==================== int_dispatch
**int_dispatch: ports around the boundary**

Scale: 4 px per micron. Pins as bars across the die edge, other pins in gray.
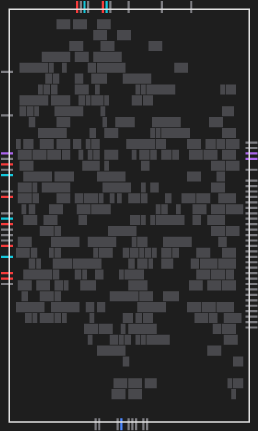
--- src/rtl/gb_pkg.sv ---
// gb_pkg: shared Game Boy core types.
// pc_mod select codes, dispatch states, IRQ bit indices.
package gb_pkg;

  localparam logic [2:0] PC_SEL_PC      = 3'd0;
  localparam logic [2:0] PC_SEL_INCR    = 3'd1;
  localparam logic [2:0] PC_SEL_RST     = 3'd2;
  localparam logic [2:0] PC_SEL_INT     = 3'd3;
  localparam logic [2:0] PC_SEL_ZERO    = 3'd4;
  localparam logic [2:0] PC_SEL_DBUS    = 3'd5;
  localparam logic [2:0] PC_SEL_DBUS_RL = 3'd6;

  localparam int IRQ_VBLANK = 0;
  localparam int IRQ_STAT   = 1;
  localparam int IRQ_TIMER  = 2;
  localparam int IRQ_SERIAL = 3;
  localparam int IRQ_JOYPAD = 4;

  typedef enum logic [2:0] {
    ST_IDLE = 3'd0,
    ST_W1   = 3'd1,
    ST_W2   = 3'd2,
    ST_PH   = 3'd3,
    ST_PL   = 3'd4,
    ST_JP   = 3'd5
  } disp_state_t;

endpackage

--- src/rtl/irq_prio_enc.sv ---
// irq_prio_enc: lowest-set-bit priority encoder.
// Bit 0 has the highest priority.
module irq_prio_enc #(
  parameter int N = 5
) (
  input  logic [N-1:0] req,
  output logic [2:0]   index,
  output logic         any
);

  // scan high to low so the lowest set bit wins
  always_comb begin
    index = 3'd0;
    for (int i = N - 1; i >= 0; i--) begin
      if (req[i]) index = 3'(i);
    end
  end

  assign any = |req;

endmodule

--- src/rtl/int_dispatch.sv ---
// int_dispatch: IF/IE/IME state and interrupt dispatch sequencer.
// INT_LATE_VECTOR_EN: re-pick the vector at the low-byte push.
module int_dispatch
  import gb_pkg::*;
#(
  parameter int NUM_IRQ = 5
) (
  input  logic               clock,
  input  logic               reset,
  input  logic [NUM_IRQ-1:0] irq_in,
  input  logic               instr_boundary,
  input  logic               ime_set,
  input  logic               ime_clr,
  input  logic               reg_wr,
  input  logic               reg_sel,
  input  logic [7:0]         reg_wdata,
  input  logic [15:0]        pc,
  input  logic               push_ready,
  output logic [7:0]         if_out,
  output logic [7:0]         ie_out,
  output logic               ime,
  output logic               int_take,
  output logic               busy,
  output logic               push_valid,
  output logic [7:0]         push_data,
  output logic [2:0]         pc_sel,
  output logic [2:0]         int_pc_in,
  output logic               halt_wake
);

  disp_state_t        state;
  logic [NUM_IRQ-1:0] if_q;
  logic [7:0]         ie_q;
  logic               ime_q;
  logic               ime_pend;
  logic [2:0]         vec;
  logic               vec_ok;
  logic               push_hi;
  logic [NUM_IRQ-1:0] pend;
  logic [2:0]         pend_idx;
  logic               pend_any;
  logic [NUM_IRQ-1:0] clr_mask;
  logic               idle;
  logic               xfer;

  assign pend = if_q & ie_q[NUM_IRQ-1:0];

  irq_prio_enc #(
    .N(NUM_IRQ)
  ) u_prio (
    .req  (pend),
    .index(pend_idx),
    .any  (pend_any)
  );

  assign idle = (state == ST_IDLE);

  // the boundary that moves EI into IME must not dispatch
  assign int_take = idle & instr_boundary & ime_q
                  & ~ime_pend & pend_any;

  assign xfer = idle & instr_boundary & ime_pend;

  // dispatch acknowledges only the latched bit, in the jump cycle
  always_comb begin
    clr_mask = '0;
    if (state == ST_JP && vec_ok)
      clr_mask = {{(NUM_IRQ-1){1'b0}}, 1'b1} << vec;
  end

  // IF/IE registers; peripheral pulses override writes and clears
  always_ff @(posedge clock) begin
    if (reset) begin
      if_q <= '0;
      ie_q <= '0;
    end else begin
      if (reg_wr && reg_sel)
        ie_q <= reg_wdata;
      if_q <= (((reg_wr && !reg_sel) ? reg_wdata[NUM_IRQ-1:0] : if_q)
               & ~clr_mask) | irq_in;
    end
  end

  // IME with one-instruction EI delay; DI wins over EI
  always_ff @(posedge clock) begin
    if (reset) begin
      ime_q    <= 1'b0;
      ime_pend <= 1'b0;
    end else if (ime_clr) begin
      ime_q    <= 1'b0;
      ime_pend <= 1'b0;
    end else begin
      if (int_take) begin
        ime_q <= 1'b0;
      end else if (xfer) begin
        ime_q    <= 1'b1;
        ime_pend <= 1'b0;
      end
      if (ime_set)
        ime_pend <= 1'b1;
    end
  end

  // dispatch sequencer: wait, wait, push hi, push lo, jump
  always_ff @(posedge clock) begin
    if (reset) begin
      state      <= ST_IDLE;
      vec        <= 3'd0;
      vec_ok     <= 1'b0;
      busy       <= 1'b0;
      push_valid <= 1'b0;
      push_hi    <= 1'b0;
      pc_sel     <= PC_SEL_PC;
      int_pc_in  <= 3'd0;
    end else begin
      unique case (state)
        ST_IDLE: begin
          if (int_take) begin
            state  <= ST_W1;
            vec    <= pend_idx;
            vec_ok <= 1'b1;
            busy   <= 1'b1;
          end
        end
        ST_W1: state <= ST_W2;
        ST_W2: begin
          state      <= ST_PH;
          push_valid <= 1'b1;
          push_hi    <= 1'b1;
        end
        ST_PH: begin
          if (push_ready) begin
            state   <= ST_PL;
            push_hi <= 1'b0;
          end
        end
        ST_PL: begin
          if (push_ready) begin
            state      <= ST_JP;
            push_valid <= 1'b0;
`ifdef INT_LATE_VECTOR_EN
            vec        <= pend_idx;
            vec_ok     <= pend_any;
            pc_sel     <= pend_any ? PC_SEL_INT : PC_SEL_ZERO;
            int_pc_in  <= pend_any ? pend_idx : 3'd0;
`else
            pc_sel     <= PC_SEL_INT;
            int_pc_in  <= vec;
`endif
          end
        end
        ST_JP: begin
          state     <= ST_IDLE;
          busy      <= 1'b0;
          pc_sel    <= PC_SEL_PC;
          int_pc_in <= 3'd0;
        end
        default: begin
          state      <= ST_IDLE;
          busy       <= 1'b0;
          push_valid <= 1'b0;
          push_hi    <= 1'b0;
          pc_sel     <= PC_SEL_PC;
          int_pc_in  <= 3'd0;
        end
      endcase
    end
  end

  assign push_data = !push_valid ? 8'h00 :
                     push_hi ? pc[15:8] : pc[7:0];

  assign if_out    = {{(8-NUM_IRQ){1'b1}}, if_q};
  assign ie_out    = ie_q;
  assign ime       = ime_q;
  assign halt_wake = pend_any;

endmodule

--- config.mk ---
export PLATFORM = sky130hd
export DESIGN_NAME = int_dispatch
export DESIGN_NICKNAME = d
export VERILOG_FILES = /design/src/rtl/gb_pkg.sv /design/src/rtl/irq_prio_enc.sv /design/src/rtl/int_dispatch.sv
export SDC_FILE = /design/constraint.sdc
export NUM_CORES = 1
export LEC_CHECK = 0
export CORE_ASPECT_RATIO = 1.75
export CORE_UTILIZATION = 25
export CTS_CLUSTER_SIZE = 25
export DETAILED_ROUTE_END_ITERATION = 8
export GPL_TIMING_DRIVEN = 0
export PLACE_DENSITY = 0.57
export RECOVER_POWER = 25
export SYNTH_ARGS = -nofsm -noshare
export SYNTH_HDL_FRONTEND = slang
export SYNTH_HIERARCHICAL = 1
export SYNTH_SLANG_ARGS = --single-unit
--- constraint.sdc ---
create_clock -name clock -period 3.17 [get_ports clock]
set_clock_uncertainty 0.05 [all_clocks]
set_input_delay 0.951 -clock clock [delete_from_list [all_inputs] [get_ports clock]]
set_output_delay 0.951 -clock clock [all_outputs]
set_load 0.01 [all_outputs]
==> flow_summary.json <==
{
  "cp_num_buf_inv": 2,
  "seqCellArea_sq_um": 580.6,
  "io_pins": 72,
  "grt_max_degree": 11,
  "final_util_pct": 41.51,
  "crit_family": "simple AND/OR/NAND/NOR gates",
  "worst-r2r-setup-slack_ps": 1340,
  "ys_warn_count": 6,
  "cts-root-buf": "clkbuf_8",
  "use_met3_pct": 3.764,
  "top_layer_used": "met4",
  "drcViolationCount": 0,
  "grt_usage_pct": 14.45,
  "hold_class": "reg2reg",
  "die_h_microns": 102.8,
  "use_met1_pct": 13.10,
  "dpl.cell_count": 315,
  "fin_cells": 325,
  "largest_class": "combinational gates",
  "drt-pass1-iter-count": 4,
  "final_nets": 285,
  "syn_inst": 173,
  "cts.sinks": 29,
  "p_comb_mw": 0.127,
  "cp_slowest_cell": "or4b_1",
  "power_clock_mw": 0.332,
  "clock.fmax_mhz": 329.8,
  "vias": 1451,
  "ys_seq_share_pct": 39.97,
  "edf_count": 0,
  "num-fill-cells": 581,
  "seq_share_pct": 25.04,
  "status": "completed",
  "p_switching_mw": 0.1919,
  "use_met2_pct": 28.26,
  "ys_sh_simple_pct": 27.22,
  "cap_viol_max_count": 0,
  "swShare_pct": 22.82
}
## Picture notes: 'ports around the boundary' of int_dispatch
`ime_clr` -> blue  # pins 1, direction input, edge bottom
`reg_wdata` -> red  # pins 8, direction input, edge 6 left, 2 top
`pc_sel` -> purple  # pins 3, direction output, edge 2 right, 1 left
`irq_in` -> cyan  # pins 5, direction input, edge 3 left, 2 top


==================== bist_response_analyzer
`config.mk`:
```
export PLATFORM = sky130hd
export DESIGN_NAME = bist_response_analyzer
export DESIGN_NICKNAME = d
export VERILOG_FILES = /design/src/rtl/bist_pkg.sv /design/src/rtl/bist_misr.sv /design/src/rtl/bist_response_analyzer.sv
export SDC_FILE = /design/constraint.sdc
export NUM_CORES = 1
export LEC_CHECK = 0
export CAP_MARGIN = 0
export CORE_AREA = 5 5 67 69
export DETAILED_ROUTE_END_ITERATION = 6
export DIE_AREA = 0 0 72 74
export PLACE_DENSITY = 0.72
export SLEW_MARGIN = 25
export SYNTH_ARGS = -nofsm -noshare
export SYNTH_HDL_FRONTEND = slang
export SYNTH_SLANG_ARGS = --single-unit
```
`constraint.sdc`:
```
create_clock -name clk -period 1.4 [get_ports clk]
set_input_delay 0.21 -clock clk [delete_from_list [all_inputs] [get_ports clk]]
set_output_delay 0.21 -clock clk [all_outputs]
set_load 0.01 [all_outputs]
```
`src/rtl/bist_pkg.sv`:
```
// rtl/bist_pkg.sv - shared BIST defaults and response-analyzer state encoding
package bist_pkg;

    localparam int          W        = 16;
    localparam logic [15:0] POLY     = 16'h1021;
    localparam logic [15:0] SEED     = 16'hFFFF;
    localparam int          NSAMPLES = 650;

    typedef logic [2:0] bist_state_t;

    localparam bist_state_t ST_IDLE    = 3'd0;
    localparam bist_state_t ST_ARMED   = 3'd1;
    localparam bist_state_t ST_COLLECT = 3'd2;
    localparam bist_state_t ST_CHECK   = 3'd3;
    localparam bist_state_t ST_DONE    = 3'd4;

    // States in which a running cycle delivers a CUT response worth compacting
    function automatic logic state_accepts_samples(input bist_state_t st);
        return (st == ST_ARMED) || (st == ST_COLLECT);
    endfunction

endpackage

```
`src/rtl/bist_misr.sv`:
```
// rtl/bist_misr.sv - multiple-input signature register, Galois-style shift with XOR-in of data
module bist_misr #(
    parameter int         W    = 16,
    parameter logic [W-1:0] POLY = 16'h1021
) (
    input  logic         clk,
    input  logic         load,
    input  logic [W-1:0] seed,
    input  logic         en,
    input  logic [W-1:0] din,
    output logic [W-1:0] sig
);

    logic [W-1:0] sig_next;

    always_comb begin
        sig_next = {sig[W-2:0], 1'b0} ^ (sig[W-1] ? POLY : '0) ^ din;
    end

    // load wins over en so a reseed never absorbs a stray sample
    always_ff @(posedge clk) begin
        if (load) begin
            sig <= seed;
        end else if (en) begin
            sig <= sig_next;
        end
    end

endmodule

```
`src/rtl/bist_response_analyzer.sv`:
```
// rtl/bist_response_analyzer.sv - BIST response analyzer; BIST_SAMPLE_CHECK_EN also requires the exact sample count to pass
module bist_response_analyzer #(
    parameter int           W        = bist_pkg::W,
    parameter logic [W-1:0] POLY     = bist_pkg::POLY,
    parameter logic [W-1:0] SEED     = bist_pkg::SEED,
    parameter logic [W-1:0] GOLDEN   = '0,
    parameter int           NSAMPLES = bist_pkg::NSAMPLES
) (
    input  logic                          clk,
    input  logic                          reset,
    input  logic                          init,
    input  logic                          running,
    input  logic                          finish,
    input  logic [W-1:0]                  cut_data,
    output logic [W-1:0]                  signature,
    output logic [$clog2(NSAMPLES):0]     sample_count,
    output logic                          done,
    output logic                          pass
);

    import bist_pkg::*;

    localparam int CW = $clog2(NSAMPLES) + 1;

    bist_state_t state;
    logic        misr_load;
    logic        misr_en;
    logic        sig_match;
    logic        count_full;

    assign count_full = (sample_count == {CW{1'b1}});
    assign misr_load  = reset | init;
    // finish and init both pre-empt the sample presented in the same cycle
    assign misr_en    = state_accepts_samples(state) & running & ~finish & ~init & ~reset;

`ifdef BIST_SAMPLE_CHECK_EN
    assign sig_match = (signature == GOLDEN) && (sample_count == CW'(NSAMPLES));
`else
    assign sig_match = (signature == GOLDEN);
`endif

    bist_misr #(
        .W    (W),
        .POLY (POLY)
    ) u_misr (
        .clk  (clk),
        .load (misr_load),
        .seed (SEED),
        .en   (misr_en),
        .din  (cut_data),
        .sig  (signature)
    );

    always_ff @(posedge clk) begin
        if (reset) begin
            state        <= ST_IDLE;
            sample_count <= '0;
            done         <= 1'b0;
            pass         <= 1'b0;
        end else if (init) begin
            state        <= ST_ARMED;
            sample_count <= '0;
            done         <= 1'b0;
            pass         <= 1'b0;
        end else begin
            case (state)
                ST_ARMED, ST_COLLECT: begin
                    if (finish) begin
                        state <= ST_CHECK;
                    end else if (running) begin
                        state <= ST_COLLECT;
                        if (!count_full) begin
                            sample_count <= sample_count + 1'b1;
                        end
                    end
                end
                ST_CHECK: begin
                    done  <= 1'b1;
                    pass  <= sig_match;
                    state <= ST_DONE;
                end
                ST_IDLE, ST_DONE: begin
                    state <= state;
                end
                default: begin
                    state <= ST_IDLE;
                end
            endcase
        end
    end

endmodule

```
==> flow_summary.json <==
{
  "fin_ws_ps": -23.59,
  "post_drt_wl_per_cell_microns": 14.17,
  "violations": "negative setup slack",
  "crit_family": "simple AND/OR/NAND/NOR gates",
  "comb_share_pct": 37.36,
  "cts-root-buf": "clkbuf_8",
  "ys_sh_xor_pct": 12.07,
  "viasPerCell": 5.226,
  "taps": 50,
  "worstReg2RegEnd": "sample_count[9]$_SDFFE_PP0P_",
  "syn_inst": 173,
  "largest_class": "combinational gates",
  "pwr-share-clk_pct": 38.9,
  "clk_share_pct": 3.906,
  "final-setup-viol-count": 1,
  "edf_count": 0,
  "status": "complete, but fails checks",
  "critPathKind": "reg2reg",
  "relSlewSlack_pct": 81.11,
  "clock.fmax_mhz": 702.5,
  "drt-pass1-iter-count": 4,
  "inverters": 2,
  "stdcell_area_sq_mm": 0.002499
}
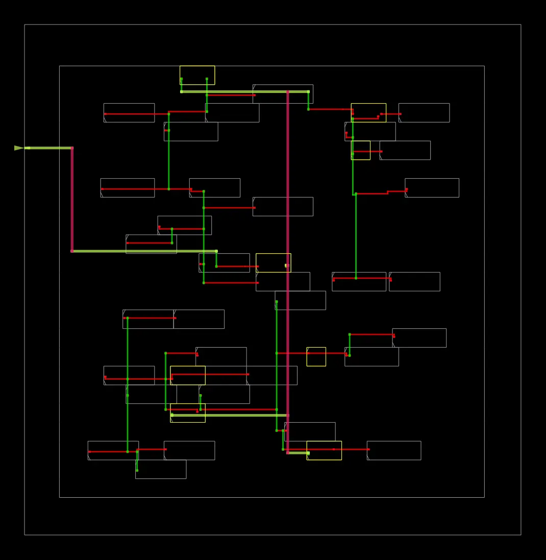
**Above:** bist_response_analyzer (the clock network).
FFs & Latches: 32
Final Skew: 7.637 ps
CTS sink cnt: 32

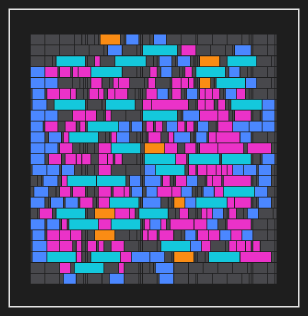
**Above:** bist_response_analyzer (cell classes on the final placement).
Scale: 4 px per micron. Fill, decap, tap and diode cells in gray.
clock drivers and dummy loads -> orange  # cells 8, share of their area 4.0%
registers -> cyan  # cells 32, share of their area 27%
remaining logic cells -> magenta  # cells 132, share of their area 39%
remaining buffers and delay cells -> blue  # cells 83, share of their area 30%
final core occ: 64.80%
core box area: 0.003856 sq mm
# rows: 23
Seq area share: 26.44%

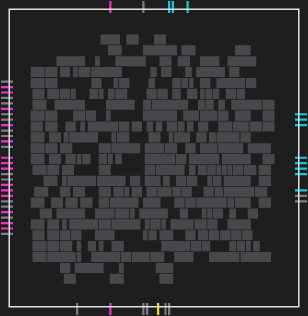
**Above:** bist_response_analyzer (ports around the boundary).
Scale: 4 px per micron. Pins as bars across the die edge, other pins in gray.
`reset` -> yellow  # pins 1, direction input, edge bottom
`cut_data` -> magenta  # pins 16, direction input, edge 14 left, 1 bottom, 1 top
`sample_count` -> cyan  # pins 11, direction output, edge 8 right, 3 top
all pins by edge = 28 left, 10 right, 7 bottom, 5 top
Die Ht: 74 microns
IO Port Bufs: 49
die width: 72 microns


==================== tomasulo_cdb_sch
**tomasulo_cdb_sch: the clock network**

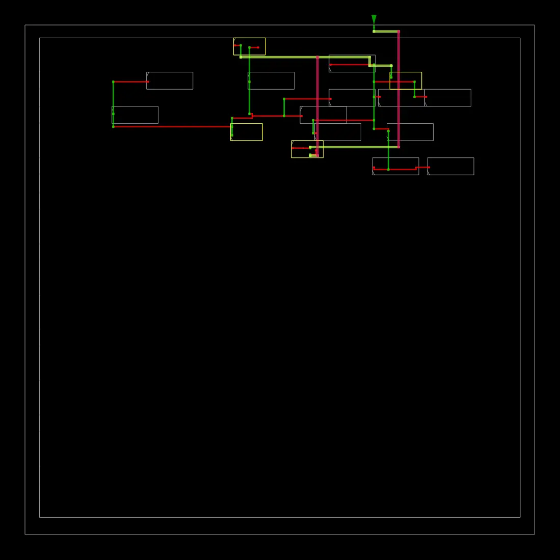
**tomasulo_cdb_sch: clock network drawn from the DEF**

Scale: 8 px per micron.
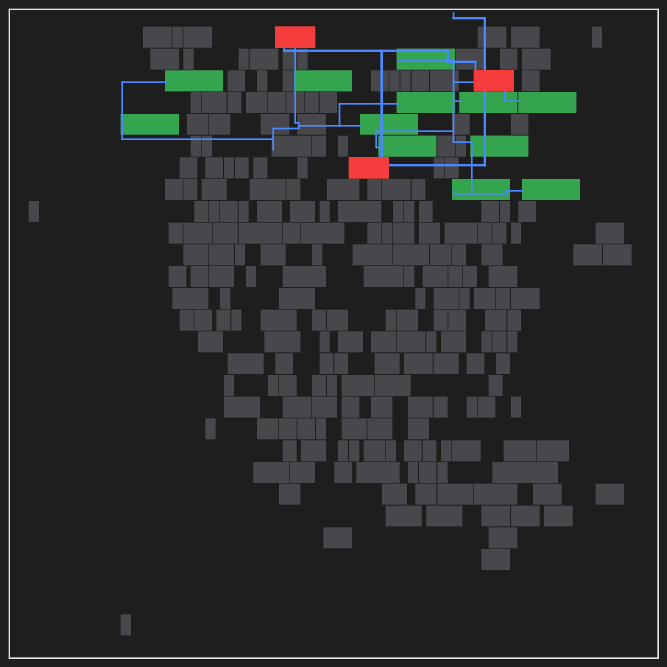
**tomasulo_cdb_sch: metal 2**

Scale: 4 px per micron. Cells faint in the background.
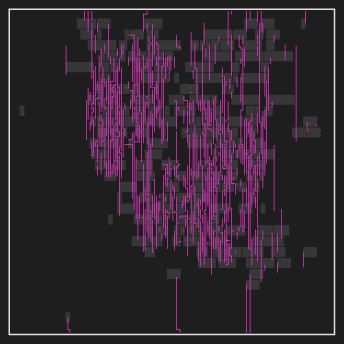
--- src/rtl/tomasulo_pkg.sv ---
// Shared Tomasulo core types: FU identifiers, the CDB reservation vector,
// and the default issue-to-CDB latency table.
package tomasulo_pkg;

  localparam int CDB_REQ_N = 4;
  localparam int CDB_SCH_N = 8;

  // Entries are listed FU0 first (leftmost), so FU0=2, FU1=2, FU2=3, FU3=5.
  localparam logic [CDB_REQ_N*4-1:0] CDB_LAT = {4'd2, 4'd2, 4'd3, 4'd5};

  typedef logic [$clog2(CDB_REQ_N)-1:0] fu_id_t;
  typedef logic [CDB_SCH_N-1:0]         cdb_sch_t;

  typedef struct packed {
    logic   vld;
    fu_id_t id;
  } cdb_slot_t;

endpackage

--- src/rtl/tomasulo_cdb_sch.sv ---
// Central CDB slot scheduler: rotating-priority arbitration of station requests
// into future CDB slots, plus a per-slot owner record that drains one slot per cycle.
module tomasulo_cdb_sch
  import tomasulo_pkg::*;
#(
  parameter int                 REQ_N = CDB_REQ_N,
  parameter int                 SCH_N = CDB_SCH_N,
  parameter logic [REQ_N*4-1:0] LAT   = CDB_LAT
) (
  input  logic                     clk,
  input  logic                     rst_n,
  input  logic [REQ_N-1:0]         req,
  output logic [REQ_N-1:0]         gnt,
  output logic [SCH_N-1:0]         sch_r,
  output logic                     cdb_own_vld,
  output logic [$clog2(REQ_N)-1:0] cdb_own_id
);

  typedef logic [$clog2(SCH_N)-1:0] slot_idx_t;

  function automatic int lat_of(input int i);
    return int'(LAT[4*(REQ_N-1-i) +: 4]);
  endfunction

  generate
    if (REQ_N < 2) begin : g_req_chk
      $error("tomasulo_cdb_sch: REQ_N must be at least 2");
    end
    if ($clog2(REQ_N) != $bits(fu_id_t) || SCH_N != $bits(cdb_sch_t)) begin : g_pkg_chk
      $error("tomasulo_cdb_sch: REQ_N/SCH_N must match tomasulo_pkg types");
    end
    for (genvar g = 0; g < REQ_N; g++) begin : g_lat_chk
      if (lat_of(g) < 1 || lat_of(g) > SCH_N - 1) begin : g_bad
        $error("tomasulo_cdb_sch: LAT entry out of range 1..SCH_N-1");
      end
    end
  endgenerate

  // A requester wins only if its target slot is neither reserved nor taken earlier in this scan.
  function automatic logic [REQ_N-1:0] rr_scan(input logic [REQ_N-1:0] r,
                                               input logic [SCH_N-1:0] busy,
                                               input fu_id_t           ptr);
    logic [SCH_N-1:0] taken;
    logic [REQ_N-1:0] g;
    fu_id_t           idx;
    slot_idx_t        slot;
    taken = busy;
    g     = '0;
    for (int k = 0; k < REQ_N; k++) begin
      idx  = fu_id_t'((int'(ptr) + k) % REQ_N);
      slot = slot_idx_t'(lat_of(int'(idx)));
      if (r[idx] && !taken[slot]) begin
        g[idx]      = 1'b1;
        taken[slot] = 1'b1;
      end
    end
    return g;
  endfunction

  cdb_slot_t [SCH_N-1:0] slots_q, slots_d;
  fu_id_t                rr_ptr_q, rr_ptr_d;
  logic [SCH_N-1:0]      claim;

  always_comb begin
    for (int k = 0; k < SCH_N; k++) begin
      sch_r[k] = slots_q[k].vld;
    end
  end

  assign gnt         = rst_n ? rr_scan(req, sch_r, rr_ptr_q) : '0;
  assign cdb_own_vld = slots_q[0].vld;
  assign cdb_own_id  = slots_q[0].vld ? slots_q[0].id : '0;

  always_comb begin
    logic   found;
    fu_id_t idx;
    found    = 1'b0;
    idx      = '0;
    rr_ptr_d = rr_ptr_q;
    for (int k = 0; k < REQ_N; k++) begin
      idx = fu_id_t'((int'(rr_ptr_q) + k) % REQ_N);
      if (!found && gnt[idx]) begin
        found    = 1'b1;
        rr_ptr_d = fu_id_t'((int'(idx) + 1) % REQ_N);
      end
    end
  end

  // Slot k+1 becomes slot k; a grant of latency L lands in slot L-1 after the shift.
  always_comb begin
    slot_idx_t s;
    s       = '0;
    slots_d = '0;
    claim   = '0;
    for (int k = 0; k < SCH_N - 1; k++) begin
      slots_d[k] = slots_q[k+1];
    end
    for (int i = 0; i < REQ_N; i++) begin
      if (gnt[i]) begin
        s              = slot_idx_t'(lat_of(i) - 1);
        claim[s]       = 1'b1;
        slots_d[s].vld = 1'b1;
        slots_d[s].id  = fu_id_t'(i);
      end
    end
  end

  always_ff @(posedge clk) begin
    if (!rst_n) begin
      slots_q  <= '0;
      rr_ptr_q <= '0;
    end else begin
      slots_q  <= slots_d;
      rr_ptr_q <= rr_ptr_d;
    end
  end

  always_ff @(posedge clk) begin
    if (rst_n) begin
      assert (((sch_r >> 1) & claim) == '0);
    end
  end

endmodule

--- config.mk ---
export PLATFORM = sky130hd
export DESIGN_NAME = tomasulo_cdb_sch
export DESIGN_NICKNAME = d
export VERILOG_FILES = /design/src/rtl/tomasulo_pkg.sv /design/src/rtl/tomasulo_cdb_sch.sv
export SDC_FILE = /design/constraint.sdc
export NUM_CORES = 1
export LEC_CHECK = 0
export CORE_MARGIN = 2
export CORE_UTILIZATION = 30
export DETAILED_ROUTE_END_ITERATION = 10
export REMOVE_ABC_BUFFERS = 1
export SETUP_SLACK_MARGIN = 0.4
export SYNTH_ARGS = -nofsm -noshare
export SYNTH_HDL_FRONTEND = slang
export SYNTH_SLANG_ARGS = --single-unit
export TNS_END_PERCENT = 1
--- constraint.sdc ---
create_clock -name clk -period 12.4 [get_ports clk]
set_clock_uncertainty 0.15 [all_clocks]
set_input_delay 1.24 -clock clk [delete_from_list [all_inputs] [get_ports clk]]
set_output_delay 1.24 -clock clk [all_outputs]
set_load 0.005 [all_outputs]
==> flow_summary.json <==
{
  "status": "completed",
  "layout-drive-gt1-share_pct": 11.54,
  "reg2reg_depth": 12,
  "drt_iter0_markers": 257,
  "tns_ps": 0,
  "regMostFlops": "slots_q",
  "p_leak_nw": 0.7172,
  "ctsResizeCount": 0,
  "num-fill-cells": 641,
  "holdPathEnd": "slots_q[1]$_SDFF_PN0_",
  "core_util_floorplan_pct": 30.53,
  "maxPowerGroup": "combinational cells",
  "hold_class": "reg2reg",
  "fin_cells": 309,
  "routed_wl_microns": 4911,
  "dpl.cell_count": 305,
  "ys_types": 72,
  "pwr-share-clk_pct": 7.7,
  "syn_inst": 236,
  "use_met3_pct": 2.111,
  "finalCriticalPeriod_ps": 6209,
  "edf_count": 0,
  "drt-pass1-iter-count": 5,
  "path_common_cell": "nor2_1",
  "cts-root-buf": "clkbuf_8",
  "post-place-ws_ps": 6495,
  "placed_area_sq_mm": 0.001906,
  "logic_area_sq_mm": 0.001356,
  "grt_max_degree": 26,
  "met2WireLength_microns": 2350,
  "internal_power_mw": 0.2555,
  "final_layout_top_logic_cells": "nor2_1, nand2_1, clkdlybuf4s50_1",
  "p_total_mw": 0.5745,
  "top_area_cell": "dfxtp_1",
  "grt_usage_pct": 15.17,
  "cp_slowest_cell": "ha_1",
  "syn_area_sq_mm": 0.001775,
  "ys_sh_xor_pct": 0,
  "cts_htree_levels": 1,
  "use_met2_pct": 25.62,
  "cp_num_buf_inv": 3,
  "final_antenna_net_count": 0,
  "ys_dominant_reg_cell": "dfxtp_1",
  "setup.worst_path.end": "gnt[1]"
}
Notes on 'the clock network' of tomasulo_cdb_sch above:
CTS sink cnt: 12
Clock net power: 0.0443 mW
FFs & Latches: 12
CTS Buf Count: 3
clock buf count: 4

Notes on 'clock network drawn from the DEF' of tomasulo_cdb_sch above:
clock-net drivers -> red  # count 3
clock wires -> blue  # length 216 microns
flip-flops -> green  # count 12
routed clock nets = 4

Notes on 'metal 2' of tomasulo_cdb_sch above:
share of all routed wire = 48%
longest straight run = 34.7 microns
main direction = vertical
nets with wire on the layer = 207


==================== dm_bus_bridge
## src/rtl/dm_bus_bridge.sv

```systemverilog
// Data-memory port to request/grant/response bus bridge: byte enables, lane replication, load extension.
// Optional DM_BUS_TIMEOUT_EN bounds REQ+RSP to TIMEOUT_CYCLES cycles, then forces an error completion.
module dm_bus_bridge #(
    parameter int TIMEOUT_CYCLES = 255
) (
    input  logic        i_clk,
    input  logic        i_rst,
    input  logic [31:0] i_DM_addr,
    input  logic [31:0] i_DM_wd,
    input  logic        i_DM_wen,
    input  logic        i_DM_ren,
    input  logic [2:0]  i_DM_funct3,
    output logic [31:0] o_DM_rd,
    output logic        o_stall,
    output logic        o_misaligned,
    output logic        o_bus_err,
    output logic        o_BUS_req,
    output logic        o_BUS_we,
    output logic [31:0] o_BUS_addr,
    output logic [31:0] o_BUS_wdata,
    output logic [3:0]  o_BUS_be,
    input  logic        i_BUS_gnt,
    input  logic        i_BUS_rvalid,
    input  logic [31:0] i_BUS_rdata,
    input  logic        i_BUS_err
);

    typedef enum logic [1:0] {IDLE, REQ, RSP, DONE} state_t;

    state_t      state;
    logic        access;
    logic        is_store;
    logic        legal;
    logic        aligned;
    logic        fault;
    logic [3:0]  be_nxt;
    logic [31:0] wdata_nxt;
    logic [2:0]  f3_q;
    logic [1:0]  off_q;
    logic        ld_q;

    always_comb begin
        access    = i_DM_wen | i_DM_ren;
        is_store  = i_DM_wen;
        legal     = 1'b0;
        aligned   = 1'b1;
        be_nxt    = 4'b0000;
        wdata_nxt = i_DM_wd;
        case (i_DM_funct3)
            3'b000, 3'b100: begin
                legal     = !(is_store && i_DM_funct3[2]);
                be_nxt    = 4'b0001 << i_DM_addr[1:0];
                wdata_nxt = {4{i_DM_wd[7:0]}};
            end
            3'b001, 3'b101: begin
                legal     = !(is_store && i_DM_funct3[2]);
                aligned   = !i_DM_addr[0];
                be_nxt    = 4'b0011 << i_DM_addr[1:0];
                wdata_nxt = {2{i_DM_wd[15:0]}};
            end
            3'b010: begin
                legal     = 1'b1;
                aligned   = (i_DM_addr[1:0] == 2'b00);
                be_nxt    = 4'b1111;
            end
            default: legal = 1'b0;
        endcase
        fault = access && !(legal && aligned);
    end

    // The core sees the stall in the very cycle it presents the access.
    assign o_stall      = (state == IDLE) ? (access && !fault) : (state != DONE);
    assign o_misaligned = (state == IDLE) && fault;

    function automatic logic [31:0] load_ext(input logic [31:0] d,
                                             input logic [1:0]  off,
                                             input logic [2:0]  f3);
        logic [31:0] sh;
        sh = d >> {off, 3'b000};
        case (f3)
            3'b000:  load_ext = {{24{sh[7]}}, sh[7:0]};
            3'b001:  load_ext = {{16{sh[15]}}, sh[15:0]};
            3'b100:  load_ext = {24'd0, sh[7:0]};
            3'b101:  load_ext = {16'd0, sh[15:0]};
            default: load_ext = d;
        endcase
    endfunction

`ifdef DM_BUS_TIMEOUT_EN
    localparam int CW = ($clog2(TIMEOUT_CYCLES + 1) > 8) ? $clog2(TIMEOUT_CYCLES + 1) : 8;
    logic [CW-1:0] cnt;
    logic          expire;

    // cnt counts cycles already spent, so expiry fires on the TIMEOUT_CYCLES-th cycle.
    assign expire = ((state == REQ) || (state == RSP))
                    && (cnt == CW'(TIMEOUT_CYCLES - 1))
                    && !((state == RSP) && i_BUS_rvalid);
`else
    logic unused_timeout;
    assign unused_timeout = |TIMEOUT_CYCLES;
`endif

    always_ff @(posedge i_clk) begin
        if (i_rst) begin
            state       <= IDLE;
            o_BUS_req   <= 1'b0;
            o_BUS_we    <= 1'b0;
            o_BUS_addr  <= 32'd0;
            o_BUS_wdata <= 32'd0;
            o_BUS_be    <= 4'd0;
            o_DM_rd     <= 32'd0;
            o_bus_err   <= 1'b0;
            f3_q        <= 3'd0;
            off_q       <= 2'd0;
            ld_q        <= 1'b0;
`ifdef DM_BUS_TIMEOUT_EN
            cnt         <= '0;
`endif
        end else begin
            o_bus_err <= 1'b0;
            case (state)
                IDLE: begin
                    if (access && !fault) begin
                        o_BUS_req   <= 1'b1;
                        o_BUS_we    <= is_store;
                        o_BUS_addr  <= {i_DM_addr[31:2], 2'b00};
                        o_BUS_wdata <= wdata_nxt;
                        o_BUS_be    <= be_nxt;
                        f3_q        <= i_DM_funct3;
                        off_q       <= i_DM_addr[1:0];
                        ld_q        <= !is_store;
                        state       <= REQ;
                    end
                end
                REQ: begin
                    if (i_BUS_gnt) begin
                        o_BUS_req <= 1'b0;
                        state     <= RSP;
                    end
                end
                RSP: begin
                    if (i_BUS_rvalid) begin
                        state <= DONE;
                        if (i_BUS_err) begin
                            o_bus_err <= 1'b1;
                            o_DM_rd   <= 32'd0;
                        end else if (ld_q) begin
                            o_DM_rd <= load_ext(i_BUS_rdata, off_q, f3_q);
                        end
                    end
                end
                default: state <= IDLE;
            endcase
`ifdef DM_BUS_TIMEOUT_EN
            if (state == IDLE) begin
                cnt <= '0;
            end else if ((state == REQ) || (state == RSP)) begin
                cnt <= cnt + 1'b1;
            end
            if (expire) begin
                state     <= DONE;
                o_BUS_req <= 1'b0;
                o_bus_err <= 1'b1;
                if (ld_q) begin
                    o_DM_rd <= 32'd0;
                end
            end
`endif
        end
    end

endmodule

```

## config.mk

```make
export PLATFORM = sky130hd
export DESIGN_NAME = dm_bus_bridge
export DESIGN_NICKNAME = d
export VERILOG_FILES = /design/src/rtl/dm_bus_bridge.sv
export SDC_FILE = /design/constraint.sdc
export NUM_CORES = 1
export LEC_CHECK = 0
export ABC_AREA = 1
export CAP_MARGIN = 20
export CORE_ASPECT_RATIO = 0.7
export CORE_MARGIN = 2
export CORE_UTILIZATION = 27
export DETAILED_ROUTE_END_ITERATION = 16
export GPL_ROUTABILITY_DRIVEN = 1
export MAX_ROUTING_LAYER = met4
export PLACE_DENSITY = 0.67
export SLEW_MARGIN = 20
export SYNTH_ARGS = -nofsm -noshare
export SYNTH_HDL_FRONTEND = slang
export SYNTH_SLANG_ARGS = --single-unit
```

## constraint.sdc

```tcl
create_clock -name i_clk -period 2.02 [get_ports i_clk]
set_input_delay 0.404 -clock i_clk [delete_from_list [all_inputs] [get_ports i_clk]]
set_output_delay 0.404 -clock i_clk [all_outputs]
set_load 0.05 [all_outputs]
```

==> flow_summary.json <==
{
  "cts.path.max_buffers": 2,
  "ys_sh_adder_pct": 0.9655,
  "cts-root-buf": "clkbuf_16",
  "ys_seq_share_pct": 42.10,
  "stdcell_area_sq_mm": 0.008055,
  "cts_tree": "built",
  "syn_area_sq_mm": 0.005184,
  "dpl.cell_count": 1207,
  "placed_area_sq_mm": 0.007717,
  "fin_ws_ps": 59.02,
  "top_area_share_pct": 42.10,
  "timing.final.crit_share_pct": 97.08,
  "drt_iter0_markers": 516,
  "area_growth_pct": 55.39,
  "logic_area_sq_mm": 0.002556,
  "port_buffers": 208,
  "status": "completed",
  "use_met3_pct": 6.299,
  "path_common_cell": "nand2_1",
  "busiest_layer": "met2",
  "seqCellArea_sq_mm": 0.002183,
  "top_logic_kind": "simple AND/OR/NAND/NOR gates",
  "drcViolationCount": 0,
  "cp-start-kind": "primary input",
  "min_path_cells": 4,
  "clkbuf_count": 9,
  "comb_share_pct": 31.73,
  "cts.clk_slew.worst_paths_ps": 70,
  "crit_fanout": 3,
  "worstReg2RegEnd": "o_DM_rd[27]$_SDFFE_PP0P_",
  "gp_congestion": 0.8680,
  "p_leak_nw": 3.177,
  "reg2reg_from": "state[0]$_SDFFE_PP0P_",
  "final_nets": 1086,
  "path_cells": "clkdlybuf4s50_1, nand2_1, nand2_1, nand2_2, and2_4, nor3_4, buf_12",
  "final-setup-viol-count": 0,
  "crit_start": "i_DM_addr[1]",
  "whs_ps": 430.4
}
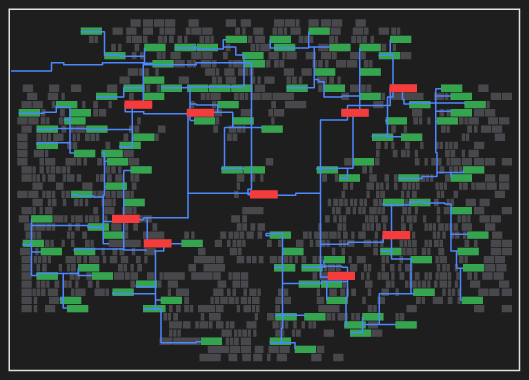
**Above:** dm_bus_bridge (clock network drawn from the DEF).
Scale: 3 px per micron.
clock-net drivers -> red  # count 9
clock wires -> blue  # length 1560 microns
flip-flops -> green  # count 109
flops lie = all over the die

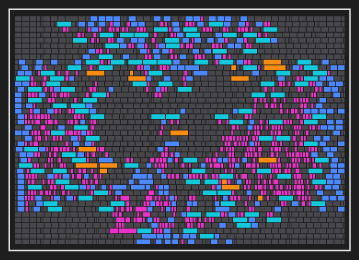
**Above:** dm_bus_bridge (cell classes on the final placement).
Scale: 2 px per micron. Fill, decap, tap and diode cells in gray.
remaining buffers and delay cells -> blue  # cells 251, share of their area 32%
clock drivers and dummy loads -> orange  # cells 16, share of their area 4.2%
registers -> cyan  # cells 109, share of their area 28%
remaining logic cells -> magenta  # cells 605, share of their area 36%
Seq area share: 27.10%
final core occ: 42.70%
core box area: 0.01887 sq mm
# rows: 42

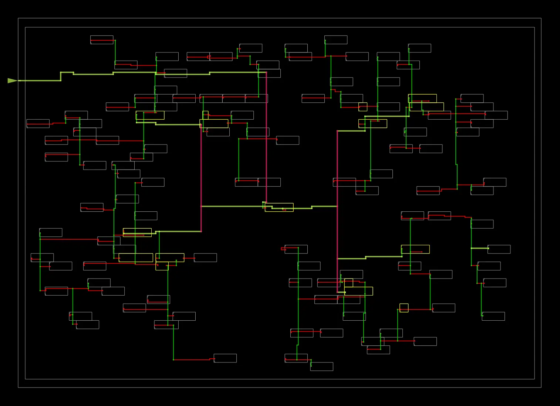
**Above:** dm_bus_bridge (the clock network).
Latency at later pin: 350 ps
Clock net power: 1.97 mW
CTS sink cnt: 109
Final Skew: 5.065 ps
CTS Buf Count: 9


==================== adv7513_video_timing_flat
**adv7513_video_timing_flat: cell classes on the final placement**

Scale: 3 px per micron. Fill, decap, tap and diode cells in gray.
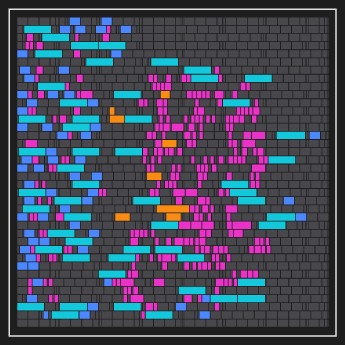
==> config.mk <==
export PLATFORM = sky130hd
export DESIGN_NAME = adv7513_video_timing_flat
export DESIGN_NICKNAME = d
export VERILOG_FILES = /design/src/rtl/adv7513_video_timing_if.sv /design/src/rtl/adv7513_video_timing.sv /design/src/flat_wrapper.sv
export SDC_FILE = /design/constraint.sdc
export NUM_CORES = 1
export LEC_CHECK = 0
export ABC_AREA = 1
export CAP_MARGIN = 20
export CORE_MARGIN = 2
export CORE_UTILIZATION = 25
export DETAILED_ROUTE_END_ITERATION = 12
export MAX_ROUTING_LAYER = met4
export PLACE_DENSITY_LB_ADDON = 0.12
export SLEW_MARGIN = 20
export SYNTH_ARGS = -nofsm -noshare
export SYNTH_HDL_FRONTEND = slang
export SYNTH_SLANG_ARGS = --single-unit
==> constraint.sdc <==
create_clock -name clk -period 4.3 [get_ports clk]
set_clock_uncertainty 0.05 [all_clocks]
set_input_delay 0.86 -clock clk [delete_from_list [all_inputs] [get_ports clk]]
set_output_delay 0.86 -clock clk [all_outputs]
set_load 0.005 [all_outputs]
==> src/rtl/adv7513_video_timing_if.sv <==
// Parallel video bus plus upstream pixel req/valid handshake for the ADV7513 timing generator.
// master = timing generator side, slave = frame source / transmitter side.
interface adv7513_video_timing_if;
   logic [23:0] pix_data;
   logic        pix_valid;
   logic        pix_req;
   logic [23:0] vid_data;
   logic        vid_hs;
   logic        vid_vs;
   logic        vid_de;

   modport master (
      input  pix_data,
      input  pix_valid,
      output pix_req,
      output vid_data,
      output vid_hs,
      output vid_vs,
      output vid_de
   );

   modport slave (
      output pix_data,
      output pix_valid,
      input  pix_req,
      input  vid_data,
      input  vid_hs,
      input  vid_vs,
      input  vid_de
   );
endinterface

==> src/rtl/adv7513_video_timing.sv <==
// ADV7513 parallel video timing generator with req/valid pixel pull and frame-aligned start/stop.
// Optional colour-bar test pattern generator enabled by defining ADV7513_TPG_EN.
module adv7513_video_timing #(
   parameter int H_ACTIVE = 640,
   parameter int H_FP     = 16,
   parameter int H_SYNC   = 96,
   parameter int H_BP     = 48,
   parameter int V_ACTIVE = 480,
   parameter int V_FP     = 10,
   parameter int V_SYNC   = 2,
   parameter int V_BP     = 33,
   parameter bit HS_POL   = 1'b0,
   parameter bit VS_POL   = 1'b0,
   parameter int CNT_W    = 12
) (
   input  logic                          clk,
   input  logic                          reset,
   input  logic                          enable,
   input  logic                          tpg_sel,
   adv7513_video_timing_if.master        vid_bus,
   output logic                          frame_start,
   output logic                          underflow,
   output logic                          busy
);

   localparam int H_TOTAL = H_ACTIVE + H_FP + H_SYNC + H_BP;
   localparam int V_TOTAL = V_ACTIVE + V_FP + V_SYNC + V_BP;

   localparam logic [CNT_W-1:0] H_LAST   = CNT_W'(H_TOTAL - 1);
   localparam logic [CNT_W-1:0] V_LAST   = CNT_W'(V_TOTAL - 1);
   localparam logic [CNT_W-1:0] H_ACT    = CNT_W'(H_ACTIVE);
   localparam logic [CNT_W-1:0] V_ACT    = CNT_W'(V_ACTIVE);
   localparam logic [CNT_W-1:0] HS_START = CNT_W'(H_ACTIVE + H_FP);
   localparam logic [CNT_W-1:0] HS_END   = CNT_W'(H_ACTIVE + H_FP + H_SYNC);
   localparam logic [CNT_W-1:0] VS_START = CNT_W'(V_ACTIVE + V_FP);
   localparam logic [CNT_W-1:0] VS_END   = CNT_W'(V_ACTIVE + V_FP + V_SYNC);

   localparam logic [0:0] S_IDLE = 1'b0;
   localparam logic [0:0] S_RUN  = 1'b1;

   logic [0:0]       state;
   logic [CNT_W-1:0] h_cnt;
   logic [CNT_W-1:0] v_cnt;
   logic             run;
   logic             active;
   logic             hs_on;
   logic             vs_on;
   logic             frame_end;
   logic             frame_boundary;
   logic             tpg_on;
   logic [23:0]      bar_rgb;
   logic [23:0]      next_data;

   assign run            = (state == S_RUN);
   assign busy           = run;
   assign active         = (h_cnt < H_ACT) && (v_cnt < V_ACT);
   assign hs_on          = (h_cnt >= HS_START) && (h_cnt < HS_END);
   assign vs_on          = (v_cnt >= VS_START) && (v_cnt < VS_END);
   assign frame_end      = run && (h_cnt == H_LAST) && (v_cnt == V_LAST);
   assign frame_boundary = ((state == S_IDLE) && enable) || frame_end;

   // enable only matters in IDLE and on the last pixel of a frame, so frames are never cut short
   always_ff @(posedge clk or negedge reset) begin
      if (!reset) begin
         state <= S_IDLE;
         h_cnt <= '0;
         v_cnt <= '0;
      end else begin
         case (state)
            S_IDLE: begin
               h_cnt <= '0;
               v_cnt <= '0;
               if (enable) state <= S_RUN;
            end
            S_RUN: begin
               if (h_cnt == H_LAST) begin
                  h_cnt <= '0;
                  if (v_cnt == V_LAST) begin
                     v_cnt <= '0;
                     if (!enable) state <= S_IDLE;
                  end else begin
                     v_cnt <= v_cnt + 1'b1;
                  end
               end else begin
                  h_cnt <= h_cnt + 1'b1;
               end
            end
            default: begin
               state <= S_IDLE;
               h_cnt <= '0;
               v_cnt <= '0;
            end
         endcase
      end
   end

`ifdef ADV7513_TPG_EN
   localparam int               BW    = H_ACTIVE / 8;
   localparam logic [CNT_W-1:0] BW_M1 = CNT_W'(BW - 1);

   logic             tpg_mode;
   logic [CNT_W-1:0] bar_pix;
   logic [2:0]       bar_idx;

   always_ff @(posedge clk or negedge reset) begin
      if (!reset) begin
         tpg_mode <= 1'b0;
      end else if (frame_boundary) begin
         tpg_mode <= tpg_sel;
      end
   end

   // Bar index tracks h_cnt with a width counter; the last bar absorbs any remainder pixels
   always_ff @(posedge clk or negedge reset) begin
      if (!reset) begin
         bar_pix <= '0;
         bar_idx <= 3'd0;
      end else if (!run || (h_cnt == H_LAST)) begin
         bar_pix <= '0;
         bar_idx <= 3'd0;
      end else if (h_cnt < H_ACT) begin
         if (bar_pix == BW_M1) begin
            if (bar_idx != 3'd7) begin
               bar_pix <= '0;
               bar_idx <= bar_idx + 3'd1;
            end
         end else begin
            bar_pix <= bar_pix + 1'b1;
         end
      end
   end

   always_comb begin
      bar_rgb = 24'h000000;
      case (bar_idx)
         3'd0:    bar_rgb = 24'hFFFFFF;
         3'd1:    bar_rgb = 24'hFFFF00;
         3'd2:    bar_rgb = 24'h00FFFF;
         3'd3:    bar_rgb = 24'h00FF00;
         3'd4:    bar_rgb = 24'hFF00FF;
         3'd5:    bar_rgb = 24'hFF0000;
         3'd6:    bar_rgb = 24'h0000FF;
         default: bar_rgb = 24'h000000;
      endcase
   end

   assign tpg_on = tpg_mode;
`else
   logic unused_tpg_sel;

   assign unused_tpg_sel = tpg_sel;
   assign tpg_on         = 1'b0;
   assign bar_rgb        = 24'h000000;
`endif

   assign vid_bus.pix_req = run && active && !tpg_on;

   always_comb begin
      next_data = 24'h000000;
      if (run && active) begin
         if (tpg_on) begin
            next_data = bar_rgb;
         end else if (vid_bus.pix_valid) begin
            next_data = vid_bus.pix_data;
         end
      end
   end

   // Output stage: every video output lags the counters by exactly one pixel clock
   always_ff @(posedge clk or negedge reset) begin
      if (!reset) begin
         vid_bus.vid_data <= 24'h000000;
         vid_bus.vid_de   <= 1'b0;
         vid_bus.vid_hs   <= ~HS_POL;
         vid_bus.vid_vs   <= ~VS_POL;
         frame_start      <= 1'b0;
         underflow        <= 1'b0;
      end else begin
         vid_bus.vid_data <= next_data;
         vid_bus.vid_de   <= run && active;
         vid_bus.vid_hs   <= (run && hs_on) ? HS_POL : ~HS_POL;
         vid_bus.vid_vs   <= (run && vs_on) ? VS_POL : ~VS_POL;
         frame_start      <= run && (h_cnt == '0) && (v_cnt == '0);
         if (vid_bus.pix_req && !vid_bus.pix_valid) underflow <= 1'b1;
      end
   end

endmodule

==> src/flat_wrapper.sv <==
// flat-port wrapper written by rule: the top's interface ports become plain ports
module adv7513_video_timing_flat 
#(
   parameter int H_ACTIVE = 640,
   parameter int H_FP     = 16,
   parameter int H_SYNC   = 96,
   parameter int H_BP     = 48,
   parameter int V_ACTIVE = 480,
   parameter int V_FP     = 10,
   parameter int V_SYNC   = 2,
   parameter int V_BP     = 33,
   parameter bit HS_POL   = 1'b0,
   parameter bit VS_POL   = 1'b0,
   parameter int CNT_W    = 12
)
  (clk, reset, enable, tpg_sel, frame_start, underflow, busy, vid_bus_pix_data, vid_bus_pix_valid, vid_bus_pix_req, vid_bus_vid_data, vid_bus_vid_hs, vid_bus_vid_vs, vid_bus_vid_de);
  adv7513_video_timing_if vid_bus_i ();
  input  logic clk;
  input  logic reset;
  input  logic enable;
  input  logic tpg_sel;
  output logic frame_start;
  output logic underflow;
  output logic busy;
  input wire logic [$bits(vid_bus_i.pix_data)-1:0] vid_bus_pix_data;
  input wire logic [$bits(vid_bus_i.pix_valid)-1:0] vid_bus_pix_valid;
  output wire logic [$bits(vid_bus_i.pix_req)-1:0] vid_bus_pix_req;
  output wire logic [$bits(vid_bus_i.vid_data)-1:0] vid_bus_vid_data;
  output wire logic [$bits(vid_bus_i.vid_hs)-1:0] vid_bus_vid_hs;
  output wire logic [$bits(vid_bus_i.vid_vs)-1:0] vid_bus_vid_vs;
  output wire logic [$bits(vid_bus_i.vid_de)-1:0] vid_bus_vid_de;
  assign vid_bus_i.pix_data = vid_bus_pix_data;
  assign vid_bus_i.pix_valid = vid_bus_pix_valid;
  assign vid_bus_pix_req = vid_bus_i.pix_req;
  assign vid_bus_vid_data = vid_bus_i.vid_data;
  assign vid_bus_vid_hs = vid_bus_i.vid_hs;
  assign vid_bus_vid_vs = vid_bus_i.vid_vs;
  assign vid_bus_vid_de = vid_bus_i.vid_de;
  adv7513_video_timing #(.H_ACTIVE(H_ACTIVE), .H_FP(H_FP), .H_SYNC(H_SYNC), .H_BP(H_BP), .V_ACTIVE(V_ACTIVE), .V_FP(V_FP), .V_SYNC(V_SYNC), .V_BP(V_BP), .HS_POL(HS_POL), .VS_POL(VS_POL), .CNT_W(CNT_W)) u_core (.clk(clk), .reset(reset), .enable(enable), .tpg_sel(tpg_sel), .vid_bus(vid_bus_i), .frame_start(frame_start), .underflow(underflow), .busy(busy));
endmodule
==> flow_summary.json <==
{
  "crit_path_max_incr_delay_ps": 500,
  "cp-start-kind": "flip-flop",
  "required_ps": 3390,
  "internal_power_mw": 0.7402,
  "clk-insertion-delay-late_ps": 300,
  "status": "completed",
  "crit_cells": 6,
  "worst-r2r-setup-slack_ps": 2630,
  "lay_top_count": "nand2_1",
  "regMostFlops": "u_core.vid_bus.vid_data",
  "cp_num_buf_inv": 3,
  "placed_area_sq_mm": 0.003423,
  "buffers_excl_clock": 60,
  "cts.clk_slew.worst_paths_ps": 100,
  "fin_ws_ps": 1450,
  "clkbuf_count": 5,
  "power_clock_mw": 0.352,
  "warning_count": 30,
  "n_sequential_cell": 54,
  "layout.nonclk_buf_share_pct": 16.70,
  "setup.worst_path.end": "vid_bus_pix_req",
  "final_util_pct": 32.91,
  "crit_family": "buffers and inverters",
  "ys_sh_adder_pct": 2.294,
  "cts_inserted_buffers": 5,
  "top_logic_kind": "simple AND/OR/NAND/NOR gates",
  "n_antenna_cell": 0,
  "cp.arrival_ps": 1940,
  "top_area_share_pct": 47.71,
  "finalCriticalPeriod_ps": 2850,
  "logic_area_sq_mm": 0.001140,
  "m1WireLength_microns": 3169
}
Notes on 'cell classes on the final placement' of adv7513_video_timing_flat above:
remaining buffers and delay cells -> blue  # cells 60, share of their area 18%
registers -> cyan  # cells 54, share of their area 40%
clock drivers and dummy loads -> orange  # cells 8, share of their area 3.4%
remaining logic cells -> magenta  # cells 265, share of their area 39%
Seq area share: 38.29%
# rows: 38


==================== clock_alarm
$ cat src/rtl/clock_alarm_pkg.sv
// Shared constants and helpers for the 24-hour alarm clock: segment patterns,
// counter limits, wrap-increment and binary-to-digit split.
package clock_alarm_pkg;

    // Active-low segment patterns, bit order {a,b,c,d,e,f,g}.
    localparam logic [6:0] SEG_0   = 7'b0000001;
    localparam logic [6:0] SEG_1   = 7'b1001111;
    localparam logic [6:0] SEG_2   = 7'b0010010;
    localparam logic [6:0] SEG_3   = 7'b0000110;
    localparam logic [6:0] SEG_4   = 7'b1001100;
    localparam logic [6:0] SEG_5   = 7'b0100100;
    localparam logic [6:0] SEG_6   = 7'b0100000;
    localparam logic [6:0] SEG_7   = 7'b0001111;
    localparam logic [6:0] SEG_8   = 7'b0000000;
    localparam logic [6:0] SEG_9   = 7'b0000100;
    localparam logic [6:0] SEG_OFF = 7'b1111111;

    localparam logic [5:0] SEC_MAX = 6'd59;
    localparam logic [5:0] MIN_MAX = 6'd59;
    localparam logic [5:0] HR_MAX  = 6'd23;

    function automatic logic [5:0] wrap_inc(input logic [5:0] v, input logic [5:0] max);
        return (v == max) ? 6'd0 : v + 6'd1;
    endfunction

    function automatic logic [3:0] bcd_tens(input logic [5:0] v);
        return 4'(v / 6'd10);
    endfunction

    function automatic logic [3:0] bcd_units(input logic [5:0] v);
        return 4'(v % 6'd10);
    endfunction

endpackage

$ cat src/rtl/clock_alarm_seg7_decoder.sv
// One 7-segment digit decoder; non-decimal inputs blank the digit.
module seg7_decoder
    import clock_alarm_pkg::*;
(
    input  logic [3:0] bcd_i,
    output logic [6:0] seg_o
);

    always_comb begin
        seg_o = SEG_OFF;
        case (bcd_i)
            4'd0: seg_o = SEG_0;
            4'd1: seg_o = SEG_1;
            4'd2: seg_o = SEG_2;
            4'd3: seg_o = SEG_3;
            4'd4: seg_o = SEG_4;
            4'd5: seg_o = SEG_5;
            4'd6: seg_o = SEG_6;
            4'd7: seg_o = SEG_7;
            4'd8: seg_o = SEG_8;
            4'd9: seg_o = SEG_9;
            default: seg_o = SEG_OFF;
        endcase
    end

endmodule

$ cat src/rtl/clock_alarm.sv
// 24-hour HH:MM:SS clock with one HH:MM alarm, button-style time/alarm setting
// and six active-low 7-segment digit outputs.
module clock_alarm
    import clock_alarm_pkg::*;
#(
    parameter int unsigned TICK_DIV = 50_000_000
) (
    input  logic clk,
    input  logic reset,
    input  logic Set_Clock,
    input  logic Set_Alarm,
    input  logic Alarm_Off,
    input  logic MIN,
    input  logic HR,
    output logic a_s_u, b_s_u, c_s_u, d_s_u, e_s_u, f_s_u, g_s_u,
    output logic a_s_t, b_s_t, c_s_t, d_s_t, e_s_t, f_s_t, g_s_t,
    output logic a_m_u, b_m_u, c_m_u, d_m_u, e_m_u, f_m_u, g_m_u,
    output logic a_m_t, b_m_t, c_m_t, d_m_t, e_m_t, f_m_t, g_m_t,
    output logic a_h_u, b_h_u, c_h_u, d_h_u, e_h_u, f_h_u, g_h_u,
    output logic a_h_t, b_h_t, c_h_t, d_h_t, e_h_t, f_h_t, g_h_t,
    output logic Alarm
);

    localparam int unsigned    PW         = (TICK_DIV > 1) ? $clog2(TICK_DIV) : 1;
    localparam logic [PW-1:0]  PRESC_LAST = PW'(TICK_DIV - 1);
    localparam logic [PW-1:0]  PRESC_ONE  = PW'(1);

    logic [PW-1:0] presc_q, presc_d;
    logic [5:0]    sec_q, sec_d, min_q, min_d, hr_q, hr_d;
    logic [5:0]    al_min_q, al_min_d, al_hr_q, al_hr_d;
    logic          min_prev_q, hr_prev_q;
    logic          alarm_q, alarm_d;

    logic          tick, min_edge, hr_edge, show_alarm;
    logic [5:0]    disp_sec, disp_min, disp_hr;

    assign min_edge   = MIN & ~min_prev_q;
    assign hr_edge    = HR & ~hr_prev_q;
    assign tick       = ~Set_Clock && (presc_q == PRESC_LAST);
    assign show_alarm = Set_Alarm & ~Set_Clock;

    always_comb begin
        presc_d  = presc_q;
        sec_d    = sec_q;
        min_d    = min_q;
        hr_d     = hr_q;
        al_min_d = al_min_q;
        al_hr_d  = al_hr_q;
        alarm_d  = alarm_q;

        if (Set_Clock || tick) presc_d = '0;
        else                   presc_d = presc_q + PRESC_ONE;

        if (Set_Clock) begin
            sec_d = 6'd0;
            if (min_edge) min_d = wrap_inc(min_q, MIN_MAX);
            if (hr_edge)  hr_d  = wrap_inc(hr_q, HR_MAX);
        end else begin
            if (tick) begin
                sec_d = wrap_inc(sec_q, SEC_MAX);
                if (sec_q == SEC_MAX) begin
                    min_d = wrap_inc(min_q, MIN_MAX);
                    if (min_q == MIN_MAX) hr_d = wrap_inc(hr_q, HR_MAX);
                end
            end
            if (Set_Alarm) begin
                if (min_edge) al_min_d = wrap_inc(al_min_q, MIN_MAX);
                if (hr_edge)  al_hr_d  = wrap_inc(al_hr_q, HR_MAX);
            end
        end

        // Only a running tick can ring, so time edits landing on the alarm stay silent.
        if (Alarm_Off)
            alarm_d = 1'b0;
        else if (tick && sec_d == 6'd0 && min_d == al_min_q && hr_d == al_hr_q)
            alarm_d = 1'b1;
    end

    always_ff @(posedge clk or negedge reset) begin
        if (!reset) begin
            presc_q    <= '0;
            sec_q      <= 6'd0;
            min_q      <= 6'd0;
            hr_q       <= 6'd0;
            al_min_q   <= 6'd0;
            al_hr_q    <= 6'd0;
            min_prev_q <= 1'b0;
            hr_prev_q  <= 1'b0;
            alarm_q    <= 1'b0;
        end else begin
            presc_q    <= presc_d;
            sec_q      <= sec_d;
            min_q      <= min_d;
            hr_q       <= hr_d;
            al_min_q   <= al_min_d;
            al_hr_q    <= al_hr_d;
            min_prev_q <= MIN;
            hr_prev_q  <= HR;
            alarm_q    <= alarm_d;
        end
    end

    assign Alarm    = alarm_q;
    assign disp_sec = show_alarm ? 6'd0     : sec_q;
    assign disp_min = show_alarm ? al_min_q : min_q;
    assign disp_hr  = show_alarm ? al_hr_q  : hr_q;

    logic [6:0] seg_su, seg_st, seg_mu, seg_mt, seg_hu, seg_ht;

    seg7_decoder u_dec_su (.bcd_i(bcd_units(disp_sec)), .seg_o(seg_su));
    seg7_decoder u_dec_st (.bcd_i(bcd_tens(disp_sec)),  .seg_o(seg_st));
    seg7_decoder u_dec_mu (.bcd_i(bcd_units(disp_min)), .seg_o(seg_mu));
    seg7_decoder u_dec_mt (.bcd_i(bcd_tens(disp_min)),  .seg_o(seg_mt));
    seg7_decoder u_dec_hu (.bcd_i(bcd_units(disp_hr)),  .seg_o(seg_hu));
    seg7_decoder u_dec_ht (.bcd_i(bcd_tens(disp_hr)),   .seg_o(seg_ht));

    assign {a_s_u, b_s_u, c_s_u, d_s_u, e_s_u, f_s_u, g_s_u} = seg_su;
    assign {a_s_t, b_s_t, c_s_t, d_s_t, e_s_t, f_s_t, g_s_t} = seg_st;
    assign {a_m_u, b_m_u, c_m_u, d_m_u, e_m_u, f_m_u, g_m_u} = seg_mu;
    assign {a_m_t, b_m_t, c_m_t, d_m_t, e_m_t, f_m_t, g_m_t} = seg_mt;
    assign {a_h_u, b_h_u, c_h_u, d_h_u, e_h_u, f_h_u, g_h_u} = seg_hu;
    assign {a_h_t, b_h_t, c_h_t, d_h_t, e_h_t, f_h_t, g_h_t} = seg_ht;

endmodule

$ cat config.mk
export PLATFORM = sky130hd
export DESIGN_NAME = clock_alarm
export DESIGN_NICKNAME = d
export VERILOG_FILES = /design/src/rtl/clock_alarm_pkg.sv /design/src/rtl/clock_alarm_seg7_decoder.sv /design/src/rtl/clock_alarm.sv
export SDC_FILE = /design/constraint.sdc
export NUM_CORES = 1
export LEC_CHECK = 0
export CAP_MARGIN = 10
export CORE_ASPECT_RATIO = 0.6
export CORE_MARGIN = 3
export CORE_UTILIZATION = 54
export DETAILED_ROUTE_END_ITERATION = 7
export PLACE_DENSITY_LB_ADDON = 0.1
export SYNTH_ARGS = -nofsm -noshare
export SYNTH_HDL_FRONTEND = slang
export SYNTH_SLANG_ARGS = --single-unit
$ cat constraint.sdc
create_clock -name clk -period 6.35 [get_ports clk]
set_input_delay 1.5875 -clock clk [delete_from_list [all_inputs] [get_ports clk]]
set_output_delay 1.5875 -clock clk [all_outputs]
set_load 0.02 [all_outputs]
==> flow_summary.json <==
{
  "top_cell": "nand2_1",
  "ys_warn_count": 0,
  "final_layout_top_logic_cells": "buf_4, nand2_1, dfrtp_1",
  "crit_family": "buffers and inverters",
  "hpwl_microns": 11290,
  "rows": 28,
  "syn_inst": 681,
  "rsz0062_at_grt": "false",
  "power.density_mw_per_mm2": 429.2,
  "holdPathEnd": "presc_q[0]$_DFF_PN0_",
  "final_antenna_net_count": 0,
  "ys_sh_xor_pct": 6.460,
  "layout.nonclk_buf_share_pct": 15.32,
  "p_total_mw": 3.175,
  "setup.worst_path.end": "e_m_u",
  "crit_fanout": 7,
  "clkbuf_count": 11,
  "num-fill-cells": 735,
  "ys_sh_simple_pct": 26.15,
  "worstReg2RegEnd": "Alarm$_DFFE_PN0P_",
  "drcViolationCount": 0,
  "timing.final.crit_share_pct": 96.31,
  "cts.sinks": 59,
  "clk_share_pct": 4.414,
  "largest_reg_flops": 26,
  "final_nets": 855,
  "top_cells_by_count": "nand2_1, dfrtp_1, nor2_1, ha_1, a21oi_1",
  "status": "completed"
}
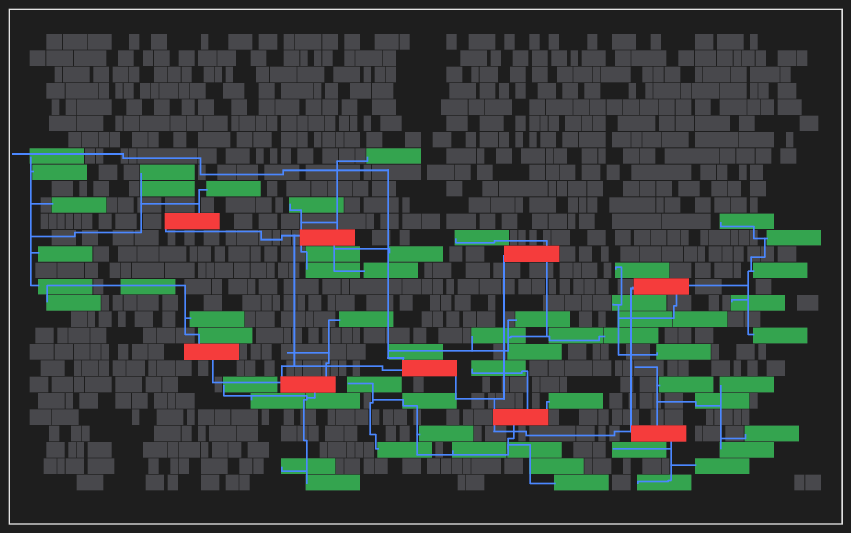
**Above:** clock_alarm (clock network drawn from the DEF).
Scale: 6 px per micron.
flip-flops -> green  # count 59
clock-net drivers -> red  # count 9
clock wires -> blue  # length 863 microns
routed clock nets = 10
Latency at later pin: 330 ps
Final Skew: 10.42 ps
Clock Power Share: 16.8%
Clock net power: 0.532 mW


==================== melody_sequencer
**melody_sequencer: the clock network**

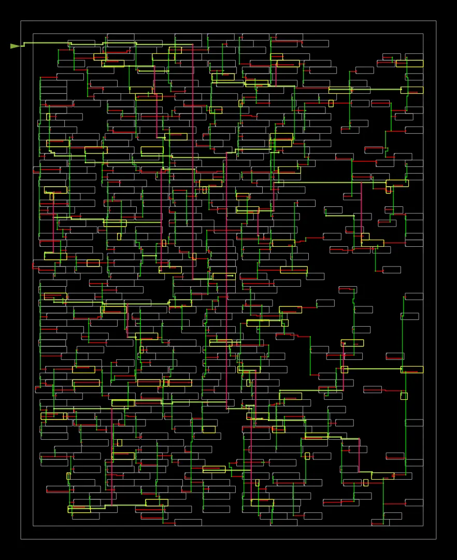
File: config.mk
export PLATFORM = sky130hd
export DESIGN_NAME = melody_sequencer
export DESIGN_NICKNAME = d
export VERILOG_FILES = /design/src/rtl/speaker_pkg.sv /design/src/rtl/tone_gen.sv /design/src/rtl/melody_sequencer.sv
export SDC_FILE = /design/constraint.sdc
export NUM_CORES = 1
export LEC_CHECK = 0
export CORE_AREA = 5 5 165 207
export DETAILED_ROUTE_END_ITERATION = 12
export DIE_AREA = 0 0 170 212
export PLACE_DENSITY_LB_ADDON = 0.1
export SYNTH_ARGS = -nofsm -noshare
export SYNTH_HDL_FRONTEND = slang
export SYNTH_SLANG_ARGS = --single-unit
File: constraint.sdc
create_clock -name clk -period 4.6 [get_ports clk]
set_clock_uncertainty 0.2 [all_clocks]
set_input_delay 0.46 -clock clk [delete_from_list [all_inputs] [get_ports clk]]
set_output_delay 0.46 -clock clk [all_outputs]
set_load 0.02 [all_outputs]
File: src/rtl/speaker_pkg.sv
// Shared definitions for the speaker/tone datapath: table entry layout,
// sequencer state encoding and a pitch helper for composing tables.
package speaker_pkg;

    localparam int ENTRY_W = 24;
    localparam int HP_W    = 20;
    localparam int DUR_W   = 4;
    localparam int DUR_LSB = 20;

    typedef enum logic [1:0] {
        IDLE,
        LOAD,
        PLAY,
        GAP
    } seq_state_t;

    // Half-period in clocks for a tone of f Hz: clk_hz / (2 * f).
    function automatic int unsigned hz_to_half_period(input int unsigned clk_hz,
                                                      input int unsigned f);
        return clk_hz / (2 * f);
    endfunction

endpackage

File: src/rtl/tone_gen.sv
// Reloadable half-period counter driving a square-wave toggle flop.
// load restarts the waveform low; with en low the output is parked at 0.
// A half_period of 0 is a rest: the output never toggles.
module tone_gen
    import speaker_pkg::*;
(
    input  logic            clk,
    input  logic            resetn,
    input  logic            en,
    input  logic            load,
    input  logic [HP_W-1:0] half_period,
    output logic            speaker
);

    logic [HP_W-1:0] cnt_q, cnt_d;
    logic            spk_q, spk_d;

    // Next counter/toggle value: reload on load, park low when disabled.
    always_comb begin
        cnt_d = cnt_q;
        spk_d = spk_q;
        if (load) begin
            cnt_d = half_period - HP_W'(1);
            spk_d = 1'b0;
        end else if (!en) begin
            spk_d = 1'b0;
        end else if (half_period != '0) begin
            if (cnt_q == '0) begin
                spk_d = ~spk_q;
                cnt_d = half_period - HP_W'(1);
            end else begin
                cnt_d = cnt_q - HP_W'(1);
            end
        end
    end

    // Counter and output flop with synchronous active-low reset.
    always_ff @(posedge clk) begin
        if (!resetn) begin
            cnt_q <= '0;
            spk_q <= 1'b0;
        end else begin
            cnt_q <= cnt_d;
            spk_q <= spk_d;
        end
    end

    assign speaker = spk_q;

endmodule

File: src/rtl/melody_sequencer.sv
// Plays a programmable table of {duration, half-period} notes on the speaker
// pin, inserting a fixed silent gap after each note. The table is writable
// only while idle; playback is started/aborted by the composer logic.
module melody_sequencer
    import speaker_pkg::*;
#(
    parameter int CLK_HZ      = 50000000,
    parameter int SEQ_LEN     = 16,
    parameter int TICK_CYCLES = CLK_HZ / 16,
    parameter int GAP_CYCLES  = CLK_HZ / 200
) (
    input  logic                       clk,
    input  logic                       resetn,
    input  logic                       start,
    input  logic                       stop,
    input  logic                       loop_en,
    input  logic                       wr_en,
    input  logic [$clog2(SEQ_LEN)-1:0] wr_addr,
    input  logic [ENTRY_W-1:0]         wr_data,
    output logic                       speaker,
    output logic                       sound,
    output logic                       busy,
    output logic [$clog2(SEQ_LEN)-1:0] note_idx,
    output logic                       done
);

    localparam int IDX_W  = $clog2(SEQ_LEN);
    localparam int TICK_W = (TICK_CYCLES > 1) ? $clog2(TICK_CYCLES) : 1;
    localparam int GAP_W  = (GAP_CYCLES > 1) ? $clog2(GAP_CYCLES) : 1;

    localparam logic [IDX_W-1:0]  IDX_LAST  = IDX_W'(SEQ_LEN - 1);
    localparam logic [TICK_W-1:0] TICK_LAST = TICK_W'(TICK_CYCLES - 1);
    localparam logic [GAP_W-1:0]  GAP_LAST  = GAP_W'(GAP_CYCLES - 1);

    seq_state_t        state_q, state_d;
    logic [IDX_W-1:0]  idx_q, idx_d;
    logic [TICK_W-1:0] tick_q, tick_d;
    logic [DUR_W-1:0]  durc_q, durc_d;
    logic [GAP_W-1:0]  gap_q, gap_d;

    logic [ENTRY_W-1:0] tbl_q [SEQ_LEN];
    logic [ENTRY_W-1:0] rd_q;
    logic [DUR_W-1:0]   rd_dur;
    logic [HP_W-1:0]    rd_hp;

    logic seq_end;
    logic done_w;
    logic tone_load;
    logic tone_en;

    assign rd_dur = rd_q[DUR_LSB +: DUR_W];
    assign rd_hp  = rd_q[HP_W-1:0];

    // Note table: writes only while idle; the read port follows the next index
    // so the entry is already registered when LOAD is entered.
    always_ff @(posedge clk) begin
        if (wr_en && (state_q == IDLE)) begin
            tbl_q[wr_addr] <= wr_data;
        end
        rd_q <= tbl_q[idx_d];
    end

    // Next-state logic: note timing, gap timing, end-of-sequence and abort.
    always_comb begin
        state_d   = state_q;
        idx_d     = idx_q;
        tick_d    = tick_q;
        durc_d    = durc_q;
        gap_d     = gap_q;
        seq_end   = 1'b0;
        done_w    = 1'b0;
        tone_load = 1'b0;

        case (state_q)
            IDLE: begin
                if (start) begin
                    state_d = LOAD;
                    idx_d   = '0;
                end
            end
            LOAD: begin
                if (rd_dur != '0) begin
                    state_d   = PLAY;
                    tick_d    = '0;
                    durc_d    = '0;
                    tone_load = 1'b1;
                end else begin
                    seq_end = 1'b1;
                end
            end
            PLAY: begin
                if (tick_q == TICK_LAST) begin
                    tick_d = '0;
                    if (durc_q == rd_dur - DUR_W'(1)) begin
                        state_d = GAP;
                        gap_d   = '0;
                    end else begin
                        durc_d = durc_q + DUR_W'(1);
                    end
                end else begin
                    tick_d = tick_q + TICK_W'(1);
                end
            end
            GAP: begin
                if (gap_q == GAP_LAST) begin
                    gap_d = '0;
                    if (idx_q == IDX_LAST) begin
                        seq_end = 1'b1;
                    end else begin
                        idx_d   = idx_q + IDX_W'(1);
                        state_d = LOAD;
                    end
                end else begin
                    gap_d = gap_q + GAP_W'(1);
                end
            end
            default: state_d = IDLE;
        endcase

        // Either wrap for looping playback or finish with a done pulse.
        if (seq_end) begin
            if (loop_en) begin
                idx_d   = '0;
                state_d = LOAD;
            end else begin
                state_d = IDLE;
                done_w  = 1'b1;
            end
        end

        // Abort overrides everything, including a simultaneous start.
        if (stop) begin
            state_d   = IDLE;
            idx_d     = idx_q;
            done_w    = 1'b0;
            tone_load = 1'b0;
        end
    end

    // Control registers with synchronous active-low reset.
    always_ff @(posedge clk) begin
        if (!resetn) begin
            state_q <= IDLE;
            idx_q   <= '0;
            tick_q  <= '0;
            durc_q  <= '0;
            gap_q   <= '0;
        end else begin
            state_q <= state_d;
            idx_q   <= idx_d;
            tick_q  <= tick_d;
            durc_q  <= durc_d;
            gap_q   <= gap_d;
        end
    end

    // The tone keeps running only while PLAY continues, so the speaker drops
    // to 0 on the edge that leaves PLAY for any reason.
    assign tone_en = (state_q == PLAY) && (state_d == PLAY);

    tone_gen u_tone_gen (
        .clk         (clk),
        .resetn      (resetn),
        .en          (tone_en),
        .load        (tone_load),
        .half_period (rd_hp),
        .speaker     (speaker)
    );

    assign sound    = (state_q == PLAY) && (rd_hp != '0);
    assign busy     = (state_q != IDLE);
    assign note_idx = idx_q;
    assign done     = done_w;

endmodule

==> flow_summary.json <==
{
  "whs_ps": 283.7,
  "worstReg2RegEnd": "rd_q[13]$_DFF_P_",
  "seqCellArea_sq_mm": 0.01343,
  "cp-start-kind": "flip-flop",
  "hold_path.startpoint": "u_tone_gen.cnt_q[1]$_SDFFE_PN0P_",
  "crit_path_max_incr_delay_ps": 680,
  "min_path_cells": 2,
  "ctsResizeCount": 0,
  "power_clock_mw": 3.84,
  "buffers_excl_clock": 70,
  "busiest_layer": "met2",
  "holdBufCountCts": 0,
  "top_cell": "edfxtp_1",
  "taps": 418,
  "synth_nets": 1274,
  "status": "completed",
  "ys_types": 66,
  "port_buffers": 41,
  "use_met3_pct": 3.348,
  "chip_area_sq_mm": 0.03604,
  "use_met2_pct": 41.31
}
## Picture notes: 'the clock network' of melody_sequencer
Latency at later pin: 560 ps
CTS Buf Count: 46
clock buf count: 66
FFs & Latches: 479


==================== hazard_unit
<file path="src/rtl/hazard_unit_pkg.sv">
// rtl/hazard_unit_pkg.sv - shared types and constants for the hazard unit
package hazard_unit_pkg;

   localparam int REG_W       = 4;
   localparam int STALL_CNT_W = 16;

   // One in-flight instruction as seen by the hazard logic
   typedef struct packed {
      logic             valid;
      logic [REG_W-1:0] dst;
      logic             wb_en;
      logic             mem_read;
   } sb_entry_t;

   localparam int ENTRY_W = $bits(sb_entry_t);

   // 1 when a read of src by the ID instruction depends on the in-flight entry e
   function automatic logic src_match(input logic use_src,
                                      input logic [REG_W-1:0] src,
                                      input sb_entry_t e);
      return use_src & e.valid & e.wb_en & (e.dst == src);
   endfunction

endpackage

</file>
<file path="src/rtl/hazard_unit_sb_entry_reg.sv">
// rtl/hazard_unit_sb_entry_reg.sv - resettable scoreboard entry register with bubble load
module sb_entry_reg
   import hazard_unit_pkg::*;
(
   input  logic               clk,
   input  logic               rst,
   input  logic               bubble,
   input  logic [ENTRY_W-1:0] d,
   output logic [ENTRY_W-1:0] q
);

   // Capture the upstream entry, or an all-zero bubble when squashed
   always_ff @(posedge clk or posedge rst) begin
      if (rst)
         q <= '0;
      else if (bubble)
         q <= '0;
      else
         q <= d;
   end

endmodule

</file>
<file path="src/rtl/hazard_unit.sv">
// rtl/hazard_unit.sv - pipeline stall/flush decision and EXE/MEM/WB scoreboard
module hazard_unit
   import hazard_unit_pkg::*;
(
   input  logic                   clk,
   input  logic                   rst,
   input  logic                   forward_en,
   input  logic [REG_W-1:0]       id_src1,
   input  logic [REG_W-1:0]       id_src2,
   input  logic                   id_use_src1,
   input  logic                   id_use_src2,
   input  logic [REG_W-1:0]       id_dst,
   input  logic                   id_wb_en,
   input  logic                   id_mem_read,
   input  logic                   id_valid,
   input  logic                   branch_taken,
   output logic                   hazard,
   output logic                   flush,
   output logic [REG_W-1:0]       mem_dst,
   output logic                   mem_wb_en,
   output logic [REG_W-1:0]       wb_dst,
   output logic                   wb_wb_en,
   output logic [STALL_CNT_W-1:0] stall_cycles
);

   sb_entry_t id_entry;
   sb_entry_t exe_q;
   sb_entry_t mem_q;
   sb_entry_t wb_q;
   logic      exe_match;
   logic      mem_match;
   logic      raw_hazard;
   logic      unused_wb_mem_read;

   assign id_entry = '{valid: id_valid, dst: id_dst, wb_en: id_wb_en, mem_read: id_mem_read};

   // EXE takes the ID instruction unless it is being held back or squashed
   sb_entry_reg u_exe (
      .clk    (clk),
      .rst    (rst),
      .bubble (hazard | flush),
      .d      (id_entry),
      .q      (exe_q)
   );

   // MEM and WB simply follow the pipe every cycle
   sb_entry_reg u_mem (
      .clk    (clk),
      .rst    (rst),
      .bubble (1'b0),
      .d      (exe_q),
      .q      (mem_q)
   );

   sb_entry_reg u_wb (
      .clk    (clk),
      .rst    (rst),
      .bubble (1'b0),
      .d      (mem_q),
      .q      (wb_q)
   );

   // Dependency detection; WB is never checked because the register file writes before it reads
   always_comb begin
      exe_match = id_valid & (src_match(id_use_src1, id_src1, exe_q) |
                              src_match(id_use_src2, id_src2, exe_q));
      mem_match = id_valid & (src_match(id_use_src1, id_src1, mem_q) |
                              src_match(id_use_src2, id_src2, mem_q));
      if (forward_en)
         raw_hazard = exe_match & exe_q.mem_read;
      else
         raw_hazard = exe_match | mem_match;
      flush  = branch_taken & ~rst;
      hazard = raw_hazard & ~branch_taken & ~rst;
   end

   assign mem_dst            = mem_q.dst;
   assign mem_wb_en          = mem_q.valid & mem_q.wb_en;
   assign wb_dst             = wb_q.dst;
   assign wb_wb_en           = wb_q.valid & wb_q.wb_en;
   assign unused_wb_mem_read = wb_q.mem_read;

   // Saturating count of cycles spent stalled
   always_ff @(posedge clk or posedge rst) begin
      if (rst)
         stall_cycles <= '0;
      else if (hazard && (stall_cycles != '1))
         stall_cycles <= stall_cycles + STALL_CNT_W'(1);
   end

endmodule

</file>
<file path="config.mk">
export PLATFORM = sky130hd
export DESIGN_NAME = hazard_unit
export DESIGN_NICKNAME = d
export VERILOG_FILES = /design/src/rtl/hazard_unit_pkg.sv /design/src/rtl/hazard_unit_sb_entry_reg.sv /design/src/rtl/hazard_unit.sv
export SDC_FILE = /design/constraint.sdc
export NUM_CORES = 1
export LEC_CHECK = 0
export CAP_MARGIN = 10
export CORE_ASPECT_RATIO = 0.7
export CORE_MARGIN = 1
export CORE_UTILIZATION = 47
export DETAILED_ROUTE_END_ITERATION = 7
export PLACE_DENSITY = 0.78
export SLEW_MARGIN = 20
export SYNTH_ARGS = -nofsm -noshare
export SYNTH_HDL_FRONTEND = slang
export SYNTH_HIERARCHICAL = 1
export SYNTH_SLANG_ARGS = --single-unit
</file>
<file path="constraint.sdc">
create_clock -name clk -period 2.5 [get_ports clk]
set_input_delay 0.5 -clock clk [delete_from_list [all_inputs] [get_ports clk]]
set_output_delay 0.5 -clock clk [all_outputs]
set_load 0.005 [all_outputs]
</file>
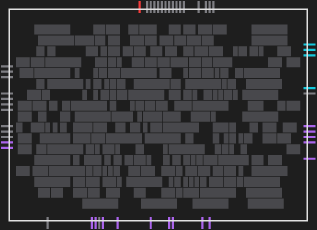
**Above:** hazard_unit (ports around the boundary).
Scale: 4 px per micron. Pins as bars across the die edge, other pins in gray.
`stall_cycles` -> purple  # pins 16, direction output, edge 9 bottom, 5 right, 2 left
`wb_dst` -> cyan  # pins 4, direction output, edge right
`forward_en` -> red  # pins 1, direction input, edge top
IO Port Bufs: 48
die width: 74.13 microns
Die Ht: 52.49 microns

==> flow_summary.json <==
{
  "use_met2_pct": 34.55,
  "ctsResizeCount": 12,
  "status": "completed",
  "grt_pass1_wl_microns": 6161,
  "cts.clk_slew.worst_paths_ps": 70,
  "warning_count": 26,
  "hpwl_microns": 2993,
  "drt_iter0_markers": 51,
  "syn_inst": 159,
  "p_leak_nw": 1.151,
  "hold_class": "reg2reg",
  "routed_wl_microns": 3830,
  "final_nets": 257,
  "buffers_excl_clock": 60,
  "grt-ovfl-total": 0,
  "seqCellArea_sq_um": 875.8,
  "holdPathEnd": "stall_cycles[7]$_DFFE_PP0P_"
}

==================== stack_ctl
[src/rtl/stack_ctl.sv]
// stack_ctl: operand-stack controller for the writeback stage.
// TOS lives in a register; deeper entries are spilled to / refilled from a single-port sync RAM.
module stack_ctl #(
    parameter int         DEPTH      = 1024,
    parameter int         AW         = 10,
    parameter logic [1:0] UC_PUSHALU = 2'b01,
    parameter logic [1:0] UC_PUSHIMM = 2'b10
) (
    input  logic          clk,
    input  logic          rst,
    input  logic          req_valid_4a,
    output logic          req_ready_4a,
    input  logic [1:0]    c__to_push_4a,
    input  logic [10:0]   st__to_pop_4a,
    input  logic [34:0]   st__to_push_4a,
    output logic [34:0]   tos_out,
    output logic          tos_valid,
    output logic [AW:0]   sp,
    output logic          fault,
    output logic [1:0]    fault_code,
    output logic [AW-1:0] ram_addr,
    output logic          ram_we,
    output logic [34:0]   ram_wdata,
    input  logic [34:0]   ram_rdata
);

    localparam int W = (AW + 1 > 11) ? AW + 1 : 11;
    localparam logic [W-1:0] DEPTH_W = W'(DEPTH);

    typedef enum logic [1:0] {
        ST_RUN    = 2'b00,
        ST_REFILL = 2'b01,
        ST_FAULT  = 2'b10
    } state_e;

    state_e        state_q, state_d;
    logic [AW:0]   sp_q, sp_d;
    logic [34:0]   tos_q, tos_d;
    logic          tos_valid_q, tos_valid_d;
    logic          fault_q, fault_d;
    logic [1:0]    fault_code_q, fault_code_d;

    logic          accept_s;
    logic          push_s;
    logic [W-1:0]  n_w_s;
    logic [W-1:0]  sp_w_s;
    logic [W-1:0]  rem_w_s;
    logic          under_s;
    logic          over_s;

    assign push_s   = (c__to_push_4a == UC_PUSHALU) || (c__to_push_4a == UC_PUSHIMM);
    assign accept_s = req_valid_4a && (state_q == ST_RUN) && !rst;
    assign n_w_s    = W'(st__to_pop_4a);
    assign sp_w_s   = W'(sp_q);
    assign rem_w_s  = sp_w_s - n_w_s;
    assign under_s  = n_w_s > sp_w_s;
    // rem_w_s may wrap on underflow, but underflow takes priority over this check
    assign over_s   = (rem_w_s + {{(W-1){1'b0}}, push_s}) > DEPTH_W;

    // Next-state, fault and RAM-port decode for the accepted request
    always_comb begin
        state_d      = state_q;
        sp_d         = sp_q;
        tos_d        = tos_q;
        tos_valid_d  = tos_valid_q;
        fault_d      = fault_q;
        fault_code_d = fault_code_q;
        ram_we       = 1'b0;
        ram_addr     = {AW{1'b0}};
        ram_wdata    = 35'd0;
        case (state_q)
            ST_RUN: begin
                if (accept_s) begin
                    if (under_s) begin
                        fault_d      = 1'b1;
                        fault_code_d = 2'b01;
                        state_d      = ST_FAULT;
                    end else if (over_s) begin
                        fault_d      = 1'b1;
                        fault_code_d = 2'b10;
                        state_d      = ST_FAULT;
                    end else if (push_s) begin
                        tos_d       = st__to_push_4a;
                        tos_valid_d = 1'b1;
                        sp_d        = rem_w_s[AW:0] + {{AW{1'b0}}, 1'b1};
                        if ((n_w_s == {W{1'b0}}) && (sp_q != {(AW+1){1'b0}})) begin
                            ram_we    = 1'b1;
                            ram_addr  = sp_q[AW-1:0] - {{(AW-1){1'b0}}, 1'b1};
                            ram_wdata = tos_q;
                        end else begin
                            ram_we = 1'b0;
                        end
                    end else if (n_w_s != {W{1'b0}}) begin
                        sp_d        = rem_w_s[AW:0];
                        tos_valid_d = 1'b0;
                        if (rem_w_s != {W{1'b0}}) begin
                            ram_addr = rem_w_s[AW-1:0] - {{(AW-1){1'b0}}, 1'b1};
                            state_d  = ST_REFILL;
                        end else begin
                            state_d = ST_RUN;
                        end
                    end else begin
                        state_d = ST_RUN;
                    end
                end else begin
                    state_d = ST_RUN;
                end
            end
            ST_REFILL: begin
                tos_d       = ram_rdata;
                tos_valid_d = 1'b1;
                state_d     = ST_RUN;
            end
            ST_FAULT: begin
                state_d = ST_FAULT;
            end
            default: begin
                state_d = ST_FAULT;
                fault_d = 1'b1;
            end
        endcase
    end

    // State and output registers
    always_ff @(posedge clk or posedge rst) begin
        if (rst) begin
            state_q      <= ST_RUN;
            sp_q         <= {(AW+1){1'b0}};
            tos_q        <= 35'd0;
            tos_valid_q  <= 1'b0;
            fault_q      <= 1'b0;
            fault_code_q <= 2'b00;
        end else begin
            state_q      <= state_d;
            sp_q         <= sp_d;
            tos_q        <= tos_d;
            tos_valid_q  <= tos_valid_d;
            fault_q      <= fault_d;
            fault_code_q <= fault_code_d;
        end
    end

    assign req_ready_4a = (state_q == ST_RUN);
    assign tos_out      = tos_q;
    assign tos_valid    = tos_valid_q;
    assign sp           = sp_q;
    assign fault        = fault_q;
    assign fault_code   = fault_code_q;

endmodule
[config.mk]
export PLATFORM = sky130hd
export DESIGN_NAME = stack_ctl
export DESIGN_NICKNAME = d
export VERILOG_FILES = /design/src/rtl/stack_ctl.sv
export SDC_FILE = /design/constraint.sdc
export NUM_CORES = 1
export LEC_CHECK = 0
export CORE_UTILIZATION = 44
export CTS_CLUSTER_DIAMETER = 50
export DETAILED_ROUTE_END_ITERATION = 8
export GPL_TIMING_DRIVEN = 0
export PLACE_DENSITY = 0.83
export SYNTH_ARGS = -nofsm -noshare
export SYNTH_HDL_FRONTEND = slang
export SYNTH_SLANG_ARGS = --single-unit
[constraint.sdc]
create_clock -name clk -period 7 [get_ports clk]
set_input_delay 1.4 -clock clk [delete_from_list [all_inputs] [get_ports clk]]
set_output_delay 1.4 -clock clk [all_outputs]
set_load 0.01 [all_outputs]
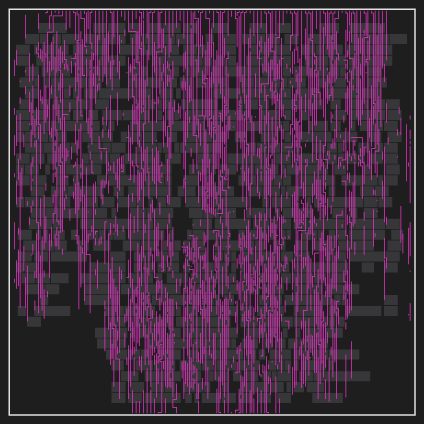
**Above:** stack_ctl (metal 2).
Scale: 4 px per micron. Cells faint in the background.
main direction = vertical
share of all routed wire = 51%
wire length on this layer = 7910 microns
nets with wire on the layer = 725
longest straight run = 33.7 microns

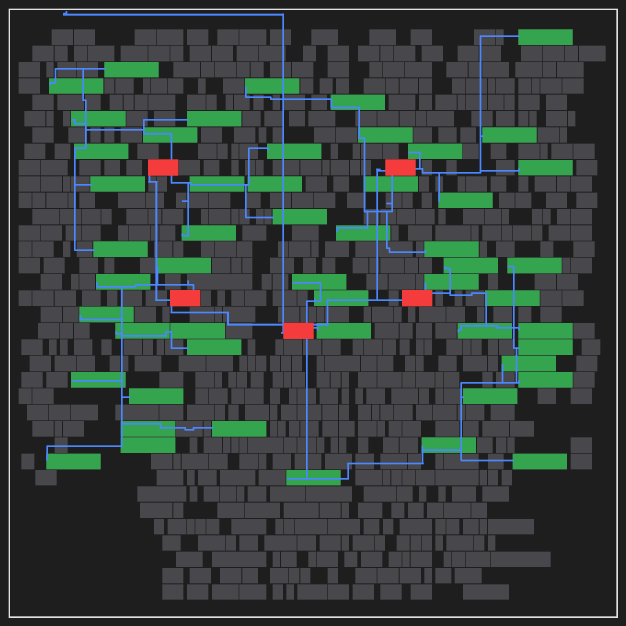
**Above:** stack_ctl (clock network drawn from the DEF).
Scale: 6 px per micron.
clock wires -> blue  # length 746 microns
clock-net drivers -> red  # count 5
flip-flops -> green  # count 52
routed clock nets = 6

==> flow_summary.json <==
{
  "grt_usage_pct": 29.56,
  "coreArea_sq_mm": 0.009371,
  "crit_start": "st__to_pop_4a[5]",
  "clk_share_pct": 1.642,
  "hold_class": "reg2reg",
  "ys_types": 56,
  "top_cells_by_count": "inv_1, dfrtp_1, nor3_1, and3_1, nor3b_1",
  "setup.worst_path.end": "ram_wdata[33]",
  "syn_inst": 503,
  "internal_power_mw": 0.5148,
  "hpwl_microns": 11600,
  "worst-r2r-setup-slack_ps": 2970,
  "status": "completed",
  "ir_drop_v": 0.00009302,
  "cp_num_buf_inv": 6,
  "seq_power_share_pct": 43.0,
  "fin_worst_skew_ps": 14.09,
  "seqCellArea_sq_mm": 0.001301,
  "top_area_share_pct": 30.13,
  "cts_tree": "built",
  "n_antenna_cell": 0,
  "final-setup-viol-count": 0,
  "taps": 129,
  "tns_ps": 0,
  "cts_setup_buffers": 7,
  "reg2reg_from": "sp[0]$_DFFE_PP0P_"
}

==================== div_controller
**div_controller: wiring by layer**

Scale: 12 px per micron. Two of the layers only.
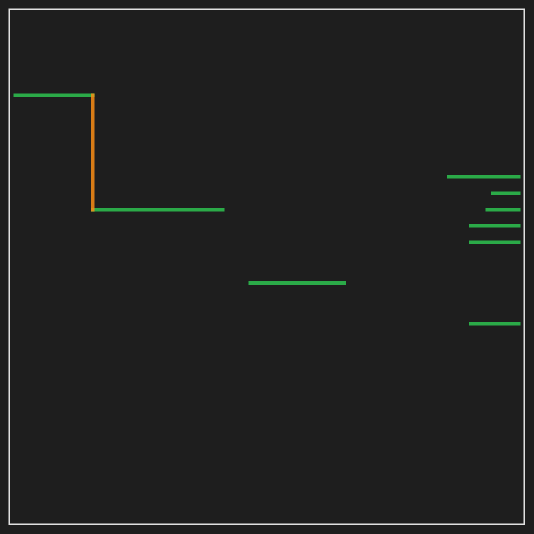
[src/rtl/div_pkg.sv]
// Shared definitions for the restoring shift-subtract divider.
//   - div_state_e  : controller state encoding (3-bit)
//   - ALU_ADD/SUB  : ALU operation codes, also used by the datapath registers
//   - ITER_DEFAULT : default number of quotient bits / iterations
//   - CNT_W_DEFAULT: default iteration counter width (2**CNT_W > ITER)
package div_pkg;

   localparam int unsigned ITER_DEFAULT  = 32;
   localparam int unsigned CNT_W_DEFAULT = 6;

   localparam logic ALU_ADD = 1'b0;
   localparam logic ALU_SUB = 1'b1;

   typedef enum logic [2:0] {
      StIdle  = 3'd0,
      StInit  = 3'd1,
      StShl0  = 3'd2,
      StSub   = 3'd3,
      StShift = 3'd4,
      StFinal = 3'd5,
      StDone  = 3'd6
   } div_state_e;

endpackage

[src/rtl/div_iter_counter.sv]
// Iteration counter for the divider controller.
// Ports:
//   clk   - system clock, rising edge
//   Reset - asynchronous active-high reset, clears the count
//   clear - synchronous clear (has priority over inc)
//   inc   - advance the count by one
//   last  - high while count == ITER-1
module div_iter_counter
   import div_pkg::*;
#(
   parameter int unsigned ITER  = ITER_DEFAULT,
   parameter int unsigned CNT_W = CNT_W_DEFAULT
) (
   input  logic clk,
   input  logic Reset,
   input  logic clear,
   input  logic inc,
   output logic last
);

   localparam logic [CNT_W-1:0] LastVal = CNT_W'(ITER - 1);

   logic [CNT_W-1:0] count_q;

   always_ff @(posedge clk or posedge Reset) begin
      if (Reset) begin
         count_q <= '0;
      end else if (clear) begin
         count_q <= '0;
      end else if (inc) begin
         count_q <= count_q + 1'b1;
      end
   end

   assign last = (count_q == LastVal);

endmodule

[src/rtl/div_controller.sv]
// Control FSM for the 32-bit restoring shift-subtract divider. Sequences the
// Divisor register, the 64-bit Remainder register and the ALU; never touches
// operand data itself.
//
// Sequence: IDLE -Run-> INIT -> SHL0 -> (SUB -> SHIFT) x ITER -> FINAL -> DONE -> IDLE
//
// Ports:
//   clk          - system clock, rising edge
//   Reset        - asynchronous active-high reset
//   Run          - start request, sampled in IDLE only
//   ALU_carry    - 1 when Remainder_hi - Divisor does not borrow
//   Divisor_zero - divisor operand is zero (used only with DIV_ZERO_CHECK_EN)
//   W_ctrl       - Divisor register write enable
//   Rem_load     - load Remainder with {32'h0, dividend}
//   Rem_shl      - shift Remainder left by one, LSB <= Shl_bit
//   Shl_bit      - bit inserted on Rem_shl
//   Rem_wr_hi    - write ALU result into Remainder[63:32]
//   Rem_shr_hi   - shift Remainder[63:32] right by one
//   ALU_op       - ALU_ADD / ALU_SUB
//   Busy         - operation in progress (INIT through FINAL)
//   Ready        - one-cycle completion pulse
//   Div_zero     - divide-by-zero flag
//
// Optional feature macro: DIV_ZERO_CHECK_EN. When defined, a zero divisor seen
// in INIT skips straight to DONE and raises Div_zero until the next accepted
// Run or Reset. When undefined, Div_zero is tied low.
module div_controller
   import div_pkg::*;
#(
   parameter int unsigned ITER  = ITER_DEFAULT,
   parameter int unsigned CNT_W = CNT_W_DEFAULT
) (
   input  logic clk,
   input  logic Reset,
   input  logic Run,
   input  logic ALU_carry,
   input  logic Divisor_zero,
   output logic W_ctrl,
   output logic Rem_load,
   output logic Rem_shl,
   output logic Shl_bit,
   output logic Rem_wr_hi,
   output logic Rem_shr_hi,
   output logic ALU_op,
   output logic Busy,
   output logic Ready,
   output logic Div_zero
);

   div_state_e state_q;

   logic q_bit_q;
   logic w_ctrl_q;
   logic rem_load_q;
   logic rem_shl_q;
   logic alu_sub_q;
   logic rem_shr_hi_q;
   logic busy_q;
   logic ready_q;
   logic cnt_last;

   div_iter_counter #(
      .ITER  (ITER),
      .CNT_W (CNT_W)
   ) u_iter_counter (
      .clk   (clk),
      .Reset (Reset),
      .clear (state_q == StDone),
      .inc   (state_q == StShift),
      .last  (cnt_last)
   );

`ifdef DIV_ZERO_CHECK_EN
   logic div_zero_q;
`else
   logic unused_divisor_zero;
   assign unused_divisor_zero = Divisor_zero;
`endif

   // Strobes are registered as the decode of the state being entered, so each
   // output is high exactly while the FSM sits in the corresponding state.
   always_ff @(posedge clk or posedge Reset) begin
      if (Reset) begin
         state_q      <= StIdle;
         q_bit_q      <= 1'b0;
         w_ctrl_q     <= 1'b0;
         rem_load_q   <= 1'b0;
         rem_shl_q    <= 1'b0;
         alu_sub_q    <= 1'b0;
         rem_shr_hi_q <= 1'b0;
         busy_q       <= 1'b0;
         ready_q      <= 1'b0;
`ifdef DIV_ZERO_CHECK_EN
         div_zero_q   <= 1'b0;
`endif
      end else begin
         w_ctrl_q     <= 1'b0;
         rem_load_q   <= 1'b0;
         rem_shl_q    <= 1'b0;
         alu_sub_q    <= 1'b0;
         rem_shr_hi_q <= 1'b0;
         busy_q       <= 1'b0;
         ready_q      <= 1'b0;
         unique case (state_q)
            StIdle: begin
               if (Run) begin
                  state_q    <= StInit;
                  w_ctrl_q   <= 1'b1;
                  rem_load_q <= 1'b1;
                  busy_q     <= 1'b1;
`ifdef DIV_ZERO_CHECK_EN
                  div_zero_q <= 1'b0;
`endif
               end
            end
            StInit: begin
`ifdef DIV_ZERO_CHECK_EN
               if (Divisor_zero) begin
                  state_q    <= StDone;
                  ready_q    <= 1'b1;
                  div_zero_q <= 1'b1;
               end else
`endif
               begin
                  state_q   <= StShl0;
                  rem_shl_q <= 1'b1;
                  busy_q    <= 1'b1;
                  // SHL0 inserts a 0; clear any quotient bit left from a prior run.
                  q_bit_q   <= 1'b0;
               end
            end
            StShl0: begin
               state_q   <= StSub;
               alu_sub_q <= 1'b1;
               busy_q    <= 1'b1;
            end
            StSub: begin
               state_q   <= StShift;
               q_bit_q   <= ALU_carry;
               rem_shl_q <= 1'b1;
               busy_q    <= 1'b1;
            end
            StShift: begin
               busy_q <= 1'b1;
               if (cnt_last) begin
                  state_q      <= StFinal;
                  rem_shr_hi_q <= 1'b1;
               end else begin
                  state_q   <= StSub;
                  alu_sub_q <= 1'b1;
               end
            end
            StFinal: begin
               state_q <= StDone;
               ready_q <= 1'b1;
            end
            StDone: begin
               state_q <= StIdle;
            end
            default: begin
               state_q <= StIdle;
            end
         endcase
      end
   end

   assign W_ctrl     = w_ctrl_q;
   assign Rem_load   = rem_load_q;
   assign Rem_shl    = rem_shl_q;
   // q_bit_q is 0 during SHL0 and holds the latched carry during SHIFT.
   assign Shl_bit    = rem_shl_q & q_bit_q;
   // Restoring step: only commit the difference when it did not borrow.
   assign Rem_wr_hi  = alu_sub_q & ALU_carry;
   assign Rem_shr_hi = rem_shr_hi_q;
   assign ALU_op     = alu_sub_q ? ALU_SUB : ALU_ADD;
   assign Busy       = busy_q;
   assign Ready      = ready_q;
`ifdef DIV_ZERO_CHECK_EN
   assign Div_zero   = div_zero_q;
`else
   assign Div_zero   = 1'b0;
`endif

endmodule

[config.mk]
export PLATFORM = sky130hd
export DESIGN_NAME = div_controller
export DESIGN_NICKNAME = d
export VERILOG_FILES = /design/src/rtl/div_pkg.sv /design/src/rtl/div_iter_counter.sv /design/src/rtl/div_controller.sv
export SDC_FILE = /design/constraint.sdc
export NUM_CORES = 1
export LEC_CHECK = 0
export CAP_MARGIN = 20
export CORE_MARGIN = 2
export CORE_UTILIZATION = 50
export DETAILED_ROUTE_END_ITERATION = 7
export PLACE_DENSITY = 0.78
export SYNTH_ARGS = -nofsm -noshare
export SYNTH_HDL_FRONTEND = slang
export SYNTH_HIERARCHICAL = 1
export SYNTH_SLANG_ARGS = --single-unit
[constraint.sdc]
create_clock -name clk -period 5.3 [get_ports clk]
set_clock_uncertainty 0.2 [all_clocks]
set_input_delay 1.06 -clock clk [delete_from_list [all_inputs] [get_ports clk]]
set_output_delay 1.06 -clock clk [all_outputs]
set_load 0.02 [all_outputs]
==> flow_summary.json <==
{
  "cap_viol_max_count": 0,
  "coreArea_sq_mm": 0.001454,
  "crit_path_max_incr_delay_ps": 600,
  "syn_inst": 70,
  "layout.nonclk_buf_share_pct": 13.52,
  "cp_num_buf_inv": 2,
  "whs_ps": 362.0,
  "status": "completed",
  "drcViolationCount": 0,
  "top_layer_used": "met4",
  "final_antenna_net_count": 0,
  "inverters": 4,
  "io_pins": 15,
  "top_area_share_pct": 53.16,
  "grt_pass1_wl_microns": 2014,
  "critPathKind": "in2out",
  "gp_congestion": 0.7382,
  "clk-insertion-delay-late_ps": 280,
  "power_clock_mw": 0.0795,
  "ys_sh_xor_pct": 5.814,
  "routed_wl_microns": 1207,
  "p_seq_mw": 0.123,
  "hpwl_microns": 887,
  "final_nets": 88,
  "ys.flops": 16,
  "chip_area_sq_mm": 0.001833,
  "final-setup-viol-count": 0,
  "fin_cells": 97,
  "cts_inserted_buffers": 3,
  "crit_cells": 3,
  "power.density_mw_per_mm2": 236.0,
  "p_comb_mw": 0.00765,
  "holdPathEnd": "u_iter_counter/count_q[4]$_DFFE_PP0P_",
  "clk_share_pct": 4.085,
  "top_regs": "u_iter_counter/count_q x6, state_q x3"
}
## Picture notes: 'wiring by layer' of div_controller
M4 -> orange  # wire length 9.50 microns
M3 -> green  # wire length 47.7 microns


==================== vending_controller
<file path="config.mk">
export PLATFORM = sky130hd
export DESIGN_NAME = vending_controller
export DESIGN_NICKNAME = d
export VERILOG_FILES = /design/src/rtl/vending_controller.sv
export SDC_FILE = /design/constraint.sdc
export NUM_CORES = 1
export LEC_CHECK = 0
export CORE_ASPECT_RATIO = 1.5
export CORE_MARGIN = 2
export CORE_UTILIZATION = 50
export CTS_BUF_LIST = sky130_fd_sc_hd__clkbuf_8
export DETAILED_ROUTE_END_ITERATION = 7
export PLACE_DENSITY_LB_ADDON = 0.15
export SYNTH_ARGS = -nofsm -noshare
export SYNTH_HDL_FRONTEND = slang
export SYNTH_SLANG_ARGS = --single-unit
export TNS_END_PERCENT = 10
</file>
<file path="constraint.sdc">
create_clock -name clk -period 4.02 [get_ports clk]
set_input_delay 0.804 -clock clk [delete_from_list [all_inputs] [get_ports clk]]
set_output_delay 0.804 -clock clk [all_outputs]
set_load 0.005 [all_outputs]
</file>
<file path="src/rtl/vending_controller.sv">
// Coin-operated vending controller: accumulates credit, sells one of four products, returns change.
// Latency: every response is registered and appears in the cycle after the input edge that triggered it.
// Backpressure: dispense_valid/dispense_id hold until dispense_ready; coins are refused while busy.
//
// Ports:
//   clk, rst                  - clock and synchronous active-high reset
//   coin_valid, coin_val      - coin strobe; code 00=5, 01=10, 10=25, 11=invalid
//   sel_valid, sel            - product selection strobe and index 0..3
//   cancel                    - return all credit as change
//   dispense_ready            - dispense mechanism accepts the pending request
//   credit                    - current credit in cents
//   coin_reject               - one-cycle pulse, coin refused
//   err_insufficient          - one-cycle pulse, selection refused
//   dispense_valid/_id        - dispense request and product index
//   change_valid/change_amt   - one-cycle change pulse and amount (0 otherwise)
//   busy                      - high while dispensing or returning change
module vending_controller #(
    parameter int PRICE0     = 25,
    parameter int PRICE1     = 50,
    parameter int PRICE2     = 75,
    parameter int PRICE3     = 100,
    parameter int MAX_CREDIT = 200
) (
    input  logic       clk,
    input  logic       rst,
    input  logic       coin_valid,
    input  logic [1:0] coin_val,
    input  logic       sel_valid,
    input  logic [1:0] sel,
    input  logic       cancel,
    input  logic       dispense_ready,
    output logic [7:0] credit,
    output logic       coin_reject,
    output logic       err_insufficient,
    output logic       dispense_valid,
    output logic [1:0] dispense_id,
    output logic       change_valid,
    output logic [7:0] change_amt,
    output logic       busy
);

    typedef enum logic [1:0] {
        S_IDLE     = 2'd0,
        S_CREDIT   = 2'd1,
        S_DISPENSE = 2'd2,
        S_CHANGE   = 2'd3
    } state_t;

    localparam logic [7:0] P0    = 8'(PRICE0);
    localparam logic [7:0] P1    = 8'(PRICE1);
    localparam logic [7:0] P2    = 8'(PRICE2);
    localparam logic [7:0] P3    = 8'(PRICE3);
    localparam logic [8:0] MAX_C = 9'(MAX_CREDIT);

    state_t     state, state_nx;
    logic [7:0] credit_nx;
    logic       coin_reject_nx;
    logic       err_nx;
    logic       dispense_valid_nx;
    logic [1:0] dispense_id_nx;
    logic       change_valid_nx;
    logic [7:0] change_amt_nx;
    logic       busy_nx;

    logic [7:0] coin_cents;
    logic [8:0] coin_sum;
    logic       coin_fits;
    logic [7:0] price_sel;

    always_comb begin
        case (coin_val)
            2'b00:   coin_cents = 8'd5;
            2'b01:   coin_cents = 8'd10;
            2'b10:   coin_cents = 8'd25;
            default: coin_cents = 8'd0;
        endcase
        case (sel)
            2'd0:    price_sel = P0;
            2'd1:    price_sel = P1;
            2'd2:    price_sel = P2;
            default: price_sel = P3;
        endcase
        // Sum is one bit wider so an overflow past 255 cannot wrap into an accepted value.
        coin_sum  = {1'b0, credit} + {1'b0, coin_cents};
        coin_fits = (coin_val != 2'b11) && (coin_sum <= MAX_C);
    end

    always_comb begin
        state_nx          = state;
        credit_nx         = credit;
        coin_reject_nx    = 1'b0;
        err_nx            = 1'b0;
        dispense_valid_nx = dispense_valid;
        dispense_id_nx    = dispense_id;
        change_valid_nx   = 1'b0;
        change_amt_nx     = 8'd0;

        case (state)
            S_IDLE, S_CREDIT: begin
                // Priority cancel > sel > coin; a coin arriving with a winning event is refused.
                // Cancel is meaningless in IDLE (no credit), so there it does not take priority.
                if (cancel && state == S_CREDIT) begin
                    coin_reject_nx  = coin_valid;
                    change_valid_nx = 1'b1;
                    change_amt_nx   = credit;
                    credit_nx       = 8'd0;
                    state_nx        = S_CHANGE;
                end else if (sel_valid) begin
                    coin_reject_nx = coin_valid;
                    if (state == S_CREDIT && credit >= price_sel) begin
                        credit_nx         = credit - price_sel;
                        dispense_id_nx    = sel;
                        dispense_valid_nx = 1'b1;
                        state_nx          = S_DISPENSE;
                    end else begin
                        err_nx = 1'b1;
                    end
                end else if (coin_valid) begin
                    if (coin_fits) begin
                        credit_nx = coin_sum[7:0];
                        state_nx  = S_CREDIT;
                    end else begin
                        coin_reject_nx = 1'b1;
                    end
                end
            end
            S_DISPENSE: begin
                coin_reject_nx = coin_valid;
                if (dispense_ready) begin
                    dispense_valid_nx = 1'b0;
                    if (credit != 8'd0) begin
                        // Change pulse is raised on entry so it is visible for the single CHANGE cycle.
                        change_valid_nx = 1'b1;
                        change_amt_nx   = credit;
                        credit_nx       = 8'd0;
                        state_nx        = S_CHANGE;
                    end else begin
                        state_nx = S_IDLE;
                    end
                end
            end
            S_CHANGE: begin
                coin_reject_nx = coin_valid;
                state_nx       = S_IDLE;
            end
            default: state_nx = S_IDLE;
        endcase

        busy_nx = (state_nx == S_DISPENSE) || (state_nx == S_CHANGE);
    end

    always_ff @(posedge clk) begin
        if (rst) begin
            state            <= S_IDLE;
            credit           <= 8'd0;
            coin_reject      <= 1'b0;
            err_insufficient <= 1'b0;
            dispense_valid   <= 1'b0;
            dispense_id      <= 2'd0;
            change_valid     <= 1'b0;
            change_amt       <= 8'd0;
            busy             <= 1'b0;
        end else begin
            state            <= state_nx;
            credit           <= credit_nx;
            coin_reject      <= coin_reject_nx;
            err_insufficient <= err_nx;
            dispense_valid   <= dispense_valid_nx;
            dispense_id      <= dispense_id_nx;
            change_valid     <= change_valid_nx;
            change_amt       <= change_amt_nx;
            busy             <= busy_nx;
        end
    end

endmodule

</file>
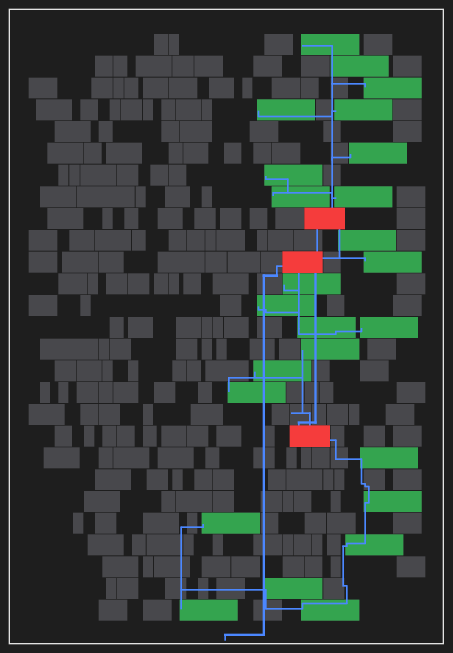
**Above:** vending_controller (clock network drawn from the DEF).
Scale: 8 px per micron.
clock-net drivers -> red  # count 3
clock wires -> blue  # length 277 microns
flip-flops -> green  # count 25
routed clock nets = 4

==> flow_summary.json <==
{
  "routed_wl_microns": 4606,
  "status": "completed",
  "use_met1_pct": 27.20,
  "whs_ps": 501.5,
  "cp-start-kind": "primary input",
  "drcViolationCount": 0,
  "top_area_cell": "dfxtp_1",
  "chip_area_sq_mm": 0.004278,
  "cts.clk_slew.worst_paths_ps": 90,
  "inverters": 15,
  "timing.final.crit_share_pct": 92.42,
  "grt_pass1_vias": 1680,
  "clk-insertion-delay-late_ps": 270,
  "dr_wl_met3_microns": 204,
  "grt_pass1_wl_microns": 7583,
  "top_logic_kind": "AND-OR/OR-AND gates",
  "crit_fanout": 6,
  "busiest_layer": "met2",
  "power_clock_mw": 0.150,
  "edf_count": 0,
  "ys_sh_adder_pct": 16.10,
  "logic_area_sq_mm": 0.001311,
  "clock.fmax_mhz": 269.2,
  "top_regs": "change_amt x8, credit x8",
  "swShare_pct": 40.61,
  "crit_start": "coin_val[0]",
  "fin_cells": 301,
  "io_pins": 33,
  "met2WireLength_microns": 2302,
  "comb_share_pct": 55.95,
  "required_ps": 4180,
  "cp_slowest_cell": "clkdlybuf4s50_1",
  "taps": 43,
  "p_comb_mw": 0.545,
  "antenna_found_initial": 0,
  "ys_types": 51
}

==================== free_list_ctrl_flat
## src/rtl/free_list_ctrl_if.sv

```systemverilog
// Shared physical-register type and the rename-side alloc/free bundle
// used between rename/retire and the free list.
package Types;
  localparam int P_W = 7;
  typedef logic [P_W-1:0] p_reg;
endpackage

interface free_list_if;
  import Types::*;
  logic i_alloc_req  [0:1];
  p_reg o_alloc_preg [0:1];
  logic o_alloc_ready;
  p_reg i_free_PRegs [0:1];

  modport master (
    output i_alloc_req, i_free_PRegs,
    input  o_alloc_preg, o_alloc_ready
  );
  modport slave (
    input  i_alloc_req, i_free_PRegs,
    output o_alloc_preg, o_alloc_ready
  );
endinterface

```

## src/rtl/free_list_ctrl.sv

```systemverilog
// Physical register free list: circular FIFO, 2-wide alloc and free.
// FREE_LIST_CHECK_EN adds an in-list bitmap that drops and flags bad frees.
module free_list_ctrl
  import Types::*;
#(
  parameter  int NUM_PREGS = 128,
  parameter  int NUM_AREGS = 32,
  localparam int CAP       = NUM_PREGS - NUM_AREGS,
  localparam int CW        = $clog2(CAP + 1)
) (
  input  logic          i_clk,
  input  logic          i_rst_n,
  free_list_if.slave    fl,
  output logic [CW-1:0] o_free_count,
  output logic          o_init_done,
  output logic          o_err
);
  localparam int IW = $clog2(CAP);
  localparam int KW = $clog2(CAP / 2);
  localparam logic [KW-1:0] K_LAST = KW'(CAP / 2 - 1);
  localparam logic [IW:0]   CAP_W  = (IW + 1)'(CAP);
  localparam logic [CW-1:0] CAP_C  = CW'(CAP);

  typedef enum logic {S_INIT, S_RUN} state_e;

  state_e        state_q;
  p_reg          fifo_q [CAP];
  logic [IW-1:0] head_q, tail_q;
  logic [CW-1:0] count_q;
  logic [KW-1:0] k_q;
  logic          done_q;

  logic          run, ready;
  logic [IW-1:0] hp1, tp1, head_d, tail_d;
  logic [1:0]    n_alloc, n_free;
  logic [CW-1:0] cnt_aa, count_d;
  logic          ok0, ok1, f0, f1, err_d;
  p_reg          fr0, fr1;

  function automatic logic [IW-1:0] wrap_add(
    input logic [IW-1:0] a,
    input logic [1:0]    n
  );
    logic [IW:0] s;
    s = {1'b0, a} + {{(IW-1){1'b0}}, n};
    if (s >= CAP_W) s = s - CAP_W;
    return s[IW-1:0];
  endfunction

`ifdef FREE_LIST_CHECK_EN
  logic [NUM_PREGS-1:0] inlist_q;
  logic                 err_q;
  logic                 bad0, bad1;
`endif

  always_comb begin
    run   = (state_q == S_RUN);
    ready = run && (count_q >= CW'(2));
    hp1   = wrap_add(head_q, 2'd1);
    tp1   = wrap_add(tail_q, 2'd1);
    fr0   = fl.i_free_PRegs[0];
    fr1   = fl.i_free_PRegs[1];
    fl.o_alloc_ready   = ready;
    fl.o_alloc_preg[0] = run ? fifo_q[head_q] : '0;
    fl.o_alloc_preg[1] = '0;
    if (run)
      fl.o_alloc_preg[1] = fl.i_alloc_req[0] ?
                           fifo_q[hp1] : fifo_q[head_q];
    n_alloc = 2'd0;
    if (ready)
      n_alloc = {1'b0, fl.i_alloc_req[0]} +
                {1'b0, fl.i_alloc_req[1]};
    cnt_aa = count_q - CW'(n_alloc);
`ifdef FREE_LIST_CHECK_EN
    bad0 = (fr0 != '0) &&
           (!run || int'(fr0) >= NUM_PREGS || inlist_q[fr0]);
    bad1 = (fr1 != '0) &&
           (!run || int'(fr1) >= NUM_PREGS || inlist_q[fr1] ||
            fr1 == fr0);
    ok0   = run && (fr0 != '0) && !bad0;
    ok1   = run && (fr1 != '0) && !bad1;
    err_d = bad0 || bad1;
`else
    ok0   = run && (fr0 != '0);
    ok1   = run && (fr1 != '0);
    err_d = 1'b0;
`endif
    // lane 0 claims space first; anything past CAP is dropped
    f0      = ok0 && (cnt_aa < CAP_C);
    f1      = ok1 && ((cnt_aa + CW'(f0)) < CAP_C);
    n_free  = {1'b0, f0} + {1'b0, f1};
    count_d = cnt_aa + CW'(n_free);
    head_d  = wrap_add(head_q, n_alloc);
    tail_d  = wrap_add(tail_q, n_free);
  end

  always_ff @(posedge i_clk) begin
    if (state_q == S_INIT) begin
      fifo_q[IW'(2 * int'(k_q))]     <= p_reg'(NUM_AREGS + 2 * int'(k_q));
      fifo_q[IW'(2 * int'(k_q) + 1)] <= p_reg'(NUM_AREGS + 2 * int'(k_q) + 1);
    end else begin
      if (f0) fifo_q[tail_q] <= fr0;
      if (f1) fifo_q[f0 ? tp1 : tail_q] <= fr1;
    end
  end

  always_ff @(posedge i_clk or negedge i_rst_n) begin
    if (!i_rst_n) begin
      state_q <= S_INIT;
      head_q  <= '0;
      tail_q  <= '0;
      count_q <= '0;
      k_q     <= '0;
      done_q  <= 1'b0;
    end else begin
      unique case (state_q)
        S_INIT: begin
          k_q <= k_q + KW'(1);
          if (k_q == K_LAST) begin
            state_q <= S_RUN;
            head_q  <= '0;
            tail_q  <= '0;
            count_q <= CAP_C;
            done_q  <= 1'b1;
          end
        end
        S_RUN: begin
          head_q  <= head_d;
          tail_q  <= tail_d;
          count_q <= count_d;
        end
      endcase
    end
  end

`ifdef FREE_LIST_CHECK_EN
  always_ff @(posedge i_clk or negedge i_rst_n) begin
    if (!i_rst_n) begin
      inlist_q <= '0;
      err_q    <= 1'b0;
    end else begin
      err_q <= err_d;
      if (state_q == S_INIT) begin
        inlist_q[NUM_AREGS + 2 * int'(k_q)]     <= 1'b1;
        inlist_q[NUM_AREGS + 2 * int'(k_q) + 1] <= 1'b1;
      end else begin
        if (ready && fl.i_alloc_req[0])
          inlist_q[fl.o_alloc_preg[0]] <= 1'b0;
        if (ready && fl.i_alloc_req[1])
          inlist_q[fl.o_alloc_preg[1]] <= 1'b0;
        if (f0) inlist_q[fr0] <= 1'b1;
        if (f1) inlist_q[fr1] <= 1'b1;
      end
    end
  end
  assign o_err = err_q;
`else
  assign o_err = 1'b0;
`endif

  assign o_free_count = count_q;
  assign o_init_done  = done_q;
endmodule

```

## src/flat_wrapper.sv

```systemverilog
// flat-port wrapper written by rule: the top's interface ports become plain ports
module free_list_ctrl_flat import Types::*;
#(
  parameter  int NUM_PREGS = 128,
  parameter  int NUM_AREGS = 32,
  localparam int CAP       = NUM_PREGS - NUM_AREGS,
  localparam int CW        = $clog2(CAP + 1)
)
  (i_clk, i_rst_n, o_free_count, o_init_done, o_err, fl_i_alloc_req, fl_i_free_PRegs, fl_o_alloc_preg, fl_o_alloc_ready);
  free_list_if fl_i ();
  input  logic i_clk;
  input  logic i_rst_n;
  output logic [CW-1:0] o_free_count;
  output logic o_init_done;
  output logic o_err;
  input wire logic [$bits(fl_i.i_alloc_req)-1:0] fl_i_alloc_req;
  input wire logic [$bits(fl_i.i_free_PRegs)-1:0] fl_i_free_PRegs;
  output wire logic [$bits(fl_i.o_alloc_preg)-1:0] fl_o_alloc_preg;
  output wire logic [$bits(fl_i.o_alloc_ready)-1:0] fl_o_alloc_ready;
  assign fl_i.i_alloc_req = {>>{fl_i_alloc_req}};
  assign fl_i.i_free_PRegs = {>>{fl_i_free_PRegs}};
  assign fl_o_alloc_preg = {>>{fl_i.o_alloc_preg}};
  assign fl_o_alloc_ready = fl_i.o_alloc_ready;
  free_list_ctrl #(.NUM_PREGS(NUM_PREGS), .NUM_AREGS(NUM_AREGS)) u_core (.i_clk(i_clk), .i_rst_n(i_rst_n), .fl(fl_i), .o_free_count(o_free_count), .o_init_done(o_init_done), .o_err(o_err));
endmodule
```

## config.mk

```make
export PLATFORM = sky130hd
export DESIGN_NAME = free_list_ctrl_flat
export DESIGN_NICKNAME = d
export VERILOG_FILES = /design/src/rtl/free_list_ctrl_if.sv /design/src/rtl/free_list_ctrl.sv /design/src/flat_wrapper.sv
export SDC_FILE = /design/constraint.sdc
export NUM_CORES = 2
export LEC_CHECK = 0
export CAP_MARGIN = 20
export CELL_PAD_IN_SITES_DETAIL_PLACEMENT = 1
export CELL_PAD_IN_SITES_GLOBAL_PLACEMENT = 2
export CORE_MARGIN = 2
export CORE_UTILIZATION = 43
export CTS_BUF_LIST = sky130_fd_sc_hd__clkbuf_8 sky130_fd_sc_hd__clkbuf_16
export CTS_CLUSTER_DIAMETER = 50
export CTS_CLUSTER_SIZE = 25
export DETAILED_ROUTE_END_ITERATION = 16
export HOLD_SLACK_MARGIN = 0.08
export PLACE_DENSITY = 0.85
export SYNTH_ARGS = -nofsm -noshare
export SYNTH_HDL_FRONTEND = slang
export SYNTH_SLANG_ARGS = --single-unit
```

## constraint.sdc

```tcl
create_clock -name i_clk -period 4.92 [get_ports i_clk]
set_input_delay 0.984 -clock i_clk [delete_from_list [all_inputs] [get_ports i_clk]]
set_output_delay 0.984 -clock i_clk [all_outputs]
set_load 0.01 [all_outputs]
```

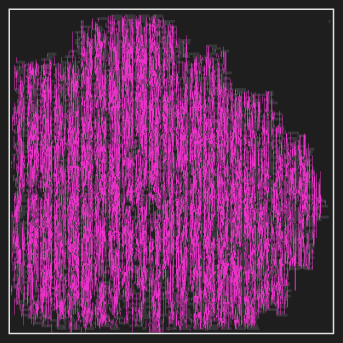
**Above:** free_list_ctrl_flat (metal 2).
Scale: 1 px per micron. Cells faint in the background.
share of all routed wire = 48%
nets with wire on the layer = 3150
vias: 31.82k
met2 Use GR: 53.24%

==> flow_summary.json <==
{
  "drcViolationCount": 0,
  "final_util_pct": 55.17,
  "ys_types": 79,
  "drv_slew": 0,
  "busiest_layer": "met2",
  "required_ps": 3940,
  "cts-root-buf": "clkbuf_16",
  "power_clock_mw": 7.29,
  "cap_viol_max_count": 0,
  "reg2reg_depth": 18,
  "ys_sh_simple_pct": 5.181,
  "final_antenna_net_count": 0,
  "hold_class": "reg2reg",
  "ys_sh_mux_pct": 37.96,
  "violations": "negative setup slack",
  "status": "complete, but fails checks",
  "crit_fanout": 5,
  "clkbuf_count": 95,
  "gp_congestion": 0.9693,
  "inverters": 21,
  "crit_family": "multiplexers",
  "post-place-ws_ps": -954.9,
  "ys_sh_adder_pct": 0.6416,
  "whs_ps": 519.7,
  "fin_ws_ps": -327.0,
  "final-setup-viol-count": 12,
  "dpl.cell_count": 4398,
  "tns_ps": -2174
}

==================== alu_arbiter
--- src/rtl/alu_arbiter_pkg.sv ---
// Shared constants and ALU op encodings for the two-port ALU arbiter.
package alu_arbiter_pkg;

    localparam int unsigned DataW = 32;
    localparam int unsigned OpW   = 3;
    localparam int unsigned CntW  = 16;

    typedef enum logic [OpW-1:0] {
        OpAdd = 3'b000,
        OpSub = 3'b001,
        OpOr  = 3'b010,
        OpEq  = 3'b011
    } alu_op_e;

endpackage

--- src/rtl/alu_arbiter_alu_core.sv ---
// Combinational ALU shared by both request ports; undefined ops yield zero.
module alu_core
    import alu_arbiter_pkg::*;
(
    input  logic [OpW-1:0]   op_i,
    input  logic [DataW-1:0] in1_i,
    input  logic [DataW-1:0] in2_i,
    output logic [DataW-1:0] out_o
);

    always_comb begin
        out_o = '0;
        case (op_i)
            OpAdd:   out_o = in1_i + in2_i;
            OpSub:   out_o = in1_i - in2_i;
            OpOr:    out_o = in1_i | in2_i;
            OpEq:    out_o = {{(DataW-1){1'b0}}, (in1_i == in2_i)};
            default: out_o = '0;
        endcase
    end

endmodule

--- src/rtl/alu_arbiter.sv ---
// Two-port arbiter in front of one ALU with a single registered result slot.
module alu_arbiter
    import alu_arbiter_pkg::*;
#(
    parameter bit Fair = 1'b1
) (
    input  logic             clk_i,
    input  logic             rst_ni,
    input  logic             req_valid0_i,
    input  logic             req_valid1_i,
    output logic             req_ready0_o,
    output logic             req_ready1_o,
    input  logic [OpW-1:0]   req_op0_i,
    input  logic [OpW-1:0]   req_op1_i,
    input  logic [DataW-1:0] req_a0_i,
    input  logic [DataW-1:0] req_b0_i,
    input  logic [DataW-1:0] req_a1_i,
    input  logic [DataW-1:0] req_b1_i,
    output logic             rsp_valid0_o,
    output logic             rsp_valid1_o,
    input  logic             rsp_ready0_i,
    input  logic             rsp_ready1_i,
    output logic [DataW-1:0] rsp_data_o,
    output logic [CntW-1:0]  xact_cnt_o
);

    logic             out_valid_q, out_valid_d;
    logic             owner_q, owner_d;
    logic             last_grant_q, last_grant_d;
    logic [DataW-1:0] result_q, result_d;
    logic [CntW-1:0]  cnt_q, cnt_d;

    logic             drain;
    logic             slot_free;
    logic             grant0, grant1;
    logic             accept;
    logic [OpW-1:0]   alu_op;
    logic [DataW-1:0] alu_a, alu_b, alu_out;

    // Only the owner's rsp_ready can drain the slot.
    assign drain     = out_valid_q && (owner_q ? rsp_ready1_i : rsp_ready0_i);
    assign slot_free = !out_valid_q || drain;

    // Port 1 wins a tie only when fair and port 0 was granted last.
    assign grant1 = req_valid1_i && (!req_valid0_i || (Fair && !last_grant_q));
    assign grant0 = req_valid0_i && !grant1;

    assign req_ready0_o = rst_ni && grant0 && slot_free;
    assign req_ready1_o = rst_ni && grant1 && slot_free;
    assign accept       = req_ready0_o || req_ready1_o;

    assign alu_op = grant1 ? req_op1_i : req_op0_i;
    assign alu_a  = grant1 ? req_a1_i  : req_a0_i;
    assign alu_b  = grant1 ? req_b1_i  : req_b0_i;

    alu_core u_alu_core (
        .op_i  (alu_op),
        .in1_i (alu_a),
        .in2_i (alu_b),
        .out_o (alu_out)
    );

    always_comb begin
        out_valid_d  = out_valid_q;
        owner_d      = owner_q;
        last_grant_d = last_grant_q;
        result_d     = result_q;
        cnt_d        = cnt_q;
        if (accept) begin
            out_valid_d  = 1'b1;
            owner_d      = grant1;
            last_grant_d = grant1;
            result_d     = alu_out;
            cnt_d        = cnt_q + 16'd1;
        end else if (drain) begin
            out_valid_d = 1'b0;
        end
    end

    always_ff @(posedge clk_i or negedge rst_ni) begin
        if (!rst_ni) begin
            out_valid_q  <= 1'b0;
            owner_q      <= 1'b0;
            last_grant_q <= 1'b1;
            result_q     <= '0;
            cnt_q        <= '0;
        end else begin
            out_valid_q  <= out_valid_d;
            owner_q      <= owner_d;
            last_grant_q <= last_grant_d;
            result_q     <= result_d;
            cnt_q        <= cnt_d;
        end
    end

    assign rsp_valid0_o = out_valid_q && !owner_q;
    assign rsp_valid1_o = out_valid_q && owner_q;
    assign rsp_data_o   = result_q;
    assign xact_cnt_o   = cnt_q;

endmodule
--- config.mk ---
export PLATFORM = sky130hd
export DESIGN_NAME = alu_arbiter
export DESIGN_NICKNAME = d
export VERILOG_FILES = /design/src/rtl/alu_arbiter_pkg.sv /design/src/rtl/alu_arbiter_alu_core.sv /design/src/rtl/alu_arbiter.sv
export SDC_FILE = /design/constraint.sdc
export NUM_CORES = 1
export LEC_CHECK = 0
export CORE_ASPECT_RATIO = 2
export CORE_MARGIN = 2
export CORE_UTILIZATION = 50
export CTS_CLUSTER_SIZE = 40
export DETAILED_ROUTE_END_ITERATION = 7
export HOLD_SLACK_MARGIN = 0.02
export PLACE_DENSITY = 0.82
export SETUP_SLACK_MARGIN = 0.2
export SYNTH_ARGS = -nofsm -noshare
export SYNTH_HDL_FRONTEND = slang
export SYNTH_SLANG_ARGS = --single-unit
--- constraint.sdc ---
create_clock -name clk_i -period 6.07 [get_ports clk_i]
set_input_delay 0.9105 -clock clk_i [delete_from_list [all_inputs] [get_ports clk_i]]
set_output_delay 0.9105 -clock clk_i [all_outputs]
set_load 0.05 [all_outputs]
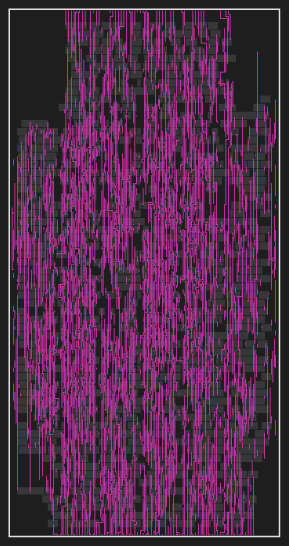
**Above:** alu_arbiter (metal 2).
Scale: 3 px per micron. Cells faint in the background.
longest straight run = 64.9 microns
main direction = vertical
share of all routed wire = 55%
met2 Use GR: 59.53%
vias: 7979
Total Wirelength: 25650 microns

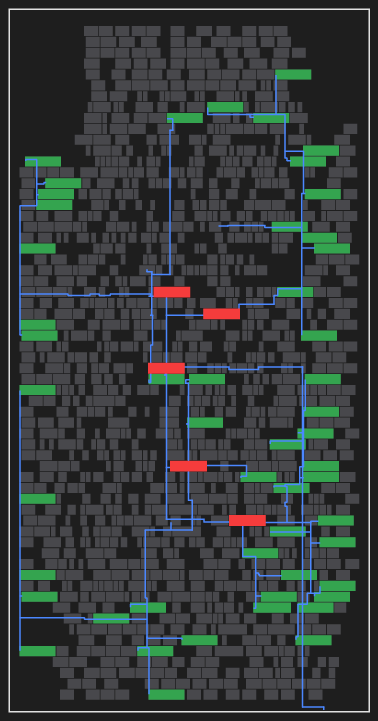
**Above:** alu_arbiter (clock network drawn from the DEF).
Scale: 4 px per micron.
flip-flops -> green  # count 51
clock wires -> blue  # length 956 microns
clock-net drivers -> red  # count 5
flops lie = all over the die
routed clock nets = 6

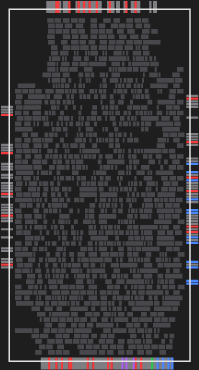
**Above:** alu_arbiter (ports around the boundary).
Scale: 2 px per micron. Pins as bars across the die edge, other pins in gray.
`xact_cnt_o` -> blue  # pins 16, direction output, edge 12 right, 4 bottom
`req_op0_i` -> purple  # pins 3, direction input, edge bottom
`req_valid1_i` -> green  # pins 1, direction input, edge bottom
`req_b1_i` -> red  # pins 32, direction input, edge 11 bottom, 10 top, 6 right, 5 left
all pins by edge = 72 bottom, 44 right, 42 top, 34 left
IO Port Bufs: 191
die width: 89.62 microns
Die Ht: 175.2 microns

==> flow_summary.json <==
{
  "status": "completed",
  "ys_sh_adder_pct": 16.93,
  "warning_count": 89,
  "top_area_cell": "dfrtp_1",
  "ys_sh_mux_pct": 10.60,
  "hold_class": "reg2reg",
  "seqCellArea_sq_mm": 0.001277,
  "met2WireLength_microns": 14040,
  "ys_warn_count": 0,
  "pwr-share-comb_pct": 70.2,
  "compound_area_share_pct": 27.94,
  "hold_path.startpoint": "rsp_data_o[19]$_DFFE_PN0P_",
  "ys_sh_xor_pct": 3.584,
  "tns_ps": 0,
  "gp_congestion": 1.041
}


==> notes/layouts.md <==
Pictures saved along the way, in no particular order.

Clock network drawn from the DEF.
image #1
Scale: 8 px per micron.
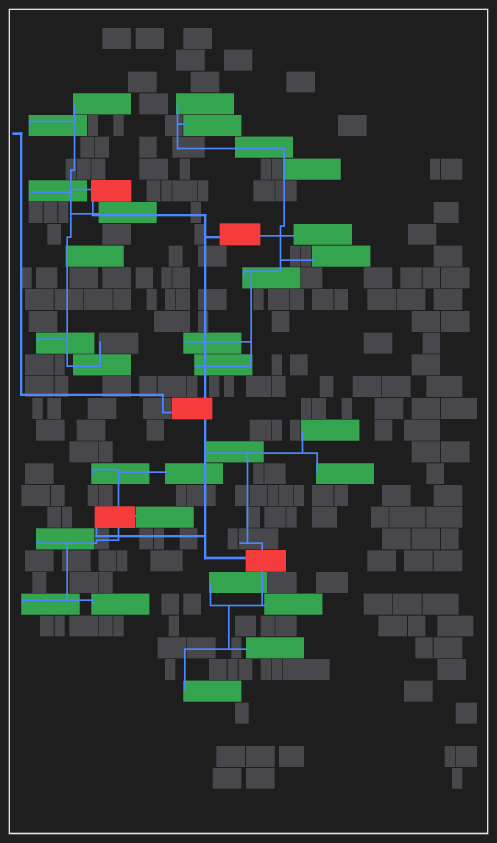
image #2
Scale: 8 px per micron.
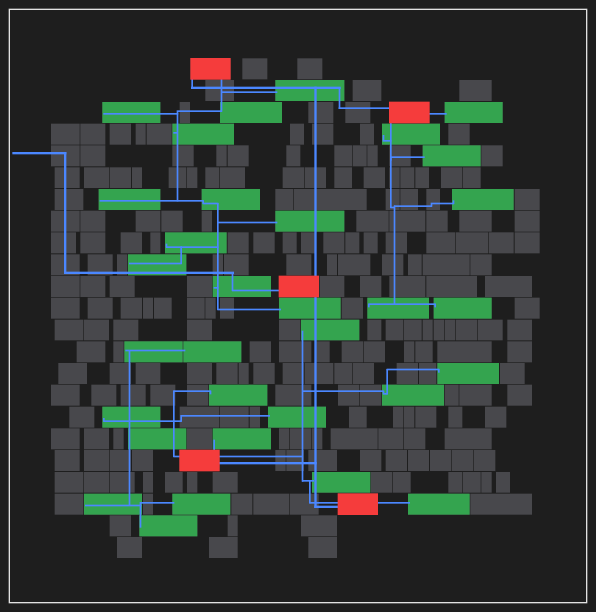
image #3
Scale: 2 px per micron.
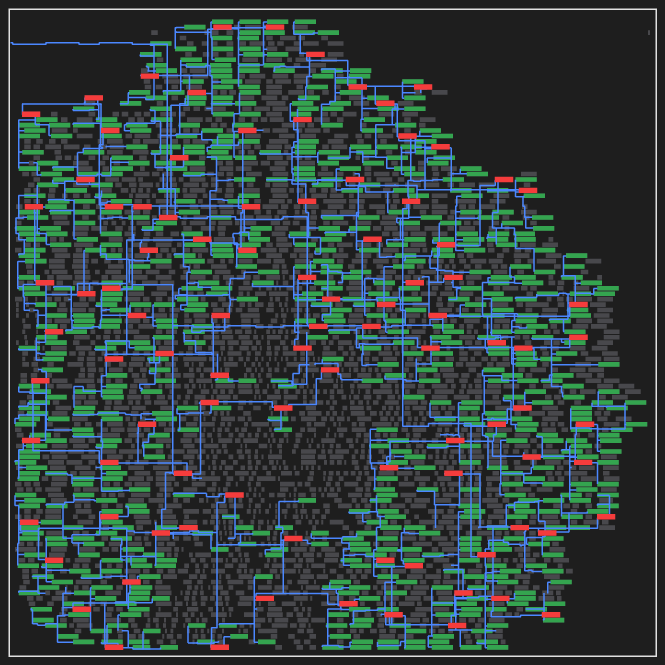
image #4
Scale: 8 px per micron.
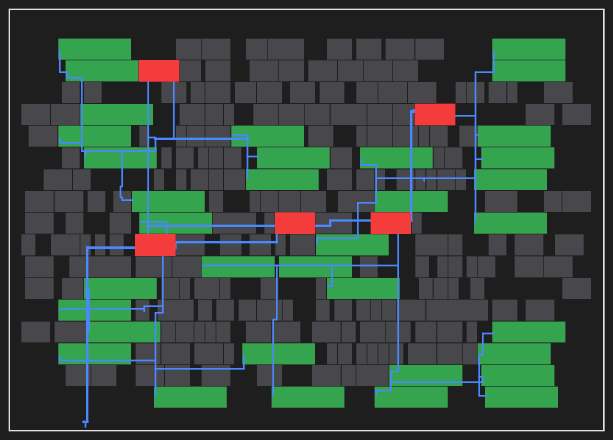
image #5
Scale: 12 px per micron.
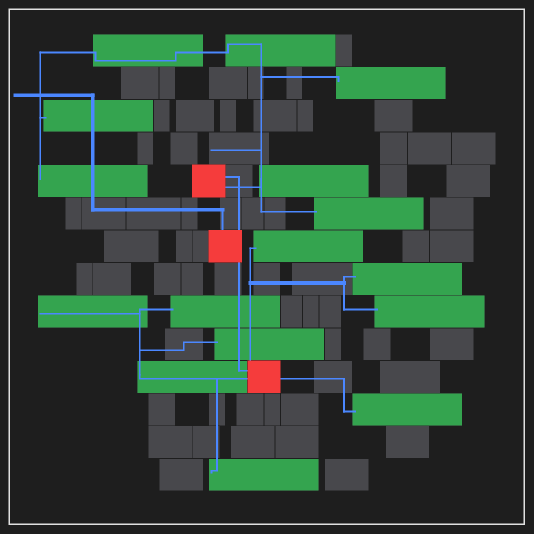
image #6
Scale: 3 px per micron.
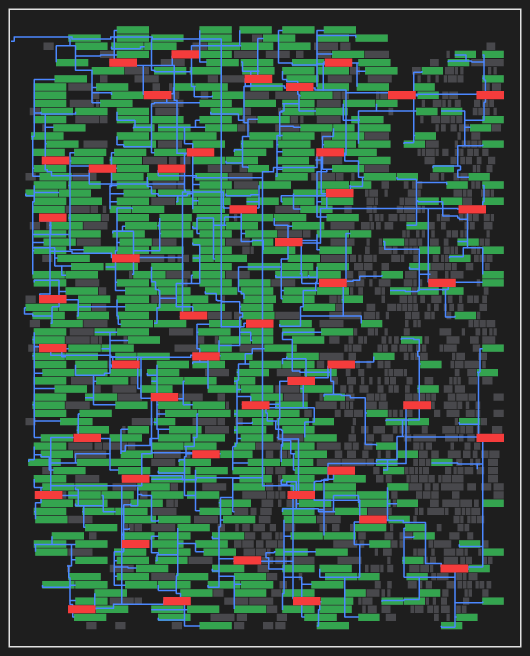
- image #2 = bist_response_analyzer
- image #3 = free_list_ctrl_flat
- image #4 = hazard_unit
- image #5 = div_controller
- image #6 = melody_sequencer
- image #1 = int_dispatch
Of these, largest die: image #3
Of these, most sequential cells: image #3

Key to image #6:
clock-net drivers -> red  # count 46
clock wires -> blue  # length 5080 microns
flip-flops -> green  # count 479
routed clock nets = 47


==> gallery <==
Metal 2.
shot_01.png
Scale: 2 px per micron. Cells faint in the background.
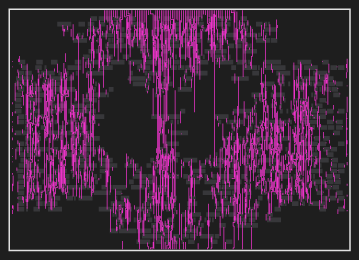
shot_02.png
Scale: 2 px per micron. Cells faint in the background.
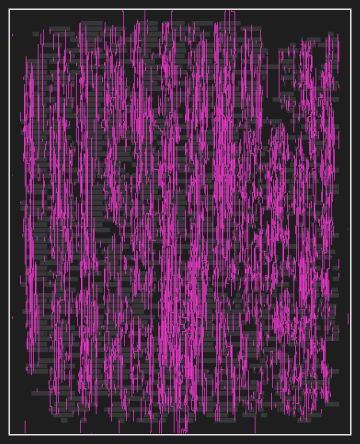
shot_03.png
Scale: 4 px per micron. Cells faint in the background.
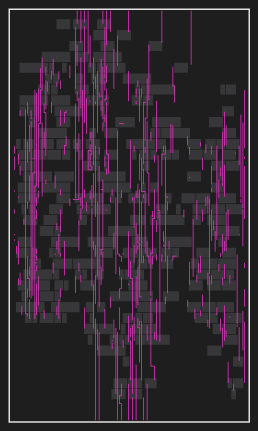
shot_04.png
Scale: 8 px per micron. Cells faint in the background.
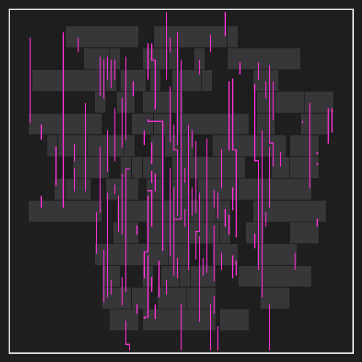
shot_05.png
Scale: 4 px per micron. Cells faint in the background.
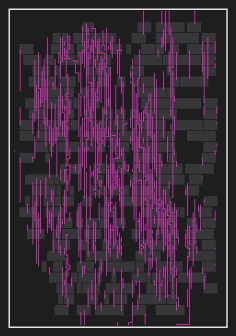
shot_06.png
Scale: 4 px per micron. Cells faint in the background.
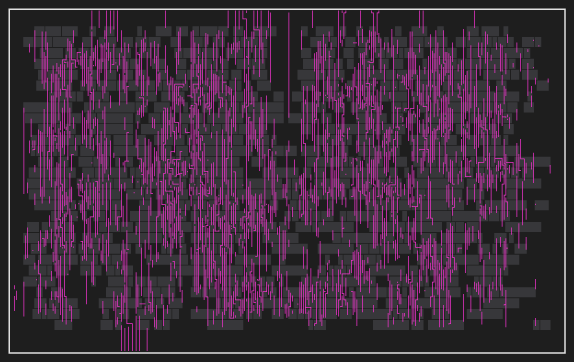
The one with the largest die is shot_02.png.
The one with the smallest die is shot_04.png.
melody_sequencer: shot_02.png
dm_bus_bridge: shot_01.png
clock_alarm: shot_06.png
div_controller: shot_04.png
int_dispatch: shot_03.png
vending_controller: shot_05.png

Key to shot_03.png:
main direction = vertical
wire length on this layer = 2210 microns

No activity file was given, so power comes from the tool's default toggle rates.
